# ---- block 1 ----
Fig. 1: block 1, clock routing
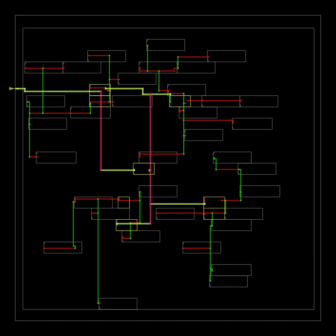

**config.mk**
```make
export PLATFORM = sky130hd
export DESIGN_NAME = board_sync_mc_flat
export DESIGN_NICKNAME = d
export VERILOG_FILES = /design/src/rtl/board_sync_pkg.sv /design/src/rtl/board_sync_mc_if.sv /design/src/rtl/board_sync_channel.sv /design/src/rtl/board_sync_mc.sv /design/src/flat_wrapper.sv
export SDC_FILE = /design/constraint.sdc
export NUM_CORES = 1
export LEC_CHECK = 0
export CAP_MARGIN = 20
export CORE_MARGIN = 1.5
export CORE_UTILIZATION = 35
export DETAILED_ROUTE_END_ITERATION = 10
export PLACE_DENSITY = 0.71
export SLEW_MARGIN = 20
export SYNTH_ARGS = -nofsm -noshare
export SYNTH_HDL_FRONTEND = slang
export SYNTH_SLANG_ARGS = --single-unit
```
**constraint.sdc**
```tcl
create_clock -name clk -period 1.1 [get_ports clk]
set_input_delay 0.22 -clock clk [delete_from_list [all_inputs] [get_ports clk]]
set_output_delay 0.22 -clock clk [all_outputs]
set_load 0.01 [all_outputs]
```
**src/rtl/board_sync_pkg.sv**
```systemverilog
// Shared defaults and helpers for the multi-channel board synchroniser.
// Lock/error logic is enabled by defining BOARD_SYNC_LOCK_EN.
package board_sync_pkg;

  localparam int unsigned DefaultNCh      = 4;
  localparam int unsigned DefaultCntWidth = 2;
  localparam int unsigned DefaultErrWidth = 8;
  localparam int unsigned DefaultLockCnt  = 4;
  localparam bit          DefaultOutInv   = 1'b1;

  // Match counters must hold LOCK_CNT up to 255.
  localparam int unsigned MatchWidth = 8;
  typedef logic [MatchWidth-1:0] match_cnt_t;

  function automatic int unsigned field_off(input int unsigned c, input int unsigned w);
    return c * w;
  endfunction

endpackage

```
**src/rtl/board_sync_mc_if.sv**
```systemverilog
// Per-channel bus bundle of board_sync_mc: pattern config, external syncs and status.
// The lock/error fields carry zeros unless BOARD_SYNC_LOCK_EN is defined.
interface board_sync_mc_if
  import board_sync_pkg::*;
#(
  parameter int unsigned N_CH      = DefaultNCh,
  parameter int unsigned CNT_WIDTH = DefaultCntWidth,
  parameter int unsigned ERR_WIDTH = DefaultErrWidth
);

  logic [N_CH-1:0]           synch_en;
  logic [N_CH*CNT_WIDTH-1:0] cnt_n;
  logic [N_CH*CNT_WIDTH-1:0] cnt_m;
  logic [N_CH-1:0]           sync_in;
  logic [N_CH-1:0]           sync_out;
  logic [N_CH-1:0]           status_int;
  logic [N_CH-1:0]           status_ext;
  logic [N_CH-1:0]           locked;
  logic [N_CH*ERR_WIDTH-1:0] err_cnt;

  modport master (
    output synch_en, cnt_n, cnt_m, sync_in,
    input  sync_out, status_int, status_ext, locked, err_cnt
  );

  modport slave (
    input  synch_en, cnt_n, cnt_m, sync_in,
    output sync_out, status_int, status_ext, locked, err_cnt
  );

endinterface

```
**src/rtl/board_sync_channel.sv**
```systemverilog
// One synchroniser channel: n-high-in-m pattern, sync_in re-timing, lock/error tracking.
// Lock/error logic is built only when BOARD_SYNC_LOCK_EN is defined.
module board_sync_channel
  import board_sync_pkg::*;
#(
  parameter int unsigned CNT_WIDTH = DefaultCntWidth,
  parameter int unsigned ERR_WIDTH = DefaultErrWidth,
  parameter int unsigned LOCK_CNT  = DefaultLockCnt,
  parameter bit          OUT_INV   = DefaultOutInv
) (
  input  logic                 clk,
  input  logic                 rst_n,
  input  logic                 e,
  input  logic                 phase_clr,
  input  logic                 err_clr,
  input  logic                 synch_en,
  input  logic [CNT_WIDTH-1:0] cnt_n,
  input  logic [CNT_WIDTH-1:0] cnt_m,
  input  logic                 sync_in,
  output logic                 sync_out,
  output logic                 status_int,
  output logic                 status_ext,
  output logic                 locked,
  output logic [ERR_WIDTH-1:0] err_cnt
);

  logic [CNT_WIDTH-1:0] ctr;
  logic                 synch;
  (* ASYNC_REG = "TRUE", IOB = "TRUE" *) logic sync_a;
  (* ASYNC_REG = "TRUE" *)               logic sync_b;

  // Set wins over clear when cnt_n == cnt_m; phase_clr wins over e.
  always_ff @(posedge clk or negedge rst_n) begin
    if (!rst_n) begin
      ctr   <= '0;
      synch <= 1'b0;
    end else if (phase_clr) begin
      ctr   <= '0;
      synch <= 1'b0;
    end else if (e) begin
      ctr <= (ctr == cnt_m) ? '0 : ctr + 1'b1;
      if (!synch_en)          synch <= 1'b0;
      else if (ctr == cnt_m)  synch <= 1'b1;
      else if (ctr == cnt_n)  synch <= 1'b0;
    end
  end

  always_ff @(posedge clk or negedge rst_n) begin
    if (!rst_n) begin
      sync_a <= 1'b0;
      sync_b <= 1'b0;
    end else begin
      sync_a <= sync_in;
      sync_b <= sync_a;
    end
  end

  // sync_out drives inverting buffers when OUT_INV is set.
  always_ff @(posedge clk or negedge rst_n) begin
    if (!rst_n) begin
      sync_out   <= OUT_INV;
      status_int <= 1'b0;
      status_ext <= 1'b0;
    end else begin
      sync_out   <= synch ^ OUT_INV;
      status_int <= synch;
      status_ext <= sync_b;
    end
  end

`ifdef BOARD_SYNC_LOCK_EN
  localparam match_cnt_t LockMax = match_cnt_t'(LOCK_CNT);
  localparam match_cnt_t LockPre = match_cnt_t'(LOCK_CNT - 1);

  match_cnt_t match_cnt;
  logic       match;

  assign match = (sync_b == synch);

  always_ff @(posedge clk or negedge rst_n) begin
    if (!rst_n) begin
      match_cnt <= '0;
      locked    <= 1'b0;
      err_cnt   <= '0;
    end else begin
      if (!synch_en) begin
        match_cnt <= '0;
        locked    <= 1'b0;
      end else if (e) begin
        if (match) begin
          if (match_cnt != LockMax) match_cnt <= match_cnt + 1'b1;
          if (match_cnt >= LockPre) locked <= 1'b1;
        end else begin
          match_cnt <= '0;
          locked    <= 1'b0;
        end
      end
      if (err_clr) begin
        err_cnt <= '0;
      end else if (e && synch_en && !match && (err_cnt != '1)) begin
        err_cnt <= err_cnt + 1'b1;
      end
    end
  end
`else
  logic unused_err_clr;
  assign unused_err_clr = err_clr;
  assign locked         = 1'b0;
  assign err_cnt        = '0;
`endif

endmodule

```
**src/rtl/board_sync_mc.sv**
```systemverilog
// Multi-channel board synchroniser top: toggle re-timing, shared strobe, channel array.
// Define BOARD_SYNC_LOCK_EN to build the per-channel lock/error logic.
module board_sync_mc
  import board_sync_pkg::*;
#(
  parameter int unsigned N_CH      = DefaultNCh,
  parameter int unsigned CNT_WIDTH = DefaultCntWidth,
  parameter int unsigned ERR_WIDTH = DefaultErrWidth,
  parameter int unsigned LOCK_CNT  = DefaultLockCnt,
  parameter bit          OUT_INV   = DefaultOutInv
) (
  input logic            clk,
  input logic            rst_n,
  input logic            toggle_en,
  input logic            phase_clr,
  input logic            err_clr,
  board_sync_mc_if.slave bus
);

  (* ASYNC_REG = "TRUE" *) logic tog_a;
  (* ASYNC_REG = "TRUE" *) logic tog_b;
  logic e;

  // e is registered so it is high for exactly one cycle, one edge after the edge detect.
  always_ff @(posedge clk or negedge rst_n) begin
    if (!rst_n) begin
      tog_a <= 1'b0;
      tog_b <= 1'b0;
      e     <= 1'b0;
    end else begin
      tog_a <= toggle_en;
      tog_b <= tog_a;
      e     <= tog_a & ~tog_b;
    end
  end

  for (genvar c = 0; c < N_CH; c++) begin : g_ch
    localparam int unsigned CntOff = field_off(c, CNT_WIDTH);
    localparam int unsigned ErrOff = field_off(c, ERR_WIDTH);

    board_sync_channel #(
      .CNT_WIDTH (CNT_WIDTH),
      .ERR_WIDTH (ERR_WIDTH),
      .LOCK_CNT  (LOCK_CNT),
      .OUT_INV   (OUT_INV)
    ) u_ch (
      .clk        (clk),
      .rst_n      (rst_n),
      .e          (e),
      .phase_clr  (phase_clr),
      .err_clr    (err_clr),
      .synch_en   (bus.synch_en[c]),
      .cnt_n      (bus.cnt_n[CntOff +: CNT_WIDTH]),
      .cnt_m      (bus.cnt_m[CntOff +: CNT_WIDTH]),
      .sync_in    (bus.sync_in[c]),
      .sync_out   (bus.sync_out[c]),
      .status_int (bus.status_int[c]),
      .status_ext (bus.status_ext[c]),
      .locked     (bus.locked[c]),
      .err_cnt    (bus.err_cnt[ErrOff +: ERR_WIDTH])
    );
  end

endmodule

```
**src/flat_wrapper.sv**
```systemverilog
// flat-port wrapper written by rule: the top's interface ports become plain ports
module board_sync_mc_flat import board_sync_pkg::*;
#(
  parameter int unsigned N_CH      = DefaultNCh,
  parameter int unsigned CNT_WIDTH = DefaultCntWidth,
  parameter int unsigned ERR_WIDTH = DefaultErrWidth,
  parameter int unsigned LOCK_CNT  = DefaultLockCnt,
  parameter bit          OUT_INV   = DefaultOutInv
)
  (clk, rst_n, toggle_en, phase_clr, err_clr, bus_synch_en, bus_cnt_n, bus_cnt_m, bus_sync_in, bus_sync_out, bus_status_int, bus_status_ext, bus_locked, bus_err_cnt);
  board_sync_mc_if #(.N_CH(N_CH), .CNT_WIDTH(CNT_WIDTH), .ERR_WIDTH(ERR_WIDTH)) bus_i ();
  input logic clk;
  input logic rst_n;
  input logic toggle_en;
  input logic phase_clr;
  input logic err_clr;
  input wire logic [$bits(bus_i.synch_en)-1:0] bus_synch_en;
  input wire logic [$bits(bus_i.cnt_n)-1:0] bus_cnt_n;
  input wire logic [$bits(bus_i.cnt_m)-1:0] bus_cnt_m;
  input wire logic [$bits(bus_i.sync_in)-1:0] bus_sync_in;
  output wire logic [$bits(bus_i.sync_out)-1:0] bus_sync_out;
  output wire logic [$bits(bus_i.status_int)-1:0] bus_status_int;
  output wire logic [$bits(bus_i.status_ext)-1:0] bus_status_ext;
  output wire logic [$bits(bus_i.locked)-1:0] bus_locked;
  output wire logic [$bits(bus_i.err_cnt)-1:0] bus_err_cnt;
  assign bus_i.synch_en = bus_synch_en;
  assign bus_i.cnt_n = bus_cnt_n;
  assign bus_i.cnt_m = bus_cnt_m;
  assign bus_i.sync_in = bus_sync_in;
  assign bus_sync_out = bus_i.sync_out;
  assign bus_status_int = bus_i.status_int;
  assign bus_status_ext = bus_i.status_ext;
  assign bus_locked = bus_i.locked;
  assign bus_err_cnt = bus_i.err_cnt;
  board_sync_mc #(.N_CH(N_CH), .CNT_WIDTH(CNT_WIDTH), .ERR_WIDTH(ERR_WIDTH), .LOCK_CNT(LOCK_CNT), .OUT_INV(OUT_INV)) u_core (.clk(clk), .rst_n(rst_n), .toggle_en(toggle_en), .phase_clr(phase_clr), .err_clr(err_clr), .bus(bus_i));
endmodule
```
# ---- block 2 ----
<file path="src/rtl/mem_rd_arbiter.sv">
// mem_rd_arbiter: shares one burst memory read channel between
// the I-cache (requester 0) and the D-cache (requester 1).
module mem_rd_arbiter #(
    parameter int ADDR_WIDTH = 32,
    parameter int DATA_WIDTH = 32,
    parameter int RR_EN      = 1,
    parameter int MAX_BEATS  = 8
) (
    input  logic                  clk,
    input  logic                  rst,
    input  logic                  from_ic_rd_req_valid,
    input  logic [ADDR_WIDTH-1:0] from_ic_rd_req_addr,
    output logic                  to_ic_rd_req_ready,
    output logic                  to_ic_rd_rsp_valid,
    output logic [DATA_WIDTH-1:0] to_ic_rd_rsp_data,
    output logic                  to_ic_rd_rsp_last,
    input  logic                  from_ic_rd_rsp_ready,
    input  logic                  from_dc_rd_req_valid,
    input  logic [ADDR_WIDTH-1:0] from_dc_rd_req_addr,
    output logic                  to_dc_rd_req_ready,
    output logic                  to_dc_rd_rsp_valid,
    output logic [DATA_WIDTH-1:0] to_dc_rd_rsp_data,
    output logic                  to_dc_rd_rsp_last,
    input  logic                  from_dc_rd_rsp_ready,
    output logic                  to_mem_rd_req_valid,
    output logic [ADDR_WIDTH-1:0] to_mem_rd_req_addr,
    input  logic                  from_mem_rd_req_ready,
    input  logic                  from_mem_rd_rsp_valid,
    input  logic [DATA_WIDTH-1:0] from_mem_rd_rsp_data,
    input  logic                  from_mem_rd_rsp_last,
    output logic                  to_mem_rd_rsp_ready,
    output logic                  burst_overrun
);

    localparam int CW = $clog2(MAX_BEATS + 1);

    typedef enum logic [2:0] {
        IDLE = 3'b001,
        REQ  = 3'b010,
        RESP = 3'b100
    } state_t;

    state_t                state_q, state_d;
    logic                  gnt_q, gnt_d;
    logic [ADDR_WIDTH-1:0] addr_q, addr_d;
    logic                  rr_ptr_q, rr_ptr_d;
    logic [CW-1:0]         beat_cnt_q, beat_cnt_d;
    logic                  overrun_q, overrun_d;
    logic                  beat_acc;

    // Channel routing: only the granted requester sees the memory side
    always_comb begin
        to_ic_rd_req_ready  = 1'b0;
        to_ic_rd_rsp_valid  = 1'b0;
        to_ic_rd_rsp_data   = '0;
        to_ic_rd_rsp_last   = 1'b0;
        to_dc_rd_req_ready  = 1'b0;
        to_dc_rd_rsp_valid  = 1'b0;
        to_dc_rd_rsp_data   = '0;
        to_dc_rd_rsp_last   = 1'b0;
        to_mem_rd_req_valid = 1'b0;
        to_mem_rd_req_addr  = '0;
        to_mem_rd_rsp_ready = 1'b0;
        unique case (1'b1)
            state_q[1]: begin
                to_mem_rd_req_valid = 1'b1;
                to_mem_rd_req_addr  = addr_q;
                to_ic_rd_req_ready  = !gnt_q && from_mem_rd_req_ready;
                to_dc_rd_req_ready  = gnt_q && from_mem_rd_req_ready;
            end
            state_q[2]: begin
                if (gnt_q) begin
                    to_dc_rd_rsp_valid  = from_mem_rd_rsp_valid;
                    to_dc_rd_rsp_data   = from_mem_rd_rsp_data;
                    to_dc_rd_rsp_last   = from_mem_rd_rsp_last;
                    to_mem_rd_rsp_ready = from_dc_rd_rsp_ready;
                end else begin
                    to_ic_rd_rsp_valid  = from_mem_rd_rsp_valid;
                    to_ic_rd_rsp_data   = from_mem_rd_rsp_data;
                    to_ic_rd_rsp_last   = from_mem_rd_rsp_last;
                    to_mem_rd_rsp_ready = from_ic_rd_rsp_ready;
                end
            end
            default: ;
        endcase
        beat_acc = state_q[2] && from_mem_rd_rsp_valid
                   && to_mem_rd_rsp_ready;
    end

    // Next state: arbitrate in IDLE, hold the grant until the last beat
    always_comb begin
        state_d    = state_q;
        gnt_d      = gnt_q;
        addr_d     = addr_q;
        rr_ptr_d   = rr_ptr_q;
        beat_cnt_d = beat_cnt_q;
        overrun_d  = overrun_q;
        case (state_q)
            IDLE: begin
                if (from_ic_rd_req_valid || from_dc_rd_req_valid) begin
                    if (from_ic_rd_req_valid && from_dc_rd_req_valid)
                        gnt_d = (RR_EN != 0) ? rr_ptr_q : 1'b0;
                    else
                        gnt_d = from_dc_rd_req_valid;
                    addr_d  = gnt_d ? from_dc_rd_req_addr
                                    : from_ic_rd_req_addr;
                    state_d = REQ;
                end
            end
            REQ: begin
                if (from_mem_rd_req_ready) begin
                    beat_cnt_d = '0;
                    state_d    = RESP;
                end
            end
            RESP: begin
                if (beat_acc) begin
                    if (beat_cnt_q != CW'(MAX_BEATS))
                        beat_cnt_d = beat_cnt_q + CW'(1);
                    if (!from_mem_rd_rsp_last
                        && beat_cnt_q == CW'(MAX_BEATS - 1))
                        overrun_d = 1'b1;
                    if (from_mem_rd_rsp_last) begin
                        state_d = IDLE;
                        if (RR_EN != 0)
                            rr_ptr_d = ~gnt_q;
                    end
                end
            end
            default: state_d = IDLE;
        endcase
    end

    // State registers with synchronous reset
    always_ff @(posedge clk) begin
        if (rst) begin
            state_q    <= IDLE;
            gnt_q      <= 1'b0;
            addr_q     <= '0;
            rr_ptr_q   <= 1'b0;
            beat_cnt_q <= '0;
            overrun_q  <= 1'b0;
        end else begin
            state_q    <= state_d;
            gnt_q      <= gnt_d;
            addr_q     <= addr_d;
            rr_ptr_q   <= rr_ptr_d;
            beat_cnt_q <= beat_cnt_d;
            overrun_q  <= overrun_d;
        end
    end

    assign burst_overrun = overrun_q;

endmodule

</file>
<file path="config.mk">
export PLATFORM = sky130hd
export DESIGN_NAME = mem_rd_arbiter
export DESIGN_NICKNAME = d
export VERILOG_FILES = /design/src/rtl/mem_rd_arbiter.sv
export SDC_FILE = /design/constraint.sdc
export NUM_CORES = 1
export LEC_CHECK = 0
export CORE_UTILIZATION = 31
export CTS_CLUSTER_DIAMETER = 200
export DETAILED_ROUTE_END_ITERATION = 12
export GPL_TIMING_DRIVEN = 1
export PLACE_DENSITY_LB_ADDON = 0.05
export SETUP_SLACK_MARGIN = 0.2
export SLEW_MARGIN = 5
export SYNTH_ARGS = -nofsm -noshare
export SYNTH_HDL_FRONTEND = slang
export SYNTH_SLANG_ARGS = --single-unit
</file>
<file path="constraint.sdc">
create_clock -name clk -period 1.42 [get_ports clk]
set_input_delay 0.284 -clock clk [delete_from_list [all_inputs] [get_ports clk]]
set_output_delay 0.284 -clock clk [all_outputs]
set_load 0.03 [all_outputs]
</file>
# ---- block 3 ----
===== src/rtl/fetch_unit.sv =====
// Instruction fetch: owns the PC, reads the synchronous imem, presents {inst, pc, pred} to ID.
// Latency: 1 cycle fetch-to-present, 1 bubble on redirect. Optional static prediction: FETCH_STATIC_BP_EN.
// Backpressure: id_stall_i holds the presented word bit-stable (captured in hold_q) and stops fetching.
module fetch_unit #(
    parameter logic [31:0] RESET_PC = 32'h4000_0000
) (
    input  logic        clk,
    input  logic        rst_n,
    output logic        imem_en_o,
    output logic [31:0] imem_addr_o,
    input  logic [31:0] imem_rdata_i,
    input  logic        id_stall_i,
    input  logic        redirect_i,
    input  logic [31:0] redirect_pc_i,
    output logic        if_valid_o,
    output logic [31:0] if_inst_o,
    output logic [31:0] if_pc_o,
    output logic        pred_taken_o
);

    typedef enum logic [1:0] {IDLE, FETCH, HOLD} state_t;

    state_t      state_q, state_d;
    logic [31:0] pc_q, pc_d;
    logic [31:0] hold_q, hold_d;
    logic [31:0] cur_inst;
    logic [31:0] redir_pc;
    logic [31:0] next_pc;
    logic        pred_taken;
    logic        unused_redir_lsb;

    // Word being presented: live memory data in FETCH, captured copy in HOLD.
    assign cur_inst         = (state_q == HOLD) ? hold_q : imem_rdata_i;
    assign redir_pc         = {redirect_pc_i[31:2], 2'b00};
    assign unused_redir_lsb = ^redirect_pc_i[1:0];

`ifdef FETCH_STATIC_BP_EN
    logic [31:0] j_imm;
    logic [31:0] b_imm;
    logic [31:0] target;
    logic        is_jal;
    logic        is_bwd_br;

    assign j_imm     = {{12{cur_inst[31]}}, cur_inst[19:12], cur_inst[20], cur_inst[30:21], 1'b0};
    assign b_imm     = {{20{cur_inst[31]}}, cur_inst[7], cur_inst[30:25], cur_inst[11:8], 1'b0};
    assign is_jal    = (cur_inst[6:2] == 5'b11011);
    assign is_bwd_br = (cur_inst[6:2] == 5'b11000) && cur_inst[31];
    assign target    = pc_q + (is_jal ? j_imm : b_imm);
    // Fetch addresses stay word-aligned even if an immediate has bit 1 set.
    assign next_pc    = (is_jal || is_bwd_br) ? {target[31:2], 2'b00} : pc_q + 32'd4;
    assign pred_taken = is_jal || is_bwd_br;
`else
    assign next_pc    = pc_q + 32'd4;
    assign pred_taken = 1'b0;
`endif

    always_ff @(posedge clk or negedge rst_n) begin
        if (!rst_n) begin
            state_q <= IDLE;
            pc_q    <= RESET_PC;
            hold_q  <= 32'd0;
        end else begin
            state_q <= state_d;
            pc_q    <= pc_d;
            hold_q  <= hold_d;
        end
    end

    always_comb begin
        state_d      = state_q;
        pc_d         = pc_q;
        hold_d       = hold_q;
        imem_en_o    = 1'b0;
        imem_addr_o  = pc_q;
        if_valid_o   = 1'b0;
        if_inst_o    = 32'd0;
        if_pc_o      = 32'd0;
        pred_taken_o = 1'b0;

        case (state_q)
            IDLE: begin
                imem_en_o   = 1'b1;
                imem_addr_o = RESET_PC;
                pc_d        = RESET_PC;
                state_d     = FETCH;
            end
            FETCH, HOLD: begin
                if_valid_o   = 1'b1;
                if_inst_o    = cur_inst;
                if_pc_o      = pc_q;
                pred_taken_o = pred_taken;
                if (id_stall_i) begin
                    hold_d  = cur_inst;
                    state_d = HOLD;
                end else begin
                    imem_en_o   = 1'b1;
                    imem_addr_o = next_pc;
                    pc_d        = next_pc;
                    state_d     = FETCH;
                end
            end
            default: state_d = IDLE;
        endcase

        // Redirect wins over stall and discards whatever is presented or in flight.
        if (redirect_i) begin
            if_valid_o   = 1'b0;
            pred_taken_o = 1'b0;
            imem_en_o    = 1'b1;
            imem_addr_o  = redir_pc;
            pc_d         = redir_pc;
            state_d      = FETCH;
        end

        // Outputs collapse to zero as soon as reset is asserted, not at the next edge.
        if (!rst_n) begin
            imem_en_o    = 1'b0;
            imem_addr_o  = 32'd0;
            if_valid_o   = 1'b0;
            if_inst_o    = 32'd0;
            if_pc_o      = 32'd0;
            pred_taken_o = 1'b0;
        end
    end

endmodule


===== config.mk =====
export PLATFORM = sky130hd
export DESIGN_NAME = fetch_unit
export DESIGN_NICKNAME = d
export VERILOG_FILES = /design/src/rtl/fetch_unit.sv
export SDC_FILE = /design/constraint.sdc
export NUM_CORES = 1
export LEC_CHECK = 0
export ABC_CLOCK_PERIOD_IN_PS = 5100
export CAP_MARGIN = 20
export CORE_MARGIN = 2
export CORE_UTILIZATION = 48
export CTS_CLUSTER_DIAMETER = 100
export DETAILED_ROUTE_END_ITERATION = 8
export PLACE_DENSITY = 0.86
export SLEW_MARGIN = 20
export SYNTH_ARGS = -nofsm -noshare
export SYNTH_HDL_FRONTEND = slang
export SYNTH_SLANG_ARGS = --single-unit

===== constraint.sdc =====
create_clock -name clk -period 5.1 [get_ports clk]
set_input_delay 1.02 -clock clk [delete_from_list [all_inputs] [get_ports clk]]
set_output_delay 1.02 -clock clk [all_outputs]
set_load 0.005 [all_outputs]

Fig. 2: block 2, pin map
Pins as bars across the die edge, other pins in grey.
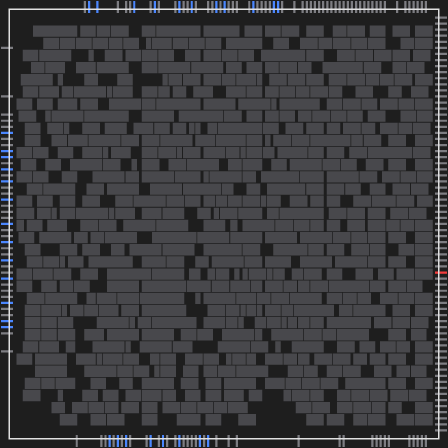
[from_ic_rd_req_addr] blue | pins: 32 | direction: input | edge: 13 left, 11 top, 8 bottom
[to_dc_rd_rsp_valid] red | pins: 1 | direction: output | edge: right

==> flow_summary.ini, block 2 <==
; generated from flow reports
[status]
outcome = finished, violations left
failed_checks = setup timing

[layout]
combGateArea_um2 = 2360
seqCellArea_um2 = 856
clockBufferCount = 7

[final_timing]
setup_viol = 144
worst_slack_ns = -0.285
timing_hold_violations_final = 0

[clock_tree]
cts_setup_buffers = 25
cts_buffers = 5
cts_num_sinks = 42

[global_routing]
grt_pass1_vias = 3482
antenna_found_initial = 0

[floorplan]
fp.dieH_um = 95.9
io_pins = 210

[power]
switchingPower_w = 0.00195

[setup_path]
worstPathBufferInverterCount = 2
cp.depth = 4
r2r_setup_slack_ns = -0.24
r2r_start = gnt_q$_SDFFE_PP0P_

[yosys]
synth.largest_area_cell = dfxtp_1
ys_warn_count = 0
syn_area_um2 = 2730

[detailed_routing]
wl_met2_um = 7750
dr.pass1.iters = 4

[hold_path]
worstHoldEndpoint = burst_overrun$_SDFFE_PP0P_
## block 2: metrics by stage
| stage | total power [W] | setup slack, ns | hold slack (ns) | instances |
|---|---|---|---|---|
| floorplan | 0.00262 | 0.104 | 0.400 | 323 |
| global placement | 0.00322 | -0.291 | 0.473 | 633 |
| detailed placement | 0.00325 | -0.327 | 0.478 | 633 |
| CTS | 0.00532 | -0.284 | 0.424 | 682 |
| global route | 0.00589 | -0.330 | 0.467 | 698 |
| finish | 0.00566 | -0.285 | 0.444 | 699 |
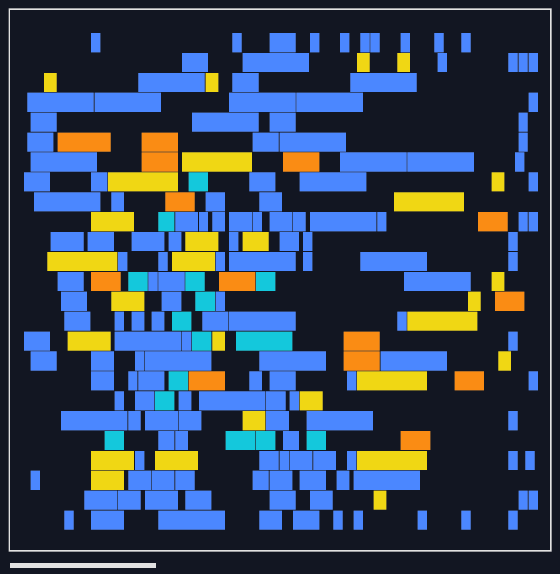
Fig. 3. Cells by drive strength (block 1).
Scale bar: 20 um.
[drive 2] yellow | cells: 28 | share: 13%
[drive 1 or less] blue | cells: 153 | share: 73%
[drive 3 to 4] cyan | cells: 15 | share: 7.1%
[drive 6 and up] orange | cells: 14 | share: 6.7%

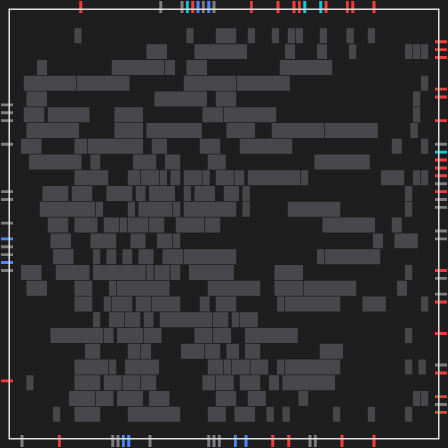
Fig. 4. Pin map (block 1).
Pins as bars across the die edge, other pins in grey.
[bus_status_ext] cyan | pins: 4 | direction: output | edge: 3 top, 1 right
[bus_cnt_n] blue | pins: 8 | direction: input | edge: 4 bottom, 2 left, 2 top
[bus_err_cnt] red | pins: 32 | direction: output | edge: 16 right, 10 top, 5 bottom, 1 left
all pins by edge: 27 right, 19 top, 18 bottom, 13 left

Notes on Fig. 1 above:
cts bufs inserted: 5
clock-net power: 0.00102 W
Clock Buffer Count: 7

==> flow_summary.ini, block 1 <==
; generated from flow reports
[setup_path]
r2r_start = u_core.g_ch[1].u_ch.ctr[1]$_DFFE_PN0P_
crit_end = u_core.g_ch[1].u_ch.synch$_DFFE_PN0P_
cp_top_family = flip-flops
ff2ff_path_depth = 4
cp_cell_sequence = xor2_1 -> o21ai_1 -> o21ai_1 -> a32o_1

[detailed_routing]
met3RoutedLength_um = 200
antenna_left = 0
routed-via-count = 1123
wl_per_cell_um = 11.0

[final_timing]
setup_viol = 7
fin_crit_ns = 1.16
worst_slack_ns = -0.0636

[hold_path]
hp-class = reg2reg

[power]
power_frac_seq = 0.484
p_clk_frac = 0.357

[clock_tree]
clkTransAtPathRegs_ns = 0.07
clk_path_buf_depth = 2

[yosys]
mux_share = 0.0114
ys_seq_frac = 0.502

[status]
outcome = finished, violations left
failed_checks = setup timing

[placed_design]
dp_cells = 266
[block 1: timing repair]
action	in CTS	in global routing
cloned	0	1
pin swaps	3	10
hold buffers	1	0
endpoints found under the hold margin	31	0
setup buffers	0	1
setup endpoints to repair	18	21
gates resized	47	31
[block 1: cells in the final DEF, fill, tap and decap left out, types with 7 or more instances in the layout]
cell,n
a21oi_1,7
buf_2,8
buf_4,11
clkbuf_8,7
clkdlybuf4s50_1,18
conb_1,36
dfrtp_1,28
inv_1,7
nand2_1,8
nor2_1,7
xor2_1,7
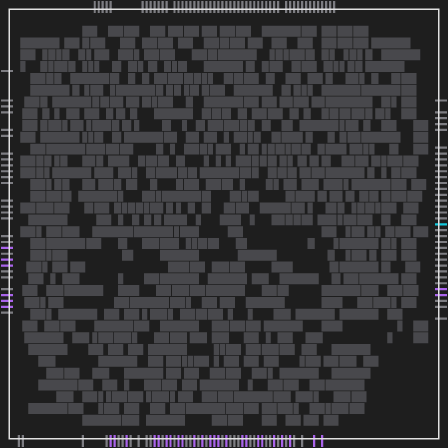
Fig. 5. Pin map (block 3).
Pins as bars across the die edge, other pins in grey.
[redirect_i] cyan | pins: 1 | direction: input | edge: right
[imem_rdata_i] purple | pins: 32 | direction: input | edge: 24 bottom, 6 left, 2 right
all pins by edge: 52 bottom, 52 top, 34 right, 29 left
Port Buf Inserts: 163
Chip Height: 98.7 um
Die X: 98.7 um

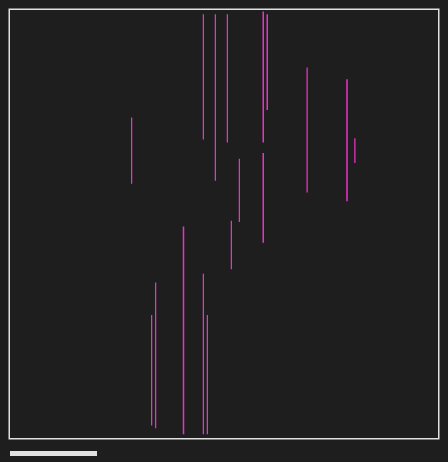
Fig. 6. The metal 4 layer (block 3).
Scale bar: 20 um.
wire length on this layer: 440 um
share of all routed wire: 3.5%
longest straight run: 47.6 um
nets with wire on the layer: 16
wirelength, routed: 12700 um
via count: 4265

==> flow_summary.ini, block 3 <==
; generated from flow reports
[power]
peakVddDrop_mv = 0.147
p_clk_frac = 0.259
switching_share = 0.317
power_density_nw_per_um2 = 279
pwr-share-comb = 0.325
pg_clk_w = 0.000449

[yosys]
ys_top_logic_family = simple AND/OR/NAND/NOR gates
netlist-cell-type-count = 48
synthTopCellsByArea = dfrtp_1 (38%), mux2_1 (8.1%), mux2i_1 (7.9%)
ys_ff = 66
mux_share = 0.165
floorplan.nets = 564
ys_sh_simple = 0.261
synth.largest_area_cell = dfrtp_1

[layout]
stdcell_count = 751
fillCellCount = 689
final_nets = 710
final_layout_top_logic_cell = clkdlybuf4s50_1
final_area_um2 = 6200
biggestCellCategory = logic gates
combGateArea_um2 = 2460
clockBufferCount = 12

[final_timing]
final_max_slew_viol_count = 0
max_freq_mhz = 219
whs_ns = 0.490

[setup_path]
arrival_ns = 3.54
path_class = reg2out
startpoint_type = register
crit_fanout = 37
cp_cell_sequence = inv_1 -> ha_1 -> nand2_1 -> buf_4 -> nor2_1 -> clkdlybuf4s50_1
critical_path.endpoint_type = primary output

[hold_path]
worstHoldEndpoint = hold_q[9]$_DFFE_PN0P_

[detailed_routing]
antenna_left = 0
wl_met2_um = 6160
dr.pass1.iters = 4

[status]
outcome = completed

[floorplan]
dieArea_um2 = 9750

[clock_tree]
cts_setup_buffers = 0
clkTransAtPathRegs_ns = 0.08

[placed_design]
gp_congestion = 0.951
block 3: state kept, by name, summed over array words and instances, names as in the netlist:
| name | flops |
|---|---|
| pc_q | 32 |
| hold_q | 32 |
| state_q | 2 |
block 3: worst register-to-register path, delay by kind of cell, from the launching register on:
family	cells	cell delay, ns
adders and majority gates	1	0.40
and+or+nand+nor	3	1.38
DFF	1	0.41
AOI/OAI and AO/OA	1	0.08
xor gates and xnor gates	1	0.19

==> layout pictures side by side <==
Clock wires, drivers and flops.
panel A
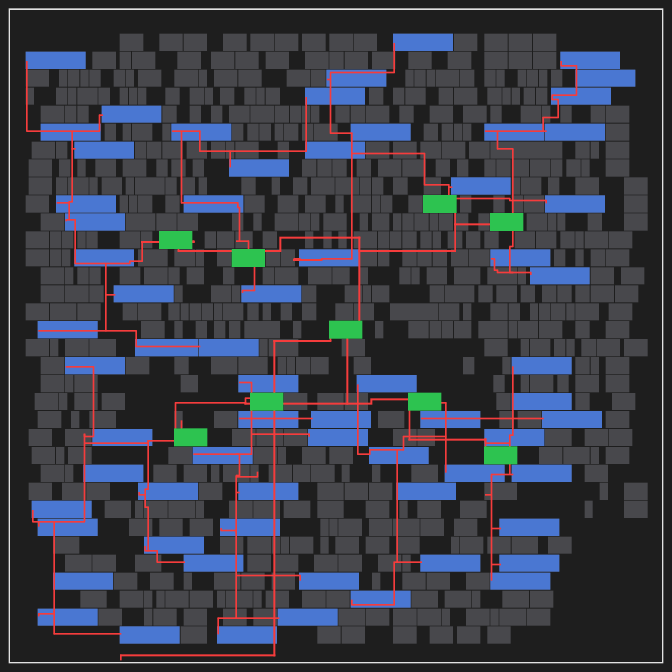
panel B
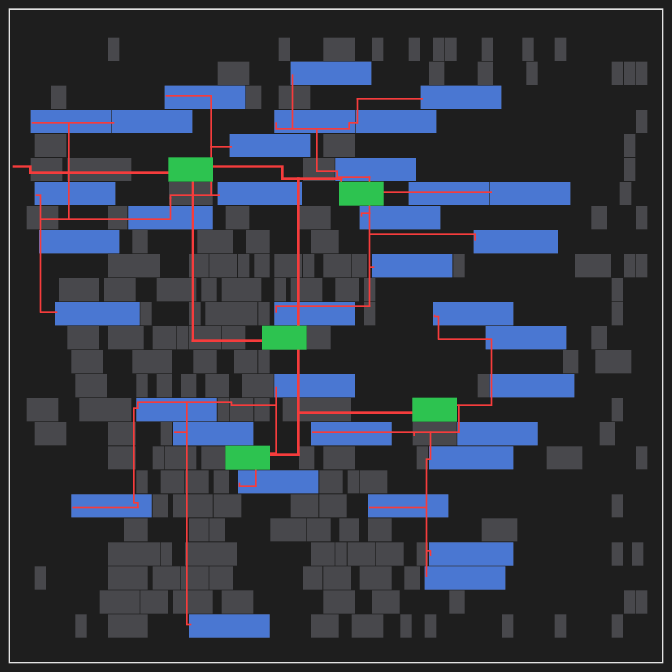
panel C
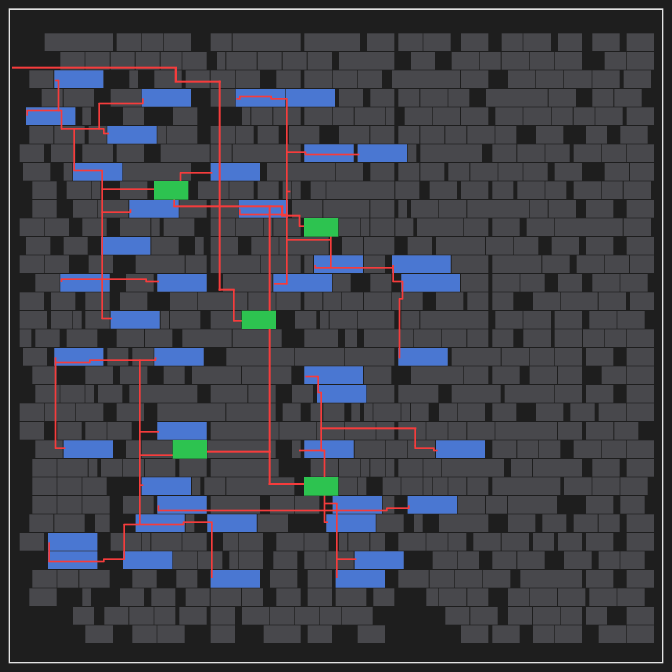
Of these, most sequential cells: panel A
| from | picture |
|---|---|
| block 1 | panel B |
| block 2 | panel C |
| block 3 | panel A |


# ---- block 4 ----
==> config.mk <==
export PLATFORM = sky130hd
export DESIGN_NAME = spike_rate_decoder
export DESIGN_NICKNAME = d
export VERILOG_FILES = /design/src/rtl/spike_rate_decoder.sv
export SDC_FILE = /design/constraint.sdc
export NUM_CORES = 1
export LEC_CHECK = 0
export CAP_MARGIN = 5
export CORE_MARGIN = 2
export CORE_UTILIZATION = 45
export DETAILED_ROUTE_END_ITERATION = 6
export GPL_TIMING_DRIVEN = 0
export PLACE_DENSITY = 0.7
export SLEW_MARGIN = 15
export SYNTH_ARGS = -nofsm -noshare
export SYNTH_HDL_FRONTEND = slang
export SYNTH_SLANG_ARGS = --single-unit
==> constraint.sdc <==
create_clock -name clk -period 4.67 [get_ports clk]
set_clock_uncertainty 0.05 [all_clocks]
set_input_delay 0.934 -clock clk [delete_from_list [all_inputs] [get_ports clk]]
set_output_delay 0.934 -clock clk [all_outputs]
set_load 0.02 [all_outputs]
==> src/rtl/spike_rate_decoder.sv <==
// rtl/spike_rate_decoder.sv - counts spikes over a programmable window and presents the rate on a valid/ready register
module spike_rate_decoder #(
  parameter int CNT_W = 8
) (
  input  logic             clk,
  input  logic             reset,
  input  logic             en,
  input  logic             spike_in,
  input  logic [7:0]       window_len,
  output logic [CNT_W-1:0] rate_out,
  output logic             rate_sat,
  output logic             rate_valid,
  input  logic             rate_ready,
  output logic             overrun,
  output logic             busy
);

  typedef enum logic {IDLE, COUNT} state_t;

  localparam logic [CNT_W-1:0] ACC_MAX = '1;

  state_t           state_q, state_d;
  logic [7:0]       cnt_q, cnt_d;
  logic [8:0]       len_q, len_d;
  logic [CNT_W-1:0] acc_q, acc_d;
  logic             sat_q, sat_d;
  logic [CNT_W-1:0] rate_out_q, rate_out_d;
  logic             rate_sat_q, rate_sat_d;
  logic             rate_valid_q, rate_valid_d;
  logic             overrun_q, overrun_d;

  logic [8:0]       fresh_len;
  logic [8:0]       win_len;
  logic [7:0]       cur_cnt;
  logic [CNT_W-1:0] cur_acc;
  logic             cur_sat;
  logic [CNT_W-1:0] next_acc;
  logic             next_sat;
  logic             win_end;

  // Window bookkeeping: an edge taken from IDLE is window cycle 0, so the
  // window state is viewed as freshly cleared and window_len is used directly.
  always_comb begin
    fresh_len    = (window_len == 8'd0) ? 9'd256 : {1'b0, window_len};
    win_len      = (state_q == IDLE) ? fresh_len : len_q;
    cur_cnt      = (state_q == IDLE) ? 8'd0 : cnt_q;
    cur_acc      = (state_q == IDLE) ? '0 : acc_q;
    cur_sat      = (state_q == IDLE) ? 1'b0 : sat_q;
    next_acc     = cur_acc;
    next_sat     = cur_sat;
    win_end      = 1'b0;
    state_d      = state_q;
    cnt_d        = cnt_q;
    len_d        = len_q;
    acc_d        = acc_q;
    sat_d        = sat_q;
    rate_out_d   = rate_out_q;
    rate_sat_d   = rate_sat_q;
    rate_valid_d = rate_valid_q;
    overrun_d    = overrun_q;

    if (en) begin
      state_d = COUNT;
      if (spike_in) begin
        if (cur_acc == ACC_MAX) begin
          next_sat = 1'b1;
        end else begin
          next_acc = cur_acc + 1'b1;
        end
      end
      win_end = ({1'b0, cur_cnt} == (win_len - 9'd1));
      if (win_end) begin
        // Publish the finished count and start the next window on the same edge.
        rate_out_d   = next_acc;
        rate_sat_d   = next_sat;
        rate_valid_d = 1'b1;
        if (rate_valid_q && !rate_ready) begin
          overrun_d = 1'b1;
        end
        acc_d = '0;
        sat_d = 1'b0;
        cnt_d = 8'd0;
        len_d = fresh_len;
      end else begin
        acc_d = next_acc;
        sat_d = next_sat;
        cnt_d = cur_cnt + 8'd1;
        len_d = win_len;
      end
    end else begin
      // Enable dropped: abandon any partial window, keep the published result.
      state_d = IDLE;
      acc_d   = '0;
      sat_d   = 1'b0;
      cnt_d   = 8'd0;
    end

    if (!win_end && rate_valid_q && rate_ready) begin
      rate_valid_d = 1'b0;
    end
  end

  // State and result registers; reset wins over every other event.
  always_ff @(posedge clk) begin
    if (reset) begin
      state_q      <= IDLE;
      cnt_q        <= 8'd0;
      len_q        <= 9'd0;
      acc_q        <= '0;
      sat_q        <= 1'b0;
      rate_out_q   <= '0;
      rate_sat_q   <= 1'b0;
      rate_valid_q <= 1'b0;
      overrun_q    <= 1'b0;
    end else begin
      state_q      <= state_d;
      cnt_q        <= cnt_d;
      len_q        <= len_d;
      acc_q        <= acc_d;
      sat_q        <= sat_d;
      rate_out_q   <= rate_out_d;
      rate_sat_q   <= rate_sat_d;
      rate_valid_q <= rate_valid_d;
      overrun_q    <= overrun_d;
    end
  end

  assign rate_out   = rate_out_q;
  assign rate_sat   = rate_sat_q;
  assign rate_valid = rate_valid_q;
  assign overrun    = overrun_q;
  assign busy       = (state_q == COUNT);

endmodule

# ---- block 5 ----
**src/rtl/parking_pkg.sv**
```systemverilog
// Shared gate FSM encoding and default timing constants for the parking gate controller.
package parking_pkg;

    localparam int unsigned DEBOUNCE_CYCLES_DEFAULT = 4;
    localparam int unsigned GATE_TIMEOUT_DEFAULT    = 1000;

    typedef enum logic [2:0] {
        GATE_IDLE,
        GATE_CHECK,
        GATE_OPEN,
        GATE_COMMIT,
        GATE_DENY,
        GATE_WAIT_CLEAR
    } gate_state_t;

endpackage

```
**src/rtl/sensor_debounce.sv**
```systemverilog
// Level debouncer: the output follows the input only after DEBOUNCE_CYCLES consecutive differing samples.
module sensor_debounce
    import parking_pkg::*;
#(
    parameter int unsigned DEBOUNCE_CYCLES = DEBOUNCE_CYCLES_DEFAULT
) (
    input  logic clk,
    input  logic reset,
    input  logic raw,
    output logic level
);

    logic       level_reg;
    logic [7:0] count_reg;

    always_ff @(posedge clk) begin
        if (reset) begin
            level_reg <= 1'b0;
            count_reg <= 8'd0;
        end else if (raw != level_reg) begin
            // The sample being taken now is the last one needed, so flip on this edge.
            if (count_reg == 8'(DEBOUNCE_CYCLES - 1)) begin
                level_reg <= raw;
                count_reg <= 8'd0;
            end else begin
                count_reg <= count_reg + 8'd1;
            end
        end else begin
            count_reg <= 8'd0;
        end
    end

    assign level = level_reg;

endmodule

```
**src/rtl/parking_gate_controller.sv**
```systemverilog
// Entry/exit barrier controller with debounced loops and badge-qualified admission.
// Optional open-gate abort timer is compiled in with the GATE_TIMEOUT_EN macro.
module parking_gate_controller
    import parking_pkg::*;
#(
    parameter int unsigned DEBOUNCE_CYCLES = DEBOUNCE_CYCLES_DEFAULT,
    parameter int unsigned GATE_TIMEOUT    = GATE_TIMEOUT_DEFAULT
) (
    input  logic clk,
    input  logic reset,
    input  logic entry_sensor,
    input  logic entry_uni_badge,
    input  logic entry_passed,
    input  logic exit_sensor,
    input  logic exit_uni_badge,
    input  logic exit_passed,
    input  logic uni_is_vacated_space,
    input  logic is_vacated_space,
    output logic entry_gate_open,
    output logic exit_gate_open,
    output logic car_entered,
    output logic is_uni_car_entered,
    output logic car_exited,
    output logic is_uni_car_exited,
    output logic entry_denied
);

    // Bit order: 0 entry_sensor, 1 entry_passed, 2 exit_sensor, 3 exit_passed.
    logic [3:0] raw_vec;
    logic [3:0] db_vec;

    assign raw_vec = {exit_passed, exit_sensor, entry_passed, entry_sensor};

    generate
        for (genvar gi = 0; gi < 4; gi++) begin : g_debounce
            sensor_debounce #(
                .DEBOUNCE_CYCLES(DEBOUNCE_CYCLES)
            ) u_debounce (
                .clk  (clk),
                .reset(reset),
                .raw  (raw_vec[gi]),
                .level(db_vec[gi])
            );
        end
    endgenerate

    logic [1:0]  badge_meta_reg, badge_sync_reg, sensor_prev_reg;
    logic        entry_rise, exit_rise;
    gate_state_t entry_state_reg, entry_state_next;
    gate_state_t exit_state_reg, exit_state_next;
    logic        entry_uni_reg, entry_uni_next;
    logic        exit_uni_reg, exit_uni_next;
    logic        entry_timeout, exit_timeout;

    assign entry_rise = db_vec[0] & ~sensor_prev_reg[0];
    assign exit_rise  = db_vec[2] & ~sensor_prev_reg[1];

    always_ff @(posedge clk) begin
        if (reset) begin
            badge_meta_reg  <= 2'b00;
            badge_sync_reg  <= 2'b00;
            sensor_prev_reg <= 2'b00;
            entry_state_reg <= GATE_IDLE;
            exit_state_reg  <= GATE_IDLE;
            entry_uni_reg   <= 1'b0;
            exit_uni_reg    <= 1'b0;
        end else begin
            badge_meta_reg  <= {exit_uni_badge, entry_uni_badge};
            badge_sync_reg  <= badge_meta_reg;
            sensor_prev_reg <= {db_vec[2], db_vec[0]};
            entry_state_reg <= entry_state_next;
            exit_state_reg  <= exit_state_next;
            entry_uni_reg   <= entry_uni_next;
            exit_uni_reg    <= exit_uni_next;
        end
    end

`ifdef GATE_TIMEOUT_EN
    logic [15:0] entry_timer_reg, exit_timer_reg;

    always_ff @(posedge clk) begin
        if (reset || entry_state_reg != GATE_OPEN) entry_timer_reg <= 16'd0;
        else                                       entry_timer_reg <= entry_timer_reg + 16'd1;
        if (reset || exit_state_reg != GATE_OPEN)  exit_timer_reg  <= 16'd0;
        else                                       exit_timer_reg  <= exit_timer_reg + 16'd1;
    end

    assign entry_timeout = (entry_timer_reg == 16'(GATE_TIMEOUT - 1));
    assign exit_timeout  = (exit_timer_reg == 16'(GATE_TIMEOUT - 1));
`else
    // Timeout compiled out; a zero timeout cannot occur in the legal parameter range.
    assign entry_timeout = (GATE_TIMEOUT == 0);
    assign exit_timeout  = (GATE_TIMEOUT == 0);
`endif

    always_comb begin
        entry_state_next   = entry_state_reg;
        entry_uni_next     = entry_uni_reg;
        entry_gate_open    = 1'b0;
        car_entered        = 1'b0;
        is_uni_car_entered = 1'b0;
        entry_denied       = 1'b0;
        case (entry_state_reg)
            GATE_IDLE: begin
                if (entry_rise) begin
                    entry_state_next = GATE_CHECK;
                    entry_uni_next   = badge_sync_reg[0];
                end
            end
            GATE_CHECK: begin
                if (entry_uni_reg ? uni_is_vacated_space : is_vacated_space)
                    entry_state_next = GATE_OPEN;
                else
                    entry_state_next = GATE_DENY;
            end
            GATE_OPEN: begin
                entry_gate_open = 1'b1;
                if (db_vec[1])          entry_state_next = GATE_COMMIT;
                else if (entry_timeout) entry_state_next = GATE_WAIT_CLEAR;
            end
            GATE_COMMIT: begin
                // Yield to a coinciding exit commit so the counter never sees two pulses at once.
                if (exit_state_reg != GATE_COMMIT) begin
                    car_entered        = 1'b1;
                    is_uni_car_entered = entry_uni_reg;
                    entry_state_next   = GATE_WAIT_CLEAR;
                end
            end
            GATE_DENY: begin
                entry_denied     = 1'b1;
                entry_state_next = GATE_WAIT_CLEAR;
            end
            GATE_WAIT_CLEAR: begin
                if (!db_vec[0] && !db_vec[1]) entry_state_next = GATE_IDLE;
            end
            default: entry_state_next = GATE_IDLE;
        endcase
    end

    always_comb begin
        exit_state_next   = exit_state_reg;
        exit_uni_next     = exit_uni_reg;
        exit_gate_open    = 1'b0;
        car_exited        = 1'b0;
        is_uni_car_exited = 1'b0;
        case (exit_state_reg)
            GATE_IDLE: begin
                if (exit_rise) begin
                    exit_state_next = GATE_OPEN;
                    exit_uni_next   = badge_sync_reg[1];
                end
            end
            GATE_OPEN: begin
                exit_gate_open = 1'b1;
                if (db_vec[3])         exit_state_next = GATE_COMMIT;
                else if (exit_timeout) exit_state_next = GATE_WAIT_CLEAR;
            end
            GATE_COMMIT: begin
                car_exited        = 1'b1;
                is_uni_car_exited = exit_uni_reg;
                exit_state_next   = GATE_WAIT_CLEAR;
            end
            GATE_WAIT_CLEAR: begin
                if (!db_vec[2] && !db_vec[3]) exit_state_next = GATE_IDLE;
            end
            default: exit_state_next = GATE_IDLE;
        endcase
    end

endmodule
```
**config.mk**
```make
export PLATFORM = sky130hd
export DESIGN_NAME = parking_gate_controller
export DESIGN_NICKNAME = d
export VERILOG_FILES = /design/src/rtl/parking_pkg.sv /design/src/rtl/sensor_debounce.sv /design/src/rtl/parking_gate_controller.sv
export SDC_FILE = /design/constraint.sdc
export NUM_CORES = 1
export LEC_CHECK = 0
export ABC_AREA = 1
export CAP_MARGIN = 5
export CORE_AREA = 2 2 76 78
export DETAILED_ROUTE_END_ITERATION = 10
export DIE_AREA = 0 0 78 80
export PLACE_DENSITY = 0.57
export SLEW_MARGIN = 30
export SYNTH_ARGS = -nofsm -noshare
export SYNTH_HDL_FRONTEND = slang
export SYNTH_SLANG_ARGS = --single-unit
```
**constraint.sdc**
```tcl
create_clock -name clk -period 2.8 [get_ports clk]
set_clock_uncertainty 0.05 [all_clocks]
set_input_delay 0.56 -clock clk [delete_from_list [all_inputs] [get_ports clk]]
set_output_delay 0.56 -clock clk [all_outputs]
set_load 0.1 [all_outputs]
```
# ---- block 6 ----
`config.mk`:
```
export PLATFORM = sky130hd
export DESIGN_NAME = decryption_cfg_arbiter
export DESIGN_NICKNAME = d
export VERILOG_FILES = /design/src/rtl/decryption_cfg_arbiter.sv
export SDC_FILE = /design/constraint.sdc
export NUM_CORES = 1
export LEC_CHECK = 0
export CAP_MARGIN = 10
export CORE_UTILIZATION = 38
export DETAILED_ROUTE_END_ITERATION = 12
export PLACE_DENSITY_LB_ADDON = 0.12
export SLEW_MARGIN = 20
export SYNTH_ARGS = -nofsm -noshare
export SYNTH_HDL_FRONTEND = slang
export SYNTH_SLANG_ARGS = --single-unit
export TNS_END_PERCENT = 30
```
`constraint.sdc`:
```
create_clock -name clk -period 2.2 [get_ports clk]
set_clock_uncertainty 0.2 [all_clocks]
set_input_delay 0.22 -clock clk [delete_from_list [all_inputs] [get_ports clk]]
set_output_delay 0.22 -clock clk [all_outputs]
set_load 0.02 [all_outputs]
```
`src/rtl/decryption_cfg_arbiter.sv`:
```
// Round-robin arbiter sharing the decryption_regfile register port between two requesters.
// Define DECRYPTION_CFG_ARB_ADDR_CHECK_EN to reject unmapped addresses without touching the regfile.
module decryption_cfg_arbiter #(
  parameter int ADDR_WIDTH = 8,
  parameter int REG_WIDTH  = 16,
  parameter int TIMEOUT    = 15
) (
  input  logic                  clk,
  input  logic                  rst,
  input  logic                  req0,
  input  logic                  req1,
  input  logic                  we0,
  input  logic                  we1,
  input  logic [ADDR_WIDTH-1:0] addr0,
  input  logic [ADDR_WIDTH-1:0] addr1,
  input  logic [REG_WIDTH-1:0]  wdata0,
  input  logic [REG_WIDTH-1:0]  wdata1,
  output logic                  ack0,
  output logic                  ack1,
  output logic [REG_WIDTH-1:0]  rdata0,
  output logic [REG_WIDTH-1:0]  rdata1,
  output logic                  err0,
  output logic                  err1,
  output logic [ADDR_WIDTH-1:0] reg_addr,
  output logic                  reg_read,
  output logic                  reg_write,
  output logic [REG_WIDTH-1:0]  reg_wdata,
  input  logic [REG_WIDTH-1:0]  reg_rdata,
  input  logic                  reg_done,
  input  logic                  reg_error,
  output logic                  busy
);

  typedef enum logic [1:0] {
    ST_IDLE  = 2'd0,
    ST_ISSUE = 2'd1,
    ST_WAIT  = 2'd2,
    ST_RESP  = 2'd3
  } state_t;

  localparam logic [7:0] TIMEOUT_C = 8'(TIMEOUT);

`ifdef DECRYPTION_CFG_ARB_ADDR_CHECK_EN
  function automatic logic addr_mapped(input logic [ADDR_WIDTH-1:0] a);
    addr_mapped = (a == ADDR_WIDTH'(8'h00)) || (a == ADDR_WIDTH'(8'h10)) ||
                  (a == ADDR_WIDTH'(8'h12)) || (a == ADDR_WIDTH'(8'h14));
  endfunction
`endif

  state_t                state_r, state_s;
  logic [7:0]            cnt_r, cnt_s, cnt_inc_s;
  logic                  last_grant_r, last_grant_s;
  logic                  port_r, port_s;
  logic                  we_r, we_s;
  logic [ADDR_WIDTH-1:0] addr_r, addr_s;
  logic [REG_WIDTH-1:0]  wdata_r, wdata_s;
  logic                  read_s, write_s;
  logic                  resp_s, resp_err_s;
  logic [REG_WIDTH-1:0]  resp_rdata_s;
  logic                  reg_read_r, reg_write_r, busy_r;
  logic                  ack0_r, ack1_r, err0_r, err1_r;
  logic [REG_WIDTH-1:0]  rdata0_r, rdata1_r;

  logic                  grant_s, sel_we_s;
  logic [ADDR_WIDTH-1:0] sel_addr_s;
  logic [REG_WIDTH-1:0]  sel_wdata_s;

  // On a tie the port that did not win last time is granted.
  assign grant_s     = (req0 && req1) ? ~last_grant_r : req1;
  assign sel_we_s    = grant_s ? we1 : we0;
  assign sel_addr_s  = grant_s ? addr1 : addr0;
  assign sel_wdata_s = grant_s ? wdata1 : wdata0;

  // Next-state, latch and response decode.
  always_comb begin
    state_s      = state_r;
    cnt_s        = cnt_r;
    cnt_inc_s    = cnt_r + 8'd1;
    last_grant_s = last_grant_r;
    port_s       = port_r;
    we_s         = we_r;
    addr_s       = addr_r;
    wdata_s      = wdata_r;
    read_s       = 1'b0;
    write_s      = 1'b0;
    resp_s       = 1'b0;
    resp_rdata_s = '0;
    resp_err_s   = 1'b0;
    case (state_r)
      ST_IDLE: begin
        if (req0 || req1) begin
          port_s       = grant_s;
          last_grant_s = grant_s;
          we_s         = sel_we_s;
          addr_s       = sel_addr_s;
          wdata_s      = sel_wdata_s;
          cnt_s        = 8'd0;
`ifdef DECRYPTION_CFG_ARB_ADDR_CHECK_EN
          if (!addr_mapped(sel_addr_s)) begin
            state_s    = ST_RESP;
            resp_s     = 1'b1;
            resp_err_s = 1'b1;
          end else begin
            state_s = ST_ISSUE;
            read_s  = ~sel_we_s;
            write_s = sel_we_s;
          end
`else
          state_s = ST_ISSUE;
          read_s  = ~sel_we_s;
          write_s = sel_we_s;
`endif
        end else begin
          state_s = ST_IDLE;
        end
      end
      ST_ISSUE: begin
        state_s = ST_WAIT;
      end
      ST_WAIT: begin
        cnt_s = cnt_inc_s;
        if (reg_done) begin
          state_s      = ST_RESP;
          resp_s       = 1'b1;
          resp_rdata_s = we_r ? '0 : reg_rdata;
          resp_err_s   = reg_error;
        end else if (cnt_inc_s == TIMEOUT_C) begin
          state_s    = ST_RESP;
          resp_s     = 1'b1;
          resp_err_s = 1'b1;
        end else begin
          state_s = ST_WAIT;
        end
      end
      ST_RESP: begin
        state_s = ST_IDLE;
      end
      default: begin
        state_s = ST_IDLE;
      end
    endcase
  end

  // State and registered outputs; response fields only move on an ack to that port.
  always_ff @(posedge clk) begin
    if (rst) begin
      state_r      <= ST_IDLE;
      cnt_r        <= 8'd0;
      last_grant_r <= 1'b1;
      port_r       <= 1'b0;
      we_r         <= 1'b0;
      addr_r       <= '0;
      wdata_r      <= '0;
      reg_read_r   <= 1'b0;
      reg_write_r  <= 1'b0;
      busy_r       <= 1'b0;
      ack0_r       <= 1'b0;
      ack1_r       <= 1'b0;
      rdata0_r     <= '0;
      rdata1_r     <= '0;
      err0_r       <= 1'b0;
      err1_r       <= 1'b0;
    end else begin
      state_r      <= state_s;
      cnt_r        <= cnt_s;
      last_grant_r <= last_grant_s;
      port_r       <= port_s;
      we_r         <= we_s;
      addr_r       <= addr_s;
      wdata_r      <= wdata_s;
      reg_read_r   <= read_s;
      reg_write_r  <= write_s;
      busy_r       <= (state_s != ST_IDLE);
      ack0_r       <= resp_s && !port_s;
      ack1_r       <= resp_s && port_s;
      if (resp_s && !port_s) begin
        rdata0_r <= resp_rdata_s;
        err0_r   <= resp_err_s;
      end
      if (resp_s && port_s) begin
        rdata1_r <= resp_rdata_s;
        err1_r   <= resp_err_s;
      end
    end
  end

  assign ack0      = ack0_r;
  assign ack1      = ack1_r;
  assign rdata0    = rdata0_r;
  assign rdata1    = rdata1_r;
  assign err0      = err0_r;
  assign err1      = err1_r;
  assign reg_addr  = addr_r;
  assign reg_read  = reg_read_r;
  assign reg_write = reg_write_r;
  assign reg_wdata = wdata_r;
  assign busy      = busy_r;

endmodule

```
Fig. 7: block 6, clock routing
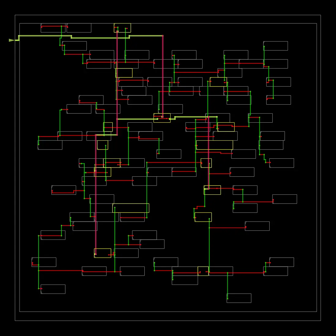
Flops: 76
Clock Buffer Count: 10
clock-net power: 0.00122 W
Clock Latency Late Sink: 0.34 ns
clk sinks: 76

==> flow_summary.ini, block 6 <==
; generated from flow reports
[status]
outcome = completed

[setup_path]
cp.depth = 8
path_class = reg2reg
worstPathBufferInverterCount = 2
critPathLaunch = state_r[0]$_SDFF_PP0_
arrival_ns = 2.18
cp_cell_sequence = inv_1 -> ha_1 -> nand2_1 -> mux2_4 -> o21ai_4 -> buf_4 -> a31oi_2 -> a32o_1

[yosys]
ys_ff = 76
netlist-cell-type-count = 43
floorplan.nets = 375
ys_sh_simple = 0.111
synthXorXnorAreaFrac = 0.00283
syn_avg_cell_area_um2 = 10.4

[layout]
clock_cell_area_share = 0.0470
fillCellCount = 670
combGateArea_um2 = 1490
sh_comb_area = 0.303

[floorplan]
num_tap_cells = 102

[global_routing]
grt_pass1_vias = 2844

[placed_design]
dp_hpwl_um = 5940

[detailed_routing]
via_per_inst = 5.28

[final_timing]
final_max_slew_viol_count = 0
rsz0062_at_grt = yes

[hold_path]
whs_path_depth = 3

[power]
power.leakage_nw = 1.83

[clock_tree]
tritoncts = built
[block 6: layer usage]
metal	vias to the layer above	GRT usage
met2	101	0.337
li1	1419	-
met4	0	0.0833
met3	10	0.0673
met5	-	0
met1	1363	0.241
[block 6: report_power, final]
part	internal (W)	switching, W
clock	0.000680	0.000538
sequential	0.00155	0.0000983
combinational	0.000689	0.000761
[block 6: metrics by stage]
step	instances	area [um2]
3_5_place_dp	527	4630
2_1_floorplan	298	3100
5_1_grt	548	4930
6_report	548	4930
4_1_cts	543	4860
3_3_place_gp	527	4630
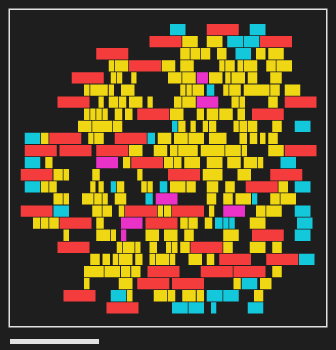
Fig. 8. Cell classes on the final placement (block 4).
Scale bar: 20 um.
[clock drivers and dummy loads] magenta | cells: 7
[flip-flops] red | cells: 38
[all other logic] yellow | cells: 187
[other buffers and delay cells] cyan | cells: 34

==> flow_summary.ini, block 4 <==
; generated from flow reports
[hold_path]
whs_path_depth = 2
hp-class = reg2reg

[clock_tree]
cts.repair.resized = 0
cts_num_sinks = 38
clkTransAtPathRegs_ns = 0.07
clk_latency_ns = 0.29
clk_path_buf_depth = 2
cts_setup_buffers = 0
hold_buffers = 0

[final_timing]
setup_viol = 0
final_max_slew_viol_count = 0
min_period_over_period = 0.825
fin_crit_ns = 3.85
tightestPinTransition_ns = 0.652
max_freq_mhz = 260

[power]
power_density_nw_per_um2 = 267
power_frac_seq = 0.528
finalPower_w = 0.000639
power.leakage_nw = 0.846
power.group.top = registers

[setup_path]
required_ns = 4.84
cp.depth = 12
critical_path.endpoint_type = register
startpoint_type = register
worstPathBufferInverterCount = 4

[detailed_routing]
drc = 0
routed-via-count = 1708
antenna_left = 0
dr.first_iter.drc_count = 103
wirelength_um = 4370
via_per_inst = 5.37

[yosys]
yosys-top-cells-count = dfxtp_1 (38), nor2_1 (32), nand2b_1 (21)
synth_top_flop_cell = dfxtp_1
top_cell = dfxtp_1
yosysCellCount = 236
mux_share = 0.0798
synth.largest_area_cell = dfxtp_1
fa_ha_area_frac = 0.0186
yosys-stat-area_um2 = 2020
ys_ff = 38
ys_top_logic_family = simple AND/OR/NAND/NOR gates
syn_area_um2 = 2020
netlist-cell-type-count = 40
syn_avg_cell_area_um2 = 8.57
async_reset_ff_frac = 0

[floorplan]
floorplan.core_util = 0.464
fp.dieH_um = 71.0
coreArea_um2 = 4350

[status]
outcome = completed

[layout]
combGateArea_um2 = 1200
area_delta_synth_final_pct = 18.6
stdcell_count = 318
clockBufferCount = 6
fin_util = 0.551

[placed_design]
post-place-ws_ns = 0.804
gp_congestion = 0.886
dp_cells = 311
dpl_cell_area_um2 = 2320
dp_hpwl_um = 3240

[run]
drv_cap = 0

[global_routing]
grt_use_met1 = 0.261
grtUsageMet2 = 0.280
overflow = 0
[block 4: metal layers]
| metal | wire [um] | up-vias |
|---|---|---|
| met3 | 153 | 6 |
| li1 | - | 878 |
| met2 | 1940 | 33 |
| met1 | 2220 | 791 |
| met5 | 0 | - |
| met4 | 61 | 0 |
[block 4: kinds of logic after synthesis]
logic type / Yosys count
AND/OR/NAND/NOR: 108
flip-flops: 38
AND-OR/OR-AND: 33
XOR/XNOR: 23
multiplexers: 16
buffers and inverters: 15
adder cells (fa/ha/maj): 3
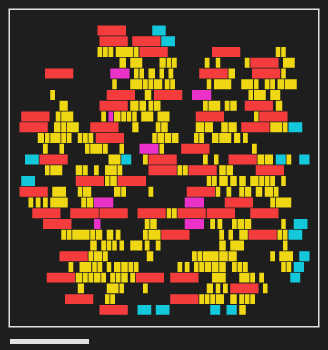
Fig. 9. Cell classes on the final placement (block 5).
Scale bar: 20 um.
[clock drivers and dummy loads] magenta | cells: 8
[flip-flops] red | cells: 50
[all other logic] yellow | cells: 251
[other buffers and delay cells] cyan | cells: 17

==> flow_summary.ini, block 5 <==
; generated from flow reports
[status]
outcome = completed

[hold_path]
whs_path_depth = 2

[setup_path]
critical_path.endpoint_type = primary output
critPathLaunch = entry_state_reg[1]$_SDFFE_PP0P_
cp_cell_sequence = nand2_1 -> nor2_1 -> inv_1 -> nor3_2 -> buf_4
r2r_start = g_debounce[0].u_debounce.count_reg[0]$_SDFF_PP0_
crit_fanout = 7
worstPathBufferInverterCount = 2
ff2ff_path_depth = 8
cp_top_family = flip-flops

[power]
p_clk_frac = 0.265
switchingPower_w = 0.000532
power.group.top = registers
powerComb_w = 0.000392
power_frac_seq = 0.489
pg_clk_w = 0.000423

[yosys]
synthXorXnorAreaFrac = 0.0662
mux_share = 0
ys_warn_count = 0
ys_top_logic_family = simple AND/OR/NAND/NOR gates
syn_inst = 303
fa_ha_area_frac = 0.0223
netlist-cell-type-count = 27
ys_ff = 50
top_cell = nor2_1

[placed_design]
gp_congestion = 0.757
dp_hpwl_um = 2750
post-place-ws_ns = 0.806

[final_timing]
final_max_slew_viol_count = 0
min_period_over_period = 0.731
max_freq_mhz = 489
worst_slack_ns = 0.754

[floorplan]
io_pins = 17
rows = 27
coreArea_um2 = 5410

[global_routing]
grt_max_degree = 15
grt_pass1_vias = 1662
grt.total_usage = 0.136

[detailed_routing]
drc = 0

[clock_tree]
tritoncts = built
cts_setup_buffers = 0
cts.repair.resized = 0
clk_latency_ns = 0.30

[layout]
final_layout_top_logic_cell = nor2_1
fin_util = 0.476

[run]
warning_count = 27
block 5: layer usage:
layer / share of wire / global-route usage
met1: 0.51 / 0.170
met2: 0.44 / 0.227
met3: 0.041 / 0.0385
met4: 0.0083 / 0.0474
met5: 0 / 0
block 5: cell type report:
| type | count | area (um2) |
|---|---|---|
| clock buffer | 7 | 86.3 |
| clock inverter | 1 | 5.00 |
| fill | 561 | 2830 |
| inverter | 45 | 169 |
| multi-input combinational | 206 | 1070 |
| sequential | 50 | 1000 |
| tap | 72 | 90.1 |
| timing repair buffer | 17 | 150 |

# ---- block 7 ----
Fig. 10: block 7, pin map
Pins as bars across the die edge, other pins in grey.
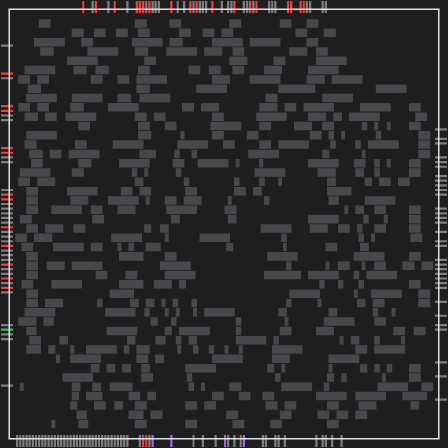

`src/rtl/store_lane_unit.sv`:
```
`default_nettype none
//------------------------------------------------------------------------------
// store_lane_unit : aligns sb/sh/sw data onto 32-bit little-endian byte lanes
//                   and writes it to data memory over a req/ack handshake.
// Optional macro STORE_RMW_EN : read-modify-write for memories without byte enables.
// Revision: 1.0
//------------------------------------------------------------------------------
module store_lane_unit #(
   parameter int ADDR_W = 32,
   parameter int DATA_W = 32
) (
   input  logic              clk,
   input  logic              rst_n,
   input  logic              st_valid,
   output logic              st_ready,
   input  logic [ADDR_W-1:0] st_addr,
   input  logic [DATA_W-1:0] st_data,
   input  logic [1:0]        st_size,
   output logic              st_done,
   output logic              st_fault,
   output logic              mem_req,
   output logic              mem_we,
   output logic [ADDR_W-1:0] mem_addr,
   output logic [DATA_W-1:0] mem_wdata,
   output logic [3:0]        mem_be,
   input  logic              mem_ack,
   input  logic [DATA_W-1:0] mem_rdata
);

   typedef enum logic [2:0] {
      S_IDLE  = 3'd0,
      S_WRITE = 3'd1,
      S_RESP  = 3'd2,
      S_FAULT = 3'd3,
      S_READ  = 3'd4
   } state_t;

   state_t              state_q, state_d;
   logic [ADDR_W-1:0]   mem_addr_q;
   logic [DATA_W-1:0]   mem_wdata_q;
   logic [3:0]          mem_be_q;
   logic                w_legal;
   logic [3:0]          w_lane_be;
   logic [DATA_W-1:0]   w_lane_data;
   logic                w_accept;

   always_comb begin
      w_legal     = 1'b0;
      w_lane_be   = 4'b0000;
      w_lane_data = '0;
      case (st_size)
         2'b00: begin
            w_legal     = 1'b1;
            w_lane_be   = 4'b0001 << st_addr[1:0];
            w_lane_data = {4{st_data[7:0]}};
         end
         2'b01: begin
            w_legal     = ~st_addr[0];
            w_lane_be   = st_addr[1] ? 4'b1100 : 4'b0011;
            w_lane_data = {2{st_data[15:0]}};
         end
         2'b10: begin
            w_legal     = (st_addr[1:0] == 2'b00);
            w_lane_be   = 4'b1111;
            w_lane_data = st_data;
         end
         default: ;
      endcase
   end

   // RESP also accepts so a zero-wait store can be followed back-to-back.
   assign w_accept = st_valid && ((state_q == S_IDLE) || (state_q == S_RESP));

   always_comb begin
      state_d  = state_q;
      st_ready = 1'b0;
      st_done  = 1'b0;
      st_fault = 1'b0;
      mem_req  = 1'b0;
      mem_we   = 1'b0;
      case (state_q)
         S_IDLE, S_RESP: begin
            st_ready = 1'b1;
            st_done  = (state_q == S_RESP);
            state_d  = S_IDLE;
            if (st_valid) begin
               if (!w_legal)
                  state_d = S_FAULT;
`ifdef STORE_RMW_EN
               else if (st_size != 2'b10)
                  state_d = S_READ;
`endif
               else
                  state_d = S_WRITE;
            end
         end
         S_WRITE: begin
            mem_req = 1'b1;
            mem_we  = 1'b1;
            if (mem_ack)
               state_d = S_RESP;
         end
`ifdef STORE_RMW_EN
         S_READ: begin
            mem_req = 1'b1;
            if (mem_ack)
               state_d = S_WRITE;
         end
`endif
         S_FAULT: begin
            st_fault = 1'b1;
            state_d  = S_IDLE;
         end
         default: state_d = S_IDLE;
      endcase
   end

`ifdef STORE_RMW_EN
   logic [3:0]        lane_q;
   logic [DATA_W-1:0] w_merged;

   always_comb begin
      w_merged = mem_rdata;
      for (int i = 0; i < 4; i++)
         if (lane_q[i])
            w_merged[8*i +: 8] = mem_wdata_q[8*i +: 8];
   end
`else
   logic unused_rdata;
   assign unused_rdata = ^mem_rdata;
`endif

   always_ff @(posedge clk or negedge rst_n) begin
      if (!rst_n) begin
         state_q     <= S_IDLE;
         mem_addr_q  <= '0;
         mem_wdata_q <= '0;
         mem_be_q    <= 4'b0000;
`ifdef STORE_RMW_EN
         lane_q      <= 4'b0000;
`endif
      end else begin
         state_q <= state_d;
         // Memory-side fields only move on a legal acceptance; faults leave them untouched.
         if (w_accept && w_legal) begin
            mem_addr_q  <= {st_addr[ADDR_W-1:2], 2'b00};
            mem_wdata_q <= w_lane_data;
`ifdef STORE_RMW_EN
            mem_be_q    <= 4'b1111;
            lane_q      <= w_lane_be;
`else
            mem_be_q    <= w_lane_be;
`endif
         end
`ifdef STORE_RMW_EN
         if ((state_q == S_READ) && mem_ack)
            mem_wdata_q <= w_merged;
`endif
      end
   end

   assign mem_addr  = mem_addr_q;
   assign mem_wdata = mem_wdata_q;
   assign mem_be    = mem_be_q;

endmodule
`default_nettype wire
```
`config.mk`:
```
export PLATFORM = sky130hd
export DESIGN_NAME = store_lane_unit
export DESIGN_NICKNAME = d
export VERILOG_FILES = /design/src/rtl/store_lane_unit.sv
export SDC_FILE = /design/constraint.sdc
export NUM_CORES = 1
export LEC_CHECK = 0
export CELL_PAD_IN_SITES_DETAIL_PLACEMENT = 2
export CELL_PAD_IN_SITES_GLOBAL_PLACEMENT = 2
export CORE_UTILIZATION = 20
export CTS_BUF_LIST = sky130_fd_sc_hd__clkbuf_4 sky130_fd_sc_hd__clkbuf_8 sky130_fd_sc_hd__clkbuf_16
export DETAILED_ROUTE_END_ITERATION = 10
export GPL_ROUTABILITY_DRIVEN = 0
export MAX_ROUTING_LAYER = met4
export PLACE_DENSITY_LB_ADDON = 0.08
export SLEW_MARGIN = 10
export SYNTH_ARGS = -nofsm -noshare
export SYNTH_HDL_FRONTEND = slang
export SYNTH_SLANG_ARGS = --single-unit
```
`constraint.sdc`:
```
create_clock -name clk -period 1.5 [get_ports clk]
set_input_delay 0.15 -clock clk [delete_from_list [all_inputs] [get_ports clk]]
set_output_delay 0.15 -clock clk [all_outputs]
set_load 0.005 [all_outputs]
```
# ---- block 8 ----
[src/rtl/rr_mux_arbiter.sv]
// Round-robin arbiter sharing one 2:1 multiplexed output channel between
// requesters A and B. A grant is held for a burst that ends on a last-beat
// flag, the MAX_BURST beat limit, or the requester withdrawing; ownership
// then passes to the other side, with no idle cycle if it is already waiting.
//
// Handshake: a beat transfers on a rising edge where out_valid and out_ready
// are both high; out_valid only rises for the granted requester's req, and
// sel (hence out_data) holds while out_valid is high and out_ready is low.
module rr_mux_arbiter #(
    parameter int WIDTH     = 8,
    parameter int MAX_BURST = 4
) (
    input  logic             clk,
    input  logic             reset,
    input  logic             req_a,
    input  logic [WIDTH-1:0] data_a,
    input  logic             last_a,
    input  logic             req_b,
    input  logic [WIDTH-1:0] data_b,
    input  logic             last_b,
    input  logic             out_ready,
    output logic             gnt_a,
    output logic             gnt_b,
    output logic             sel,
    output logic             out_valid,
    output logic [WIDTH-1:0] out_data,
    output logic             busy
);

    typedef enum logic [1:0] {
        IDLE    = 2'd0,
        GRANT_A = 2'd1,
        GRANT_B = 2'd2
    } state_t;

    // Beat index that closes a burst when reached without a last flag.
    localparam logic [7:0] LAST_CNT = 8'(MAX_BURST - 1);

    state_t     state_q, state_d;
    logic       sel_q, sel_d;
    logic       ptr_q, ptr_d;        // 0 = A has priority, 1 = B
    logic [7:0] burst_cnt_q, burst_cnt_d;
    logic       beat;

    assign gnt_a     = (state_q == GRANT_A);
    assign gnt_b     = (state_q == GRANT_B);
    assign busy      = gnt_a | gnt_b;
    assign sel       = sel_q;
    assign out_data  = sel_q ? data_b : data_a;
    assign out_valid = (gnt_a & req_a) | (gnt_b & req_b);
    assign beat      = out_valid & out_ready;

    // State, select, priority pointer and burst counter registers.
    always_ff @(posedge clk or posedge reset) begin
        if (reset) begin
            state_q     <= IDLE;
            sel_q       <= 1'b0;
            ptr_q       <= 1'b0;
            burst_cnt_q <= 8'd0;
        end else begin
            state_q     <= state_d;
            sel_q       <= sel_d;
            ptr_q       <= ptr_d;
            burst_cnt_q <= burst_cnt_d;
        end
    end

    // Next-state: arbitration from IDLE, burst tracking and release/handover.
    always_comb begin
        state_d     = state_q;
        sel_d       = sel_q;
        ptr_d       = ptr_q;
        burst_cnt_d = burst_cnt_q;
        unique case (state_q)
            IDLE: begin
                if (req_a && (!req_b || !ptr_q)) begin
                    state_d = GRANT_A;
                    sel_d   = 1'b0;
                end else if (req_b) begin
                    state_d = GRANT_B;
                    sel_d   = 1'b1;
                end
            end
            GRANT_A: begin
                if (!req_a || (beat && (last_a || burst_cnt_q == LAST_CNT))) begin
                    burst_cnt_d = 8'd0;
                    ptr_d       = 1'b1;
                    if (req_b) begin
                        state_d = GRANT_B;
                        sel_d   = 1'b1;
                    end else begin
                        state_d = IDLE;
                    end
                end else if (beat) begin
                    burst_cnt_d = burst_cnt_q + 8'd1;
                end
            end
            GRANT_B: begin
                if (!req_b || (beat && (last_b || burst_cnt_q == LAST_CNT))) begin
                    burst_cnt_d = 8'd0;
                    ptr_d       = 1'b0;
                    if (req_a) begin
                        state_d = GRANT_A;
                        sel_d   = 1'b0;
                    end else begin
                        state_d = IDLE;
                    end
                end else if (beat) begin
                    burst_cnt_d = burst_cnt_q + 8'd1;
                end
            end
            default: begin
                state_d = IDLE;
            end
        endcase
    end

endmodule

[config.mk]
export PLATFORM = sky130hd
export DESIGN_NAME = rr_mux_arbiter
export DESIGN_NICKNAME = d
export VERILOG_FILES = /design/src/rtl/rr_mux_arbiter.sv
export SDC_FILE = /design/constraint.sdc
export NUM_CORES = 1
export LEC_CHECK = 0
export CAP_MARGIN = 20
export CORE_UTILIZATION = 38
export DETAILED_ROUTE_END_ITERATION = 8
export PLACE_DENSITY = 0.74
export SYNTH_ARGS = -nofsm -noshare
export SYNTH_HDL_FRONTEND = slang
export SYNTH_SLANG_ARGS = --single-unit
[constraint.sdc]
create_clock -name clk -period 1.5 [get_ports clk]
set_input_delay 0.3 -clock clk [delete_from_list [all_inputs] [get_ports clk]]
set_output_delay 0.3 -clock clk [all_outputs]
set_load 0.005 [all_outputs]
# ---- block 9 ----
**src/rtl/wisard_rx_pkg.sv**
```systemverilog
// Shared definitions for the serial tuple receiver.
//   rx_state_e  : receiver FSM state (IDLE waits for sop, RECV collects bits)
//   ERR_*       : bit positions of the sticky error flags inside the
//                 receiver's error vector
package wisard_rx_pkg;

    typedef enum logic {
        IDLE = 1'b0,
        RECV = 1'b1
    } rx_state_e;

    localparam int ERR_TRUNC   = 0;
    localparam int ERR_OVERRUN = 1;
    localparam int ERR_STRAY   = 2;
    localparam int ERR_W       = 3;

endpackage

```
**src/rtl/tuple_shift_counter.sv**
```systemverilog
// Serial-to-parallel shift register with bit and tuple counters.
//   clk, rst     : clock, synchronous active-high reset
//   shift        : accept bit_in this cycle
//   restart      : bit_in is bit 0 of tuple 0 (partial state discarded)
//   bit_in       : serial data, MSB first
//   word_next    : tuple word including bit_in (valid when tuple_done)
//   tuple_idx    : index of the tuple bit_in belongs to
//   tuple_done   : bit_in completes a tuple
//   frame_wrap   : bit_in completes the last tuple of the frame
// Requires ADDRESS_WIDTH >= 2.
module tuple_shift_counter #(
    parameter int ADDRESS_WIDTH = 4,
    parameter int N_RAMS        = 8,
    parameter int INDEX_WIDTH   = $clog2(N_RAMS)
) (
    input  logic                     clk,
    input  logic                     rst,
    input  logic                     shift,
    input  logic                     restart,
    input  logic                     bit_in,
    output logic [ADDRESS_WIDTH-1:0] word_next,
    output logic [INDEX_WIDTH-1:0]   tuple_idx,
    output logic                     tuple_done,
    output logic                     frame_wrap
);

    localparam int BIT_W = (ADDRESS_WIDTH > 1) ? $clog2(ADDRESS_WIDTH) : 1;

    logic [ADDRESS_WIDTH-1:0] shreg;
    logic [BIT_W-1:0]         bit_cnt;
    logic [INDEX_WIDTH-1:0]   tup_cnt;

    // On restart the bit is evaluated as if all state were already zero,
    // so the same next-state logic serves both the normal and restart paths.
    logic [ADDRESS_WIDTH-1:0] base;
    logic [BIT_W-1:0]         eff_bit;
    logic [INDEX_WIDTH-1:0]   eff_tup;

    always_comb begin
        base       = restart ? '0 : shreg;
        eff_bit    = restart ? '0 : bit_cnt;
        eff_tup    = restart ? '0 : tup_cnt;
        word_next  = {base[ADDRESS_WIDTH-2:0], bit_in};
        tuple_idx  = eff_tup;
        tuple_done = shift && (eff_bit == BIT_W'(ADDRESS_WIDTH - 1));
        frame_wrap = tuple_done && (eff_tup == INDEX_WIDTH'(N_RAMS - 1));
    end

    always_ff @(posedge clk) begin
        if (rst) begin
            shreg   <= '0;
            bit_cnt <= '0;
            tup_cnt <= '0;
        end else if (shift) begin
            shreg <= word_next;
            if (tuple_done) begin
                bit_cnt <= '0;
                tup_cnt <= frame_wrap ? '0 : eff_tup + INDEX_WIDTH'(1);
            end else begin
                bit_cnt <= eff_bit + BIT_W'(1);
                tup_cnt <= eff_tup;
            end
        end
    end

endmodule

```
**src/rtl/tuple_stream_rx.sv**
```systemverilog
// Serial tuple-address receiver. Reassembles ADDRESS_WIDTH-bit tuples from a
// one-bit stream (framed by sop) and presents them with their RAM index on a
// valid/ready output. Sticky error flags report truncated frames, output
// overruns and stray bits.
//   clk, rst                  : clock, synchronous active-high reset
//   sop, sink_valid, addr     : serial input (no backpressure)
//   tuple_addr/index/valid    : output tuple, held until tuple_ready
//   tuple_ready               : consumer handshake
//   tuple_last                : output tuple is the frame's last
//   frame_done                : pulse after a clean frame's last tuple is taken
//   err_trunc/overrun/stray   : sticky error flags
module tuple_stream_rx
    import wisard_rx_pkg::*;
#(
    parameter int ADDRESS_WIDTH = 4,
    parameter int N_RAMS        = 8,
    parameter int INDEX_WIDTH   = $clog2(N_RAMS)
) (
    input  logic                     clk,
    input  logic                     rst,
    input  logic                     sop,
    input  logic                     sink_valid,
    input  logic                     addr,
    output logic [ADDRESS_WIDTH-1:0] tuple_addr,
    output logic [INDEX_WIDTH-1:0]   tuple_index,
    output logic                     tuple_valid,
    input  logic                     tuple_ready,
    output logic                     tuple_last,
    output logic                     frame_done,
    output logic                     err_trunc,
    output logic                     err_overrun,
    output logic                     err_stray
);

    rx_state_e          state;
    logic [ERR_W-1:0]   err_q;
    logic               frame_bad;  // current input frame has overrun
    logic               out_bad;    // held tuple belongs to a bad frame
    logic               last_q;

    logic                     shift, restart, trunc, stray;
    logic [ADDRESS_WIDTH-1:0] word_next;
    logic [INDEX_WIDTH-1:0]   tuple_idx;
    logic                     tuple_done, frame_wrap;
    logic                     accept, load, overrun;

    tuple_shift_counter #(
        .ADDRESS_WIDTH(ADDRESS_WIDTH),
        .N_RAMS       (N_RAMS),
        .INDEX_WIDTH  (INDEX_WIDTH)
    ) u_shift (
        .clk       (clk),
        .rst       (rst),
        .shift     (shift),
        .restart   (restart),
        .bit_in    (addr),
        .word_next (word_next),
        .tuple_idx (tuple_idx),
        .tuple_done(tuple_done),
        .frame_wrap(frame_wrap)
    );

    always_comb begin
        shift   = 1'b0;
        restart = 1'b0;
        trunc   = 1'b0;
        stray   = 1'b0;
        if (sink_valid) begin
            case (state)
                IDLE: begin
                    if (sop) begin
                        shift   = 1'b1;
                        restart = 1'b1;
                    end else begin
                        stray = 1'b1;
                    end
                end
                RECV: begin
                    // Frame completion always returns to IDLE, so any sop
                    // seen in RECV interrupts a frame in progress.
                    shift   = 1'b1;
                    restart = sop;
                    trunc   = sop;
                end
                default: ;
            endcase
        end
        accept  = tuple_valid && tuple_ready;
        load    = tuple_done && (!tuple_valid || tuple_ready);
        overrun = tuple_done && tuple_valid && !tuple_ready;
    end

    always_ff @(posedge clk) begin
        if (rst) begin
            state       <= IDLE;
            err_q       <= '0;
            frame_bad   <= 1'b0;
            out_bad     <= 1'b0;
            last_q      <= 1'b0;
            tuple_addr  <= '0;
            tuple_index <= '0;
            tuple_valid <= 1'b0;
            frame_done  <= 1'b0;
        end else begin
            if (shift)
                state <= frame_wrap ? IDLE : RECV;

            if (shift && restart)
                frame_bad <= 1'b0;
            if (overrun)
                frame_bad <= 1'b1;

            if (load) begin
                tuple_addr  <= word_next;
                tuple_index <= tuple_idx;
                tuple_valid <= 1'b1;
                last_q      <= frame_wrap;
                out_bad     <= restart ? 1'b0 : frame_bad;
            end else if (accept) begin
                tuple_valid <= 1'b0;
            end

            frame_done <= accept && last_q && !out_bad;

            err_q[ERR_TRUNC]   <= err_q[ERR_TRUNC]   | trunc;
            err_q[ERR_OVERRUN] <= err_q[ERR_OVERRUN] | overrun;
            err_q[ERR_STRAY]   <= err_q[ERR_STRAY]   | stray;
        end
    end

    assign tuple_last  = tuple_valid && last_q;
    assign err_trunc   = err_q[ERR_TRUNC];
    assign err_overrun = err_q[ERR_OVERRUN];
    assign err_stray   = err_q[ERR_STRAY];

endmodule

```
**config.mk**
```make
export PLATFORM = sky130hd
export DESIGN_NAME = tuple_stream_rx
export DESIGN_NICKNAME = d
export VERILOG_FILES = /design/src/rtl/wisard_rx_pkg.sv /design/src/rtl/tuple_shift_counter.sv /design/src/rtl/tuple_stream_rx.sv
export SDC_FILE = /design/constraint.sdc
export NUM_CORES = 1
export LEC_CHECK = 0
export CORE_UTILIZATION = 35
export DETAILED_ROUTE_END_ITERATION = 10
export DONT_BUFFER_PORTS = 1
export MAX_ROUTING_LAYER = met4
export PLACE_DENSITY = 0.59
export SLEW_MARGIN = 30
export SYNTH_ARGS = -nofsm -noshare
export SYNTH_HDL_FRONTEND = slang
export SYNTH_SLANG_ARGS = --single-unit
```
**constraint.sdc**
```tcl
create_clock -name clk -period 3.3 [get_ports clk]
set_input_delay 0.33 -clock clk [delete_from_list [all_inputs] [get_ports clk]]
set_output_delay 0.33 -clock clk [all_outputs]
set_load 0.005 [all_outputs]
```

==> notes/layouts.md <==
Pictures saved along the way, in no particular order.

Cells by drive strength.
Scale bar: 20 um.
(a)
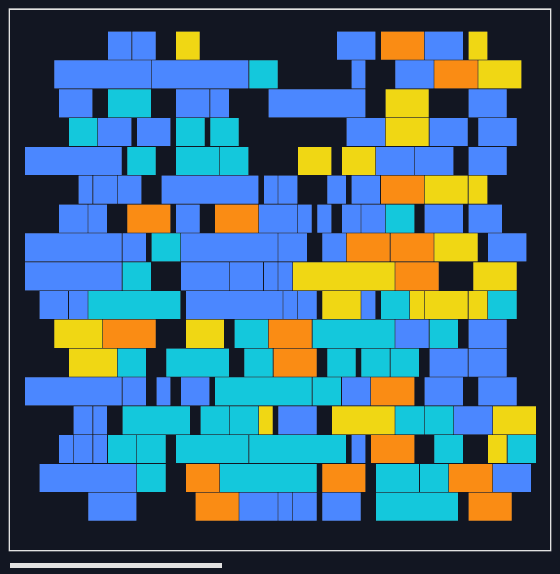
(b)
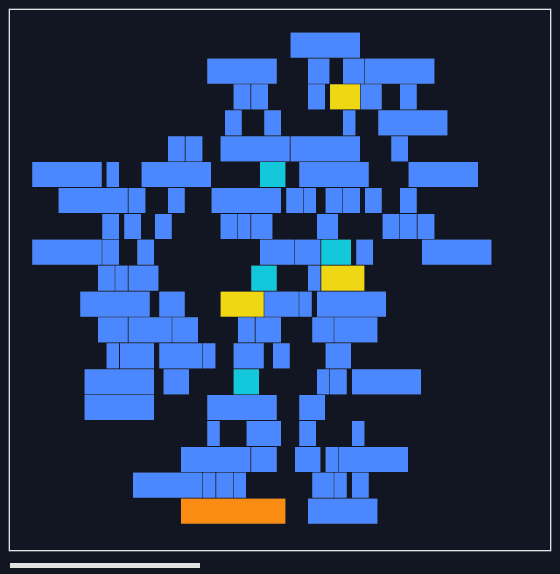
(c)
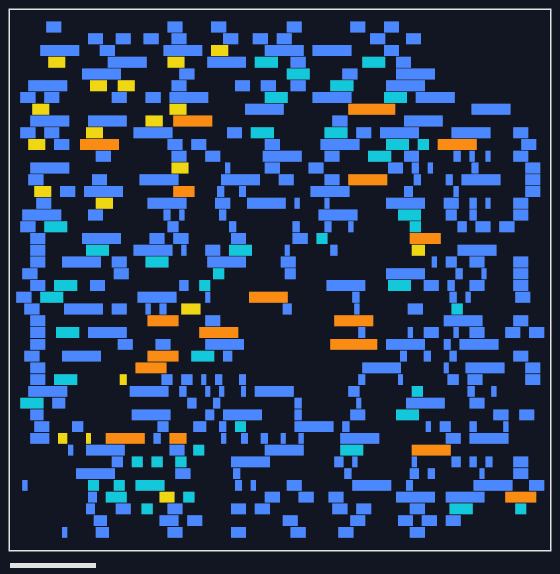
Of these, smallest die: (a)
Block 7 is (c).
Block 9 is (b).
Block 8 is (a).

Fig. 11: block 7, clock routing
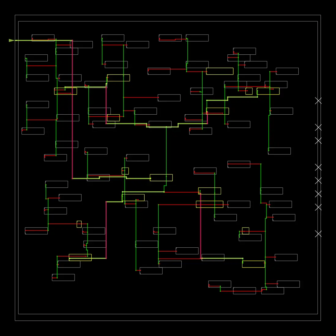
Flops: 68
clk_skew: 0.00452 ns

Notes on Fig. 10 above:
[st_addr] red | pins: 32 | direction: input | edge: 18 top, 12 left, 2 bottom
[mem_req] green | pins: 1 | direction: output | edge: left
[mem_be] purple | pins: 4 | direction: output | edge: bottom

==> flow_summary.ini, block 7 <==
; generated from flow reports
[status]
outcome = finished, violations left
failed_checks = DRC

[run]
warning_count = 58

[yosys]
yosys-stat-area_um2 = 3030
synthTopCellsByArea = dfrtp_1 (56%), mux2_4 (12%), mux2_2 (4.8%)
async_reset_ff_frac = 1.00
ys_top_logic_family = multiplexers
synth-edff-count = 0
synth.largest_area_cell = dfrtp_1
ys_sh_simple = 0.0732
ys_warn_count = 0
ys_seq_frac = 0.562
syn_inst = 250
netlist-cell-type-count = 24

[detailed_routing]
dr.first_iter.drc_count = 123
wl_per_cell_um = 16.3
met3RoutedLength_um = 662
via_per_inst = 4.16
wl_met2_um = 4760
routed-via-count = 2460
dr.pass1.iters = 7
drc = 16

[power]
power_frac_seq = 0.362
peakVddDrop_mv = 0.593
p_seq_w = 0.00270
pwr-share-comb = 0.322

[placed_design]
dpl_cell_area_um2 = 4740
dp_hpwl_um = 6860

[clock_tree]
tritoncts = built
htreeDepth = 3
cts_setup_buffers = 2
clkTransAtPathRegs_ns = 0.06
clk_path_buf_depth = 2
clock-root-buffer = clkbuf_16
cts.repair.resized = 6

[setup_path]
critical_path.endpoint_type = register
arrival_ns = 1.68
path_class = in2reg
critPathLaunch = st_addr[0]
ff2ff_path_depth = 4
required_ns = 1.73

[floorplan]
floorplan.core_util = 0.207
dieArea_um2 = 15600
die_width_um = 125
coreArea_um2 = 14600

[final_timing]
whs_ns = 0.344
worst_slack_ns = 0.0463
fin_crit_ns = 1.45
setup_viol = 0

[layout]
final_layout_top_logic_cell = clkdlybuf4s50_1
final_area_um2 = 5110
stdcell_count = 592
combGateArea_um2 = 1200
antenna_cells = 0
seqCellArea_um2 = 1700
drive_gt1_frac = 0.199

[global_routing]
overflow = 0
grt.busiest_layer = met2
grt_use_met1 = 0.151
-- block 7: flip-flops by register name (all words and copies together), names as in the netlist --
| register | flops |
|---|---|
| mem_addr | 30 |
| state_q | 2 |
| mem_wdata | 32 |
| mem_be | 4 |
-- block 7: area by class of cell --
cell class              instances  share of cell area
clock buffers                  12              0.0497
clock inverters                 4              0.0142
inverters                       9             0.00662
multi-input cells             155               0.234
flip-flops and latches         68               0.333
well taps                     184              0.0451
repair buffers                160               0.317
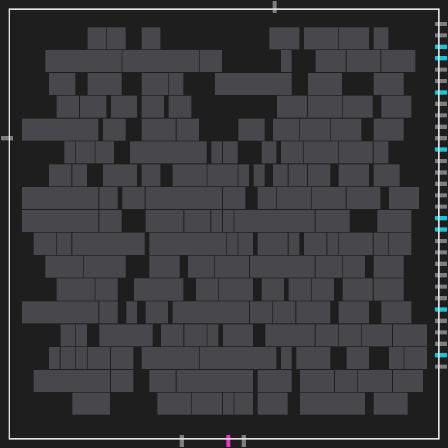
Fig. 12. Pin map (block 8).
Pins as bars across the die edge, other pins in grey.
[out_data] cyan | pins: 8 | direction: output | edge: right
[last_b] magenta | pins: 1 | direction: input | edge: bottom

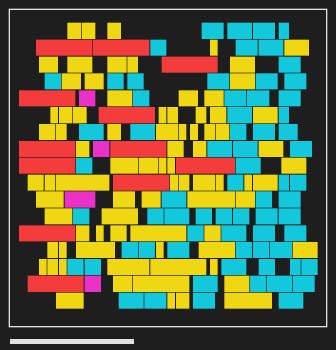
Fig. 13. Cell classes on the final placement (block 8).
Scale bar: 20 um.
[all other logic] yellow | cells: 81
[clock drivers and dummy loads] magenta | cells: 4
[other buffers and delay cells] cyan | cells: 68
[flip-flops] red | cells: 12
flop share of the area: 0.176
Row Count: 17
Core ar.: 2230 um2
final core utilization: 0.768

==> flow_summary.ini, block 8 <==
; generated from flow reports
[final_timing]
worst_slack_ns = -0.208
max_freq_mhz = 585
timing_hold_violations_final = 0
final_max_slew_viol_count = 0
skew_ns = 0.00596
setup_viol = 24

[power]
peakVddDrop_mv = 1.20
power.leakage_nw = 0.769

[run]
drv_cap = 0

[yosys]
aoi_share = 0.191
floorplan.nets = 123
ys_warn_count = 0
syn_avg_cell_area_um2 = 9.59
yosys-stat-area_um2 = 911
synth_top_flop_cell = dfrtp_1
ys_seq_frac = 0.330
ys_sh_simple = 0.239
yosys-top-cells-count = dfrtp_1 (12), nand2_1 (11), mux2_2 (8)

[placed_design]
dpl_cell_area_um2 = 1480
dp_cells = 179
io_buffers = 35

[clock_tree]
clock-root-buffer = clkbuf_4
cts_setup_buffers = 7
clk_latency_ns = 0.29
clkTransAtPathRegs_ns = 0.09
cts_buffers = 3

[detailed_routing]
routed.top_layer = met4
via_per_inst = 5.42
wirelength_um = 3100
dr.pass1.iters = 4
routed-via-count = 1046

[status]
outcome = finished, violations left
failed_checks = setup timing

[floorplan]
die_width_um = 51.0

[setup_path]
required_ns = 1.68
critical_path.endpoint_type = register
crit_fanout = 4
critPathLaunch = state_q[1]$_DFFE_PP0P_
ff2ff_path_depth = 8
cp_cell_sequence = buf_6 -> ha_4 -> nand2_1 -> buf_4 -> o211ai_1 -> a21oi_4 -> a21oi_1 -> a21o_1

[layout]
n_all_inverters = 5
num-multi-input-gates = 76
stdcell_count = 193
lay_top_cells = buf_4 (25), clkdlybuf4s50_1 (22), buf_6 (16)
final_layout_top_logic_cell = buf_4
antenna_cells = 0
seqCellArea_um2 = 302

[global_routing]
grt_pass1_wl_um = 4410
met3_usage = 0.0655
grt_use_met1 = 0.230
[block 8: critical path: cells and delay by family, from the launching register on]
kind,cells,cell delay (ns)
and+or+nand+nor,1,0.16
AOI/OAI and AO/OA,4,0.56
DFF,1,0.41
buffers and inverters,2,0.30
adders and majority gates,1,0.16
[block 8: sequential cells by signal, indices dropped and copies added (netlist names)]
register / cells
ptr_q: 1
sel: 1
burst_cnt_q: 8
state_q: 2
[block 8: report_power, final]
part / internal, W / switching, W
sequential: 0.000385 / 0.0000492
combinational: 0.00102 / 0.000703
clock: 0.000148 / 0.000127
total: 0.00155 / 0.000879
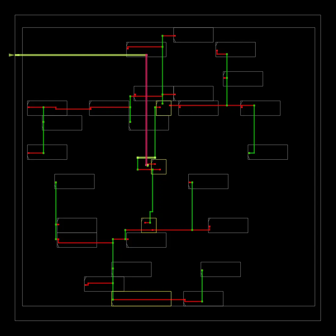
Fig. 14. Clock routing (block 9).
Clock Buffer Count: 3
clk sinks: 24
cts bufs inserted: 3
Clock Latency Late Sink: 0.31 ns

==> flow_summary.ini, block 9 <==
; generated from flow reports
[status]
outcome = completed

[power]
p_seq_w = 0.000298
powerComb_w = 0.0000167
power_frac_seq = 0.570
power_density_nw_per_um2 = 496
p_clk_frac = 0.398

[yosys]
synthXorXnorAreaFrac = 0.00835
yosys-top-cells-count = dfxtp_1 (24), a21oi_1 (16), nor2_1 (11)
synth_top_flop_cell = dfxtp_1

[layout]
sh_seq_area = 0.456
stdcell_count = 138
num-multi-input-gates = 78
antenna_cells = 0
final_layout_top_logic_cell = dfxtp_1
area_delta_synth_final_pct = 0.596
nonClkBufAreaFrac = 0
final_area_um2 = 1050

[clock_tree]
clkTransAtPathRegs_ns = 0.13
cts_setup_buffers = 0
clk_path_buf_depth = 2

[run]
drv_cap = 0

[setup_path]
crit_fanout = 12
cp_cell_sequence = and2_4 -> ha_1 -> o211a_1 -> nand4_1 -> a21oi_1
required_ns = 3.55
r2r_start = u_shift.bit_cnt[0]$_SDFFE_PP0P_

[hold_path]
hold_start = rst

[final_timing]
final_max_slew_viol_count = 0
fin_tns_setup_ns = 0
slew_headroom = 0.546
skew_ns = 0.00413
tightestPinTransition_ns = 0.680

[global_routing]
grt_use_met1 = 0.163
grtUsageMet2 = 0.213
grt.total_usage = 0.134
grt_pass1_wl_um = 3260

[floorplan]
dieArea_um2 = 3220
fp.dieH_um = 56.7
rows = 19

[detailed_routing]
routed.top_layer = met4
met3RoutedLength_um = 82
via_per_inst = 5.38

[placed_design]
dp_hpwl_um = 1320
dp_cells = 134
## block 9: how the worst max path moves through the flow
| stage | end | slack [ns] | cells past startpoint |
|---|---|---|---|
| CTS | tuple_addr[3]$_SDFFE_PP0P_ | 1.80 | 5 |
| finish | tuple_addr[3]$_SDFFE_PP0P_ | 1.79 | 5 |
| global route | tuple_addr[3]$_SDFFE_PP0P_ | 1.66 | 5 |
| floorplan | out_bad$_SDFFE_PP0P_ | 1.78 | 8 |
| detailed placement | tuple_addr[3]$_SDFFE_PP0P_ | 1.68 | 6 |
| global placement | tuple_addr[3]$_SDFFE_PP0P_ | 1.72 | 6 |

# ---- block 10 ----
<file path="src/rtl/hazard_scoreboard.sv">
// hazard_scoreboard
//   Load-use hazard detection for a pipeline whose loads become forwardable
//   LOAD_LAT cycles after entering EX. The loads still in flight past EX are
//   tracked in a short shift register of {valid, rd}. HDUStall holds PC and
//   IF/ID and inserts a bubble into ID/EX.
//
//   Optional feature: define HDU_STALL_CNT_EN to add the saturating StallCnt
//   output and its register. Without the macro the port does not exist and
//   the stall behaviour is unchanged.
//
//   Handshake: there is no valid/ready pair. HDUStall is a level that is
//   valid combinationally in the same cycle as its inputs. The upstream
//   stages must honour it in that cycle, and nothing acknowledges it.
module hazard_scoreboard #(
   parameter int REG_W    = 5,
   parameter int LOAD_LAT = 1,
   parameter int CNT_W    = 32
) (
   input  logic             clk,
   input  logic             rst,
   input  logic             DMRd_ex,
   input  logic [REG_W-1:0] rd_ex,
   input  logic [REG_W-1:0] rs1_de,
   input  logic [REG_W-1:0] rs2_de,
   input  logic             rs1_used_de,
   input  logic             rs2_used_de,
   input  logic             BrTaken_ex,
   output logic             HDUStall
`ifdef HDU_STALL_CNT_EN
   ,
   output logic [CNT_W-1:0] StallCnt
`endif
);

   // A load with LOAD_LAT=1 is forwardable right after EX, so nothing needs
   // to be remembered past EX. NPEND is kept at least 1 so that declarations
   // stay legal. The pending logic itself exists only when LOAD_LAT > 1.
   localparam int NPEND = (LOAD_LAT > 1) ? (LOAD_LAT - 1) : 1;

   logic ex_load_vld;
   logic rs1_pend_hit;
   logic rs2_pend_hit;
   logic rs1_haz;
   logic rs2_haz;

   // Only a load that writes a real register can create a hazard.
   always_comb begin
      ex_load_vld = DMRd_ex && (rd_ex != '0);
   end

   generate
      if (LOAD_LAT > 1) begin : g_pend
         logic [NPEND-1:0]            pend_vld_q;
         logic [NPEND-1:0]            pend_vld_d;
         logic [NPEND-1:0][REG_W-1:0] pend_rd_q;
         logic [NPEND-1:0][REG_W-1:0] pend_rd_d;

         // The shift register advances every cycle, even while stalled,
         // because EX always moves forward and only decode is held.
         always_comb begin
            pend_vld_d    = pend_vld_q;
            pend_rd_d     = pend_rd_q;
            pend_vld_d[0] = ex_load_vld;
            pend_rd_d[0]  = ex_load_vld ? rd_ex : '0;
            for (int k = 1; k < NPEND; k++) begin
               pend_vld_d[k] = pend_vld_q[k-1];
               pend_rd_d[k]  = pend_rd_q[k-1];
            end
         end

         // The pending register. Reset drops every load still in flight.
         always_ff @(posedge clk) begin
            if (rst) begin
               pend_vld_q <= '0;
               pend_rd_q  <= '0;
            end else begin
               pend_vld_q <= pend_vld_d;
               pend_rd_q  <= pend_rd_d;
            end
         end

         // A source is hit when any valid in-flight load targets it. When
         // several entries match, the result is still a single hit.
         always_comb begin
            rs1_pend_hit = 1'b0;
            rs2_pend_hit = 1'b0;
            for (int k = 0; k < NPEND; k++) begin
               if (pend_vld_q[k] && (pend_rd_q[k] == rs1_de)) begin
                  rs1_pend_hit = 1'b1;
               end
               if (pend_vld_q[k] && (pend_rd_q[k] == rs2_de)) begin
                  rs2_pend_hit = 1'b1;
               end
            end
         end
      end else begin : g_no_pend
         // With single-cycle load latency, only the load in EX matters.
         // clk clocks nothing here unless the stall counter is built.
         logic unused_clk;
         assign unused_clk   = clk;
         assign rs1_pend_hit = 1'b0;
         assign rs2_pend_hit = 1'b0;
      end
   endgenerate

   // A source is hazardous only when the decode instruction actually reads
   // it, it is not x0, and its producer is a load that is not yet
   // forwardable.
   always_comb begin
      rs1_haz = rs1_used_de && (rs1_de != '0) &&
                ((ex_load_vld && (rs1_de == rd_ex)) || rs1_pend_hit);
      rs2_haz = rs2_used_de && (rs2_de != '0) &&
                ((ex_load_vld && (rs2_de == rd_ex)) || rs2_pend_hit);
   end

   // A taken branch flushes decode, so a stall would only hold an
   // instruction that is about to be discarded. Reset suppresses the stall
   // outright.
   always_comb begin
      HDUStall = (rs1_haz || rs2_haz) && !BrTaken_ex && !rst;
   end

`ifdef HDU_STALL_CNT_EN
   logic [CNT_W-1:0] stall_cnt_q;
   logic [CNT_W-1:0] stall_cnt_d;

   // Count stall cycles. The counter saturates at all ones instead of
   // wrapping, so a long run never reads as a short one.
   always_comb begin
      stall_cnt_d = stall_cnt_q;
      if (HDUStall && (stall_cnt_q != '1)) begin
         stall_cnt_d = stall_cnt_q + CNT_W'(1);
      end
   end

   // The stall counter register.
   always_ff @(posedge clk) begin
      if (rst) begin
         stall_cnt_q <= '0;
      end else begin
         stall_cnt_q <= stall_cnt_d;
      end
   end

   assign StallCnt = stall_cnt_q;
`endif

endmodule

</file>
<file path="config.mk">
export PLATFORM = sky130hd
export DESIGN_NAME = hazard_scoreboard
export DESIGN_NICKNAME = d
export VERILOG_FILES = /design/src/rtl/hazard_scoreboard.sv
export SDC_FILE = /design/constraint.sdc
export NUM_CORES = 1
export LEC_CHECK = 0
export ABC_CLOCK_PERIOD_IN_PS = 3070
export CORE_AREA = 2 2 39 41
export DETAILED_ROUTE_END_ITERATION = 10
export DIE_AREA = 0 0 41 43
export SYNTH_ARGS = -nofsm -noshare
export SYNTH_HDL_FRONTEND = slang
export SYNTH_SLANG_ARGS = --single-unit
</file>
<file path="constraint.sdc">
create_clock -name vclk -period 3.07
set_input_delay 0.614 -clock vclk [all_inputs]
set_output_delay 0.614 -clock vclk [all_outputs]
set_load 0.005 [all_outputs]
</file>
# ---- block 11 ----
$ cat src/rtl/riscv_memresp.sv
// riscv_memresp: response side of the memory access buffer.
//   Tracks the requests issued to memory, captures each in-order response
//   (ack_i/err_i/q_i) and hands it to the CPU over valid_o/ready_i. Responses
//   the CPU cannot take yet are buffered. Issue is throttled with stall_o so
//   that every outstanding response is guaranteed a buffer slot. Responses
//   belonging to requests flushed by clr_i are silently dropped.
// Ports:
//   clk_i, rst_ni               clock, async active-low reset
//   clr_i                       flush buffered and in-flight responses
//   req_i, we_i                 request issued to memory, write flag
//   ack_i, err_i, q_i           memory response (ok / error, read data)
//   valid_o, ready_i            response handshake towards the CPU
//   err_o, we_o, q_o            presented response contents
//   stall_o                     no new request may be issued
//   pending_o                   outstanding request count
//   empty_o                     response FIFO empty
//   overflow_o                  sticky protocol-violation flag
module riscv_memresp #(
    parameter int XLEN        = 32,
    parameter int QUEUE_DEPTH = 2,
    parameter int MAX_PENDING = 2
) (
    input  logic                           clk_i,
    input  logic                           rst_ni,
    input  logic                           clr_i,
    input  logic                           req_i,
    input  logic                           we_i,
    input  logic                           ack_i,
    input  logic                           err_i,
    input  logic [XLEN-1:0]                q_i,
    output logic                           valid_o,
    input  logic                           ready_i,
    output logic                           err_o,
    output logic                           we_o,
    output logic [XLEN-1:0]                q_o,
    output logic                           stall_o,
    output logic [$clog2(MAX_PENDING):0]   pending_o,
    output logic                           empty_o,
    output logic                           overflow_o
);
    localparam int PW = $clog2(MAX_PENDING) + 1;
    localparam int CW = $clog2(QUEUE_DEPTH) + 1;
    localparam int SW = ((PW > CW) ? PW : CW) + 1;
    localparam int QA = (QUEUE_DEPTH > 1) ? $clog2(QUEUE_DEPTH) : 1;
    localparam int TA = (MAX_PENDING > 1) ? $clog2(MAX_PENDING) : 1;

    typedef struct packed {
        logic            err;
        logic            we;
        logic [XLEN-1:0] q;
    } resp_t;

    function automatic logic [QA-1:0] qinc(input logic [QA-1:0] p);
        return (p == QA'(QUEUE_DEPTH - 1)) ? '0 : p + QA'(1);
    endfunction

    function automatic logic [TA-1:0] tinc(input logic [TA-1:0] p);
        return (p == TA'(MAX_PENDING - 1)) ? '0 : p + TA'(1);
    endfunction

    logic [PW-1:0] pend_q, pend_d, drop_q, drop_d;
    logic [CW-1:0] cnt_q, cnt_d;
    logic [QA-1:0] rd_q, rd_d, wr_q, wr_d;
    logic [TA-1:0] trd_q, trd_d, twr_q, twr_d;
    logic          ovf_q, ovf_d;
    resp_t         rmem_q [QUEUE_DEPTH];
    resp_t         rmem_d [QUEUE_DEPTH];
    logic          tmem_q [MAX_PENDING];
    logic          tmem_d [MAX_PENDING];

    logic  resp, resp_ok, live, issue, stall;
    logic  fifo_empty, fifo_full, bypass, push, pop;
    resp_t nresp, head;

    always_comb begin
        resp    = ack_i | err_i;
        // Credit check: pending responses plus buffered ones must fit the FIFO.
        stall   = (pend_q == PW'(MAX_PENDING)) |
                  ((SW'(pend_q) + SW'(cnt_q)) >= SW'(QUEUE_DEPTH));
        issue   = req_i & ~stall;
        resp_ok = resp & (pend_q != '0);
        // A response is live only if it belongs to a request not flushed.
        live    = resp_ok & (drop_q == '0) & ~clr_i;

        fifo_empty = (cnt_q == '0);
        fifo_full  = (cnt_q == CW'(QUEUE_DEPTH));
        pop        = ready_i & ~fifo_empty;
        bypass     = live & fifo_empty & ready_i;
        push       = live & ~bypass & (~fifo_full | pop);

        nresp.err = err_i;
        nresp.we  = tmem_q[trd_q];
        nresp.q   = (err_i | tmem_q[trd_q]) ? '0 : q_i;

        if (!fifo_empty) head = rmem_q[rd_q];
        else if (live)   head = nresp;
        else             head = '0;

        pend_d = pend_q + PW'(issue) - PW'(resp_ok);
        ovf_d  = ovf_q | (req_i & stall) | (resp & (pend_q == '0)) |
                 (live & ~bypass & fifo_full & ~pop);

        // On a flush everything still owed (minus a response arriving now)
        // becomes a response to be dropped.
        if (clr_i)                          drop_d = pend_q - PW'(resp_ok);
        else if (resp_ok && drop_q != '0)   drop_d = drop_q - PW'(1);
        else                                drop_d = drop_q;

        rmem_d = rmem_q;
        tmem_d = tmem_q;
        cnt_d  = cnt_q;
        rd_d   = rd_q;
        wr_d   = wr_q;
        trd_d  = trd_q;
        twr_d  = twr_q;

        if (clr_i) begin
            cnt_d = '0;
            rd_d  = '0;
            wr_d  = '0;
            trd_d = '0;
            twr_d = '0;
            // A request in the flush cycle survives as the first new tag.
            if (issue) begin
                tmem_d[0] = we_i;
                twr_d     = tinc('0);
            end
        end else begin
            if (push) begin
                rmem_d[wr_q] = nresp;
                wr_d         = qinc(wr_q);
            end
            if (pop) rd_d = qinc(rd_q);
            cnt_d = cnt_q + CW'(push) - CW'(pop);
            if (issue) begin
                tmem_d[twr_q] = we_i;
                twr_d         = tinc(twr_q);
            end
            if (live) trd_d = tinc(trd_q);
        end
    end

    always_ff @(posedge clk_i or negedge rst_ni) begin
        if (!rst_ni) begin
            pend_q <= '0;
            drop_q <= '0;
            cnt_q  <= '0;
            rd_q   <= '0;
            wr_q   <= '0;
            trd_q  <= '0;
            twr_q  <= '0;
            ovf_q  <= 1'b0;
            for (int i = 0; i < QUEUE_DEPTH; i++) rmem_q[i] <= '0;
            for (int i = 0; i < MAX_PENDING; i++) tmem_q[i] <= 1'b0;
        end else begin
            pend_q <= pend_d;
            drop_q <= drop_d;
            cnt_q  <= cnt_d;
            rd_q   <= rd_d;
            wr_q   <= wr_d;
            trd_q  <= trd_d;
            twr_q  <= twr_d;
            ovf_q  <= ovf_d;
            rmem_q <= rmem_d;
            tmem_q <= tmem_d;
        end
    end

    assign valid_o    = ~fifo_empty | live;
    assign err_o      = head.err;
    assign we_o       = head.we;
    assign q_o        = head.q;
    assign stall_o    = stall;
    assign pending_o  = pend_q;
    assign empty_o    = fifo_empty;
    assign overflow_o = ovf_q;

endmodule

$ cat config.mk
export PLATFORM = sky130hd
export DESIGN_NAME = riscv_memresp
export DESIGN_NICKNAME = d
export VERILOG_FILES = /design/src/rtl/riscv_memresp.sv
export SDC_FILE = /design/constraint.sdc
export NUM_CORES = 1
export LEC_CHECK = 0
export ABC_AREA = 1
export CELL_PAD_IN_SITES_DETAIL_PLACEMENT = 1
export CELL_PAD_IN_SITES_GLOBAL_PLACEMENT = 2
export CORE_MARGIN = 10
export CORE_UTILIZATION = 32
export DETAILED_ROUTE_END_ITERATION = 7
export PLACE_DENSITY_LB_ADDON = 0.3
export SLEW_MARGIN = 10
export SYNTH_ARGS = -nofsm -noshare
export SYNTH_HDL_FRONTEND = slang
export SYNTH_SLANG_ARGS = --single-unit
$ cat constraint.sdc
create_clock -name clk_i -period 3.49 [get_ports clk_i]
set_clock_uncertainty 0.05 [all_clocks]
set_input_delay 1.047 -clock clk_i [delete_from_list [all_inputs] [get_ports clk_i]]
set_output_delay 1.047 -clock clk_i [all_outputs]
set_load 0.02 [all_outputs]
# ---- block 12 ----
$ cat src/rtl/mult_pkg.sv
// Shared types and Booth step decoding for the sequential multiplier.
package mult_pkg;

  typedef enum logic [1:0] {
    IDLE,
    RUN,
    DONE
  } mult_state_t;

  typedef enum logic [1:0] {
    NOP,
    ADD,
    SUB
  } booth_op_t;

  // Unsigned mode adds M whenever the multiplier LSB is set; signed mode
  // inspects the (LSB, previous LSB) pair as in radix-2 Booth recoding.
  function automatic booth_op_t booth_decode(input logic lsb, input logic prev,
                                             input logic mode);
    booth_op_t op;
    op = NOP;
    if (!mode) begin
      op = lsb ? ADD : NOP;
    end else begin
      case ({lsb, prev})
        2'b10:   op = SUB;
        2'b01:   op = ADD;
        default: op = NOP;
      endcase
    end
    return op;
  endfunction

endpackage

$ cat src/rtl/mult_addsub.sv
// Combinational WIDTH+1-bit add/subtract of the multiplicand into the upper product half.
module mult_addsub
  import mult_pkg::*;
#(
  parameter int WIDTH = 32
) (
  input  logic [WIDTH-1:0] hi,
  input  logic [WIDTH-1:0] m,
  input  booth_op_t        op,
  input  logic             sign_ext,
  output logic [WIDTH:0]   result
);

  logic [WIDTH:0] hi_ext;
  logic [WIDTH:0] m_ext;

  // One extra bit keeps the unsigned carry and the signed sum exact.
  assign hi_ext = {sign_ext & hi[WIDTH-1], hi};
  assign m_ext  = {sign_ext & m[WIDTH-1], m};

  always_comb begin
    // NOTE: default first so every path assigns result and no latch is inferred.
    result = hi_ext;
    case (op)
      ADD:     result = hi_ext + m_ext;
      SUB:     result = hi_ext - m_ext;
      default: result = hi_ext;
    endcase
  end

endmodule

$ cat src/rtl/seq_multiplier.sv
// Sequential shift-add / radix-2 Booth multiplier, one partial-product step per clock.
module seq_multiplier
  import mult_pkg::*;
#(
  parameter int WIDTH = 32,
  parameter int CNT_W = $clog2(WIDTH)
) (
  input  logic                 clk,
  input  logic                 Reset,
  input  logic                 start,
  input  logic                 signed_mode,
  input  logic [WIDTH-1:0]     multiplicand_in,
  input  logic [WIDTH-1:0]     multiplier_in,
  output logic                 busy,
  output logic                 done,
  output logic [2*WIDTH-1:0]   product_out
);

  mult_state_t          state;
  mult_state_t          next_state;
  logic [CNT_W-1:0]     cnt;
  logic [2*WIDTH-1:0]   p_reg;
  logic [WIDTH-1:0]     m_reg;
  logic                 mode_reg;
  logic                 booth_prev;
  booth_op_t            op;
  logic [WIDTH:0]       sum;

  assign op = booth_decode(p_reg[0], booth_prev, mode_reg);

  mult_addsub #(.WIDTH(WIDTH)) u_addsub (
    .hi       (p_reg[2*WIDTH-1:WIDTH]),
    .m        (m_reg),
    .op       (op),
    .sign_ext (mode_reg),
    .result   (sum)
  );

  always_comb begin
    next_state = state;
    case (state)
      IDLE:    if (start) next_state = RUN;
      RUN:     if (cnt == '0) next_state = DONE;
      DONE:    next_state = IDLE;
      default: next_state = IDLE;
    endcase
  end

  // NOTE: non-blocking assignments so every register samples pre-edge values.
  always_ff @(posedge clk) begin
    if (Reset) begin
      state      <= IDLE;
      cnt        <= '0;
      p_reg      <= '0;
      m_reg      <= '0;
      mode_reg   <= 1'b0;
      booth_prev <= 1'b0;
    end else begin
      state <= next_state;
      case (state)
        IDLE: begin
          if (start) begin
            p_reg      <= {{WIDTH{1'b0}}, multiplier_in};
            m_reg      <= multiplicand_in;
            mode_reg   <= signed_mode;
            booth_prev <= 1'b0;
            cnt        <= CNT_W'(WIDTH - 1);
          end
        end
        RUN: begin
          // sum[WIDTH] is the unsigned carry or the signed sign bit; either way
          // it becomes the new MSB as the product shifts right.
          p_reg      <= {sum, p_reg[WIDTH-1:1]};
          booth_prev <= p_reg[0];
          cnt        <= cnt - 1'b1;
        end
        default: ;
      endcase
    end
  end

  assign busy        = (state == RUN);
  assign done        = (state == DONE);
  assign product_out = p_reg;

endmodule

$ cat config.mk
export PLATFORM = sky130hd
export DESIGN_NAME = seq_multiplier
export DESIGN_NICKNAME = d
export VERILOG_FILES = /design/src/rtl/mult_pkg.sv /design/src/rtl/mult_addsub.sv /design/src/rtl/seq_multiplier.sv
export SDC_FILE = /design/constraint.sdc
export NUM_CORES = 1
export LEC_CHECK = 0
export CELL_PAD_IN_SITES_DETAIL_PLACEMENT = 0
export CELL_PAD_IN_SITES_GLOBAL_PLACEMENT = 1
export CORE_ASPECT_RATIO = 1.4
export CORE_MARGIN = 3
export CORE_UTILIZATION = 35
export CTS_CLUSTER_DIAMETER = 120
export CTS_CLUSTER_SIZE = 24
export DETAILED_ROUTE_END_ITERATION = 8
export PLACE_DENSITY = 0.88
export SETUP_SLACK_MARGIN = 0.05
export SLEW_MARGIN = 25
export SYNTH_ARGS = -nofsm -noshare
export SYNTH_HDL_FRONTEND = slang
export SYNTH_HIERARCHICAL = 1
export SYNTH_SLANG_ARGS = --single-unit
$ cat constraint.sdc
create_clock -name clk -period 3.7 [get_ports clk]
set_input_delay 0.925 -clock clk [delete_from_list [all_inputs] [get_ports clk]]
set_output_delay 0.925 -clock clk [all_outputs]
set_load 0.01 [all_outputs]
Fig. 15: block 12, cells by drive strength
Scale bar: 50 um.
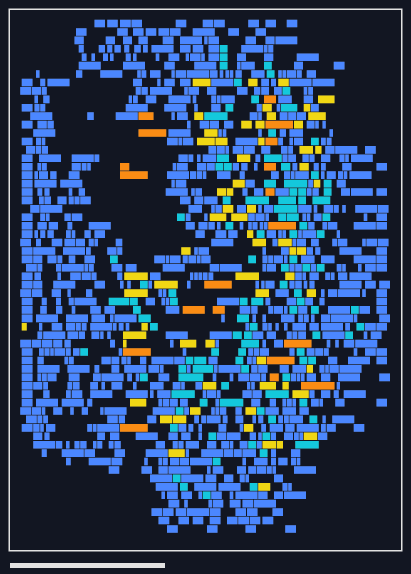
[drive 2] yellow | cells: 64 | share: 6.0%
[drive 3 to 4] cyan | cells: 106 | share: 10%
[drive 6 and up] orange | cells: 19 | share: 1.8%
[drive 1 or less] blue | cells: 873 | share: 82%

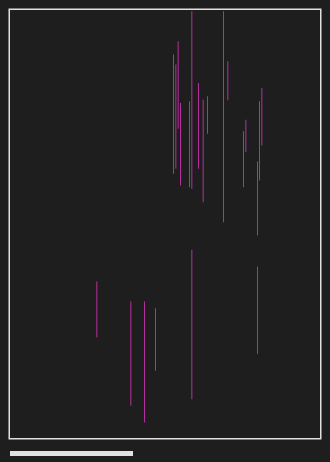
Fig. 16. The metal 4 layer (block 12).
Scale bar: 50 um.
longest straight run: 85.7 um
nets with wire on the layer: 21
wirelength, routed: 21600 um
via count: 6962

==> flow_summary.ini, block 12 <==
; generated from flow reports
[status]
outcome = completed

[layout]
sh_comb_area = 0.508
final_layout_top_logic_cell = clkdlybuf4s50_1
num-multi-input-gates = 696
n_all_inverters = 27
sh_seq_area = 0.215
biggestCellCategory = logic gates

[setup_path]
startpoint_type = register
crit_fanout = 3
critPathLaunch = m_reg[9]$_SDFFE_PP0P_
arrival_ns = 3.93
crit_end = product_out[62]$_SDFFE_PP0P_
required_ns = 3.95

[detailed_routing]
dr.pass1.iters = 4
routed.top_layer = met4

[global_routing]
overflow = 0

[placed_design]
dp_hpwl_um = 15300
gp_congestion = 0.904

[power]
p_seq_w = 0.00130
power.group.top = combinational logic
peakVddDrop_mv = 0.201
power.leakage_nw = 3.89
pg_clk_w = 0.00104
power_density_nw_per_um2 = 377

[yosys]
synth-edff-count = 0
syn_inst = 883
async_reset_ff_frac = 0
ys_ff = 105
syn_area_um2 = 7090
mux_share = 0.0629
ys_seq_frac = 0.297
floorplan.nets = 987
syn_avg_cell_area_um2 = 8.03

[final_timing]
min_period_over_period = 0.994
skew_ns = 0.00503
setup_viol = 0
fin_crit_ns = 3.68

[clock_tree]
clock-root-buffer = clkbuf_16
hold_buffers = 0
clk_latency_ns = 0.35
cts_buffers = 9

[floorplan]
die_width_um = 126
fp.dieH_um = 174
coreArea_um2 = 19800

[hold_path]
hp-class = reg2reg
hold_start = cnt[0]$_SDFFE_PP0P_
## block 12: stage by stage
step | util | worst slack [ns] | cell area (um2)
2_1_floorplan | - | 0.0707 | 7090
3_3_place_gp | 0.457 | -0.00999 | 9060
3_5_place_dp | 0.457 | -0.0576 | 9060
4_1_cts | 0.475 | 0.0189 | 9420
5_1_grt | 0.494 | -0.164 | 9800
6_report | 0.494 | 0.0206 | 9800
## block 12: tightest hold or removal path, delay by kind of cell (launching register included)
| family | cells | cell delay, ns |
|---|---|---|
| DFF | 1 | 0.33 |
| AOI/OAI and AO/OA | 1 | 0.05 |
| and+or+nand+nor | 1 | 0.06 |
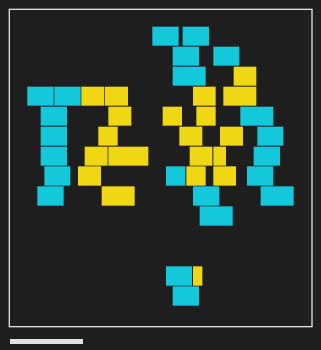
Fig. 17. Cell classes on the final placement (block 10).
Scale bar: 10 um.
[other buffers and delay cells] cyan | cells: 22
[all other logic] yellow | cells: 20

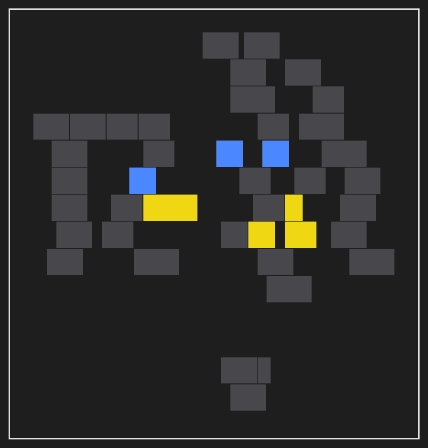
Fig. 18. Logic cells by family (block 10).
[AND and OR gates] blue | cells: 3 | most used: or4_1
[inverting AOI/OAI gates] yellow | cells: 4
fin cells: 58
Comb area share: 0.414
most frequent logic cell in the layout: clkdlybuf4s50_1

==> flow_summary.ini, block 10 <==
; generated from flow reports
[status]
outcome = completed

[yosys]
yosys-top-cells-count = xor2_1 (8), or4_1 (3), nor4_1 (2), o2111ai_1 (2), xnor2_1 (2)
ys_top_logic_family = XOR/XNOR gates
netlist-cell-type-count = 8
mux_share = 0
top_area_frac = 0.448
top_cell = xor2_1
ys_warn_count = 0
aoi_share = 0.192
synthTopCellsByArea = xor2_1 (45%), or4_1 (14%), o2111ai_1 (11%)
ys_sh_simple = 0.248
fa_ha_area_frac = 0

[setup_path]
startpoint_type = primary input
crit_fanout = 2
path_class = in2out
crit_end = HDUStall
critPathLaunch = rs1_de[1]
cp_cell_sequence = clkdlybuf4s50_1 -> or4_1 -> o2111ai_1 -> a21oi_1 -> dlymetal6s2s_1
crit_slowest_cell = or4_1

[detailed_routing]
routed.top_layer = met3
antenna_left = 0
drc = 0
wl_met2_um = 310
via_per_inst = 4.17
wirelength_um = 614

[floorplan]
dieArea_um2 = 1760
coreArea_um2 = 1380

[hold_path]
whs_path_depth = 5
hold_start = rd_ex[0]

[layout]
seqCellArea_um2 = 0
signal_buffers = 22
num-multi-input-gates = 20
final_nets = 65
area_delta_synth_final_pct = 170
seq_cell_count = 0

[power]
p_clk_frac = 0
p_int_w = 0.0000310
power.leakage_nw = 0.179
pg_clk_w = 0
switching_share = 0.348
finalPower_w = 0.0000476
pwr-share-comb = 1.000
p_seq_w = 0

[final_timing]
final_max_slew_viol_count = 0
max_freq_mhz = 379
timing_hold_violations_final = 0
whs_ns = 1.79
tightestPinTransition_ns = 0.239
fin_tns_setup_ns = 0

[placed_design]
dp_hpwl_um = 536

[global_routing]
grt_pass1_wl_um = 945
antenna_found_initial = 0
grt.total_usage = 0.0759

[clock_tree]
cts_setup_buffers = 0
==> block 10: worst max-delay path, delay by kind of cell <==
kind            cells  cell delay (ns)
buf+inv             2             0.59
compound gates      2             0.29
simple gates        1             0.53
==> block 10: stage by stage <==
step	utilization	area [um2]
finish	0.306	423
floorplan	-	156
CTS	0.285	394
global placement	0.285	394
global route	0.306	423
detailed placement	0.285	394
==> block 10: kinds of logic after synthesis <==
| kind of cell | Yosys count |
|---|---|
| AND/OR/NAND/NOR | 6 |
| AND-OR/OR-AND | 4 |
| XOR/XNOR | 10 |
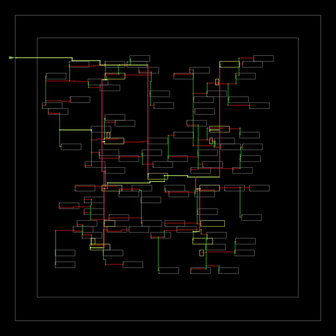
Fig. 19. Clock routing (block 11).
clk sinks: 81
Clock Buffer Count: 13
clock-net power: 0.000970 W

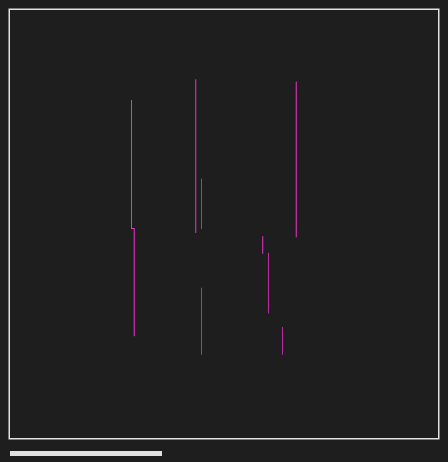
Fig. 20. The metal 4 layer (block 11).
Scale bar: 50 um.
share of all routed wire: 1.6%
wire length on this layer: 252 um
longest straight run: 51.0 um
nets with wire on the layer: 5
main direction: vertical
wirelength, routed: 16000 um
via count: 4928

==> flow_summary.ini, block 11 <==
; generated from flow reports
[power]
finalPower_w = 0.00533
peakVddDrop_mv = 0.664
power_density_nw_per_um2 = 848
power.leakage_nw = 3.47

[layout]
lay_top_cells = nand2_1 (193), nor2_1 (107), dfrtp_1 (81)
largest_reg_flops = 68
drive_gt1_frac = 0.168
antenna_cells = 0
regMostFlops = rmem_q
sh_comb_area = 0.353
final_nets = 820
clock_cell_area_share = 0.0462
final_area_um2 = 6290
num-multi-input-gates = 475
combGateArea_um2 = 2220
sh_seq_area = 0.322
nonClkBufAreaFrac = 0.209
seq_cell_count = 81
stdcell_count = 962

[detailed_routing]
met1_length_um = 7130
dr.first_iter.drc_count = 233
dr.pass1.iters = 4

[yosys]
synth-edff-count = 0
netlist-cell-type-count = 26
synth.largest_area_cell = dfrtp_1
synthXorXnorAreaFrac = 0.00748
synth_top_flop_cell = dfrtp_1
synthTopCellsByArea = dfrtp_1 (43%), nand2_1 (16%), nand4_1 (9.2%)
ys_sh_simple = 0.396
top_cell = nand2_1
yosysCellCount = 660
async_reset_ff_frac = 1.00
ys_seq_frac = 0.433
mux_share = 0
yosys-stat-area_um2 = 4680
aoi_share = 0.0481
top_area_frac = 0.433

[clock_tree]
hold_buffers = 0
cts.repair.resized = 117
tritoncts = built
clk_latency_ns = 0.35
clkTransAtPathRegs_ns = 0.06
clock-root-buffer = clkbuf_16

[placed_design]
dpl_cell_area_um2 = 6010
gp_congestion = 0.802

[setup_path]
arrival_ns = 2.28
r2r_end = cnt_q[1]$_DFF_PN0_

[global_routing]
antenna_found_initial = 0
grt_use_met1 = 0.201

[floorplan]
coreArea_um2 = 14400
fp.dieH_um = 141
floorplan.core_util = 0.325
dieArea_um2 = 19900
rows = 44

[final_timing]
rsz0062_at_grt = no
min_period_over_period = 0.966
whs_ns = 0.416

[status]
outcome = completed

[hold_path]
whs_path_depth = 2
[block 11: critical path, stage by stage]
cell and delay [ns]:
dlygate4sd2_1 0.19, inv_1 0.05, nand2_2 0.08, nand3_4 0.10, nor2_8 0.16, buf_12 0.15, buf_4 0.15, nand3_1 0.08
nand2_1 0.12, buf_4 0.16
[block 11: power by group]
group,internal (W),total (W),leakage [nW],switching (W)
combinational,0.00101,0.00285,2.24,0.00184
clock,0.000573,0.000970,0.144,0.000397
sequential,0.00129,0.00151,1.09,0.000212
total,0.00288,0.00533,3.47,0.00245

==> layout pictures side by side <==
Pin map.
Pins as bars across the die edge, other pins in grey.
shot_01.png
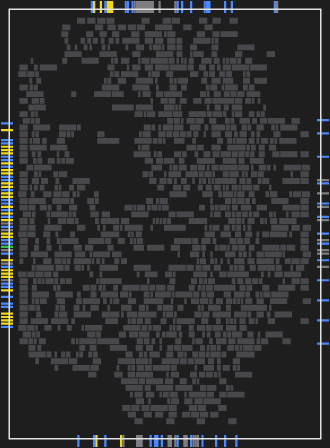
shot_02.png
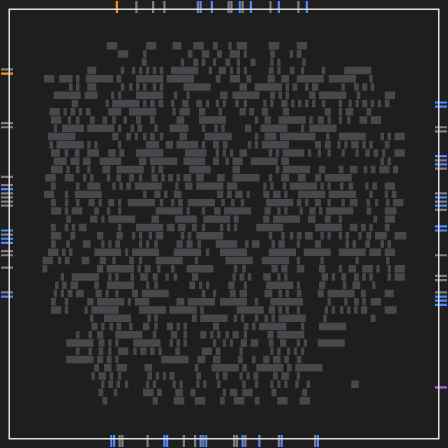
shot_03.png
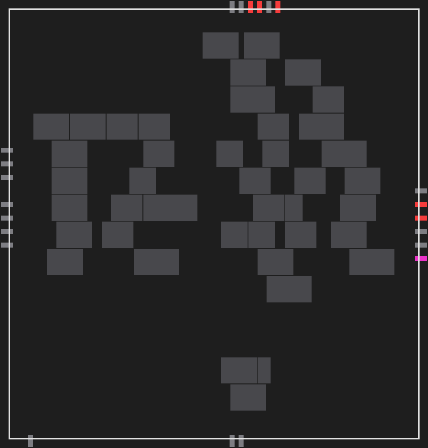
The one with the most pins is shot_01.png.
shot_03.png -> block 10
shot_01.png -> block 12
shot_02.png -> block 11

Key to shot_02.png:
[rst_ni] purple | pins: 1 | direction: input | edge: right
[pending_o] orange | pins: 2 | direction: output | edge: 1 left, 1 top
[q_o] blue | pins: 32 | direction: output | edge: 11 right, 10 bottom, 6 top, 5 left
all pins by edge: 23 right, 21 bottom, 20 left, 16 top



## Gallery

Clock wires, drivers and flops.
Plate I
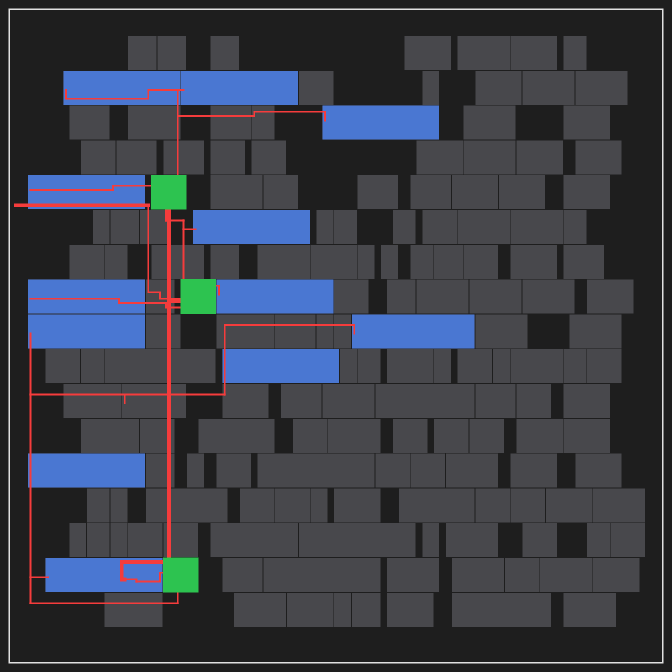
Plate II
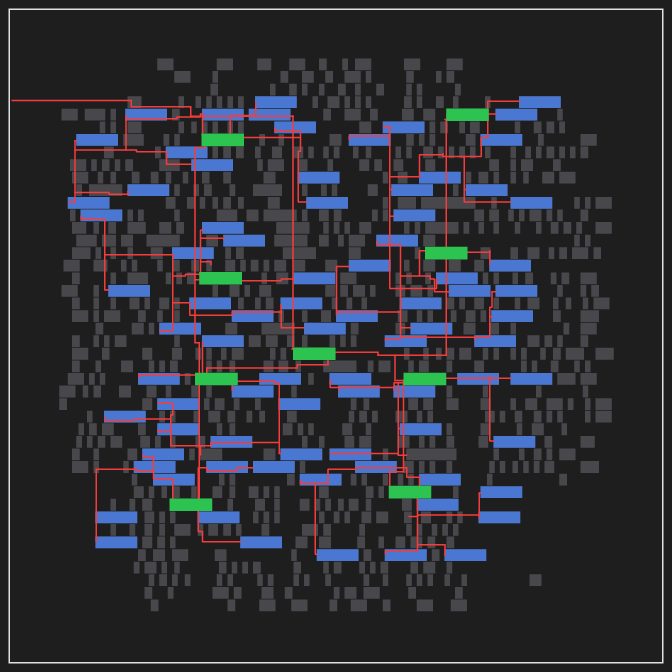
Plate III
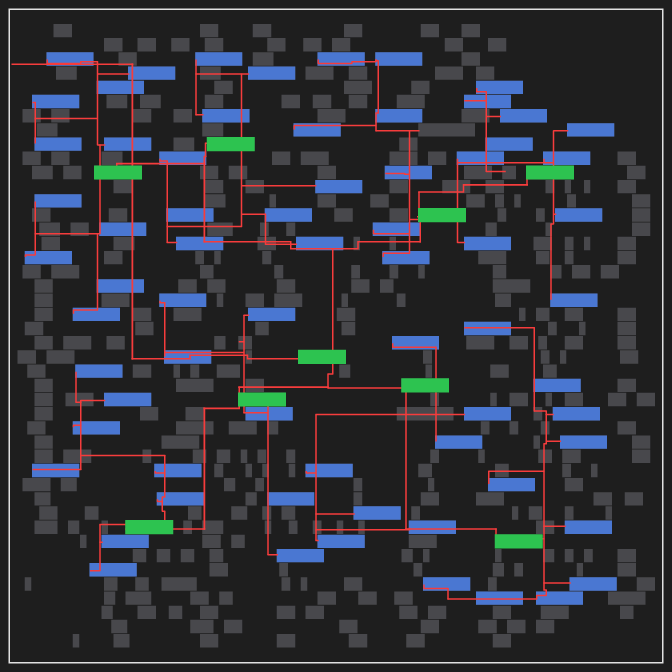
Plate IV
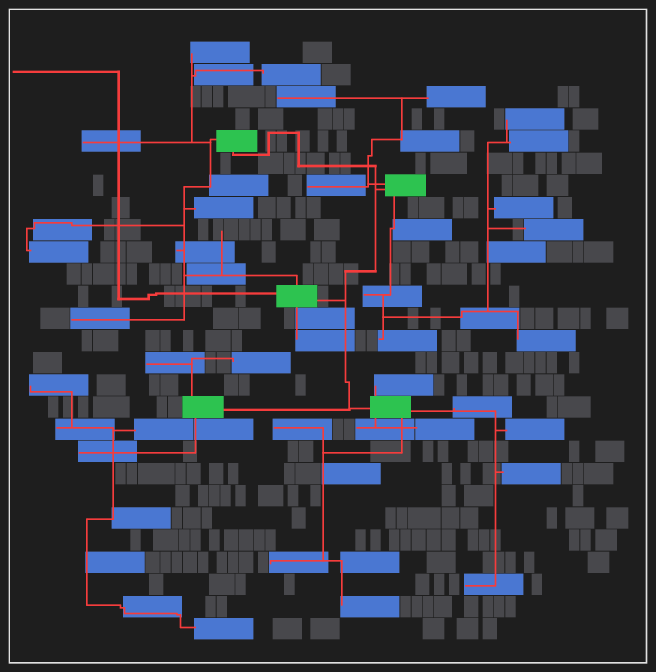
Plate V
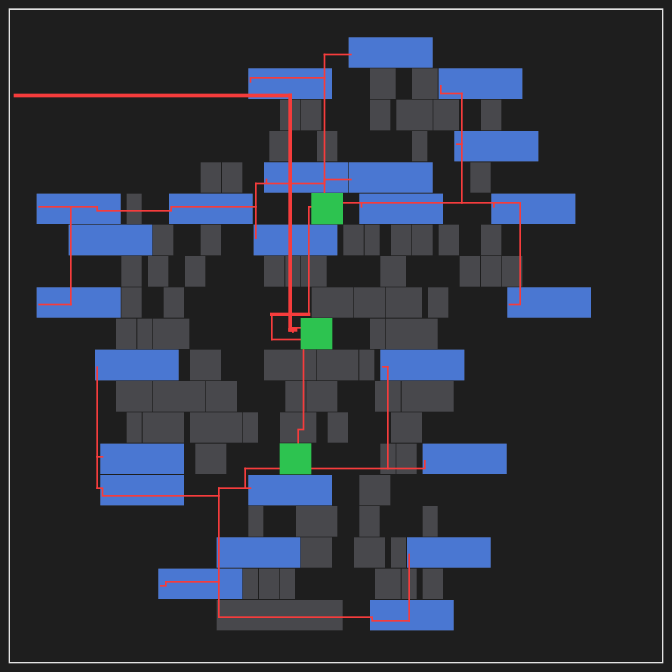
Plate VI
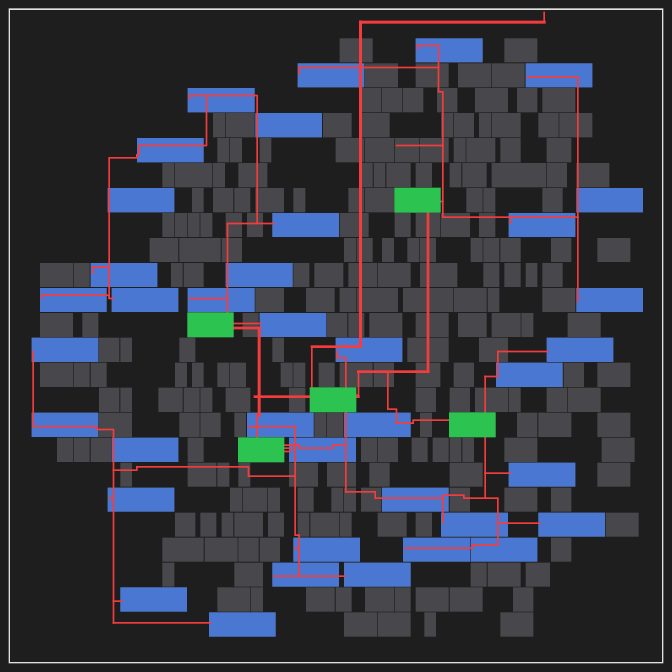
Of these, most sequential cells: Plate II
Plate IV is block 5.
Plate VI is block 4.
Plate I is block 8.
Plate II is block 11.
Plate III is block 7.
Plate V is block 9.

Key to Plate VI:
[flip-flops] blue | count: 38
[cells driving clock nets] green | count: 5
[clock wires] red | length: 523 um
routed clock nets: 6

Power is estimated from default activity; no workload was simulated.
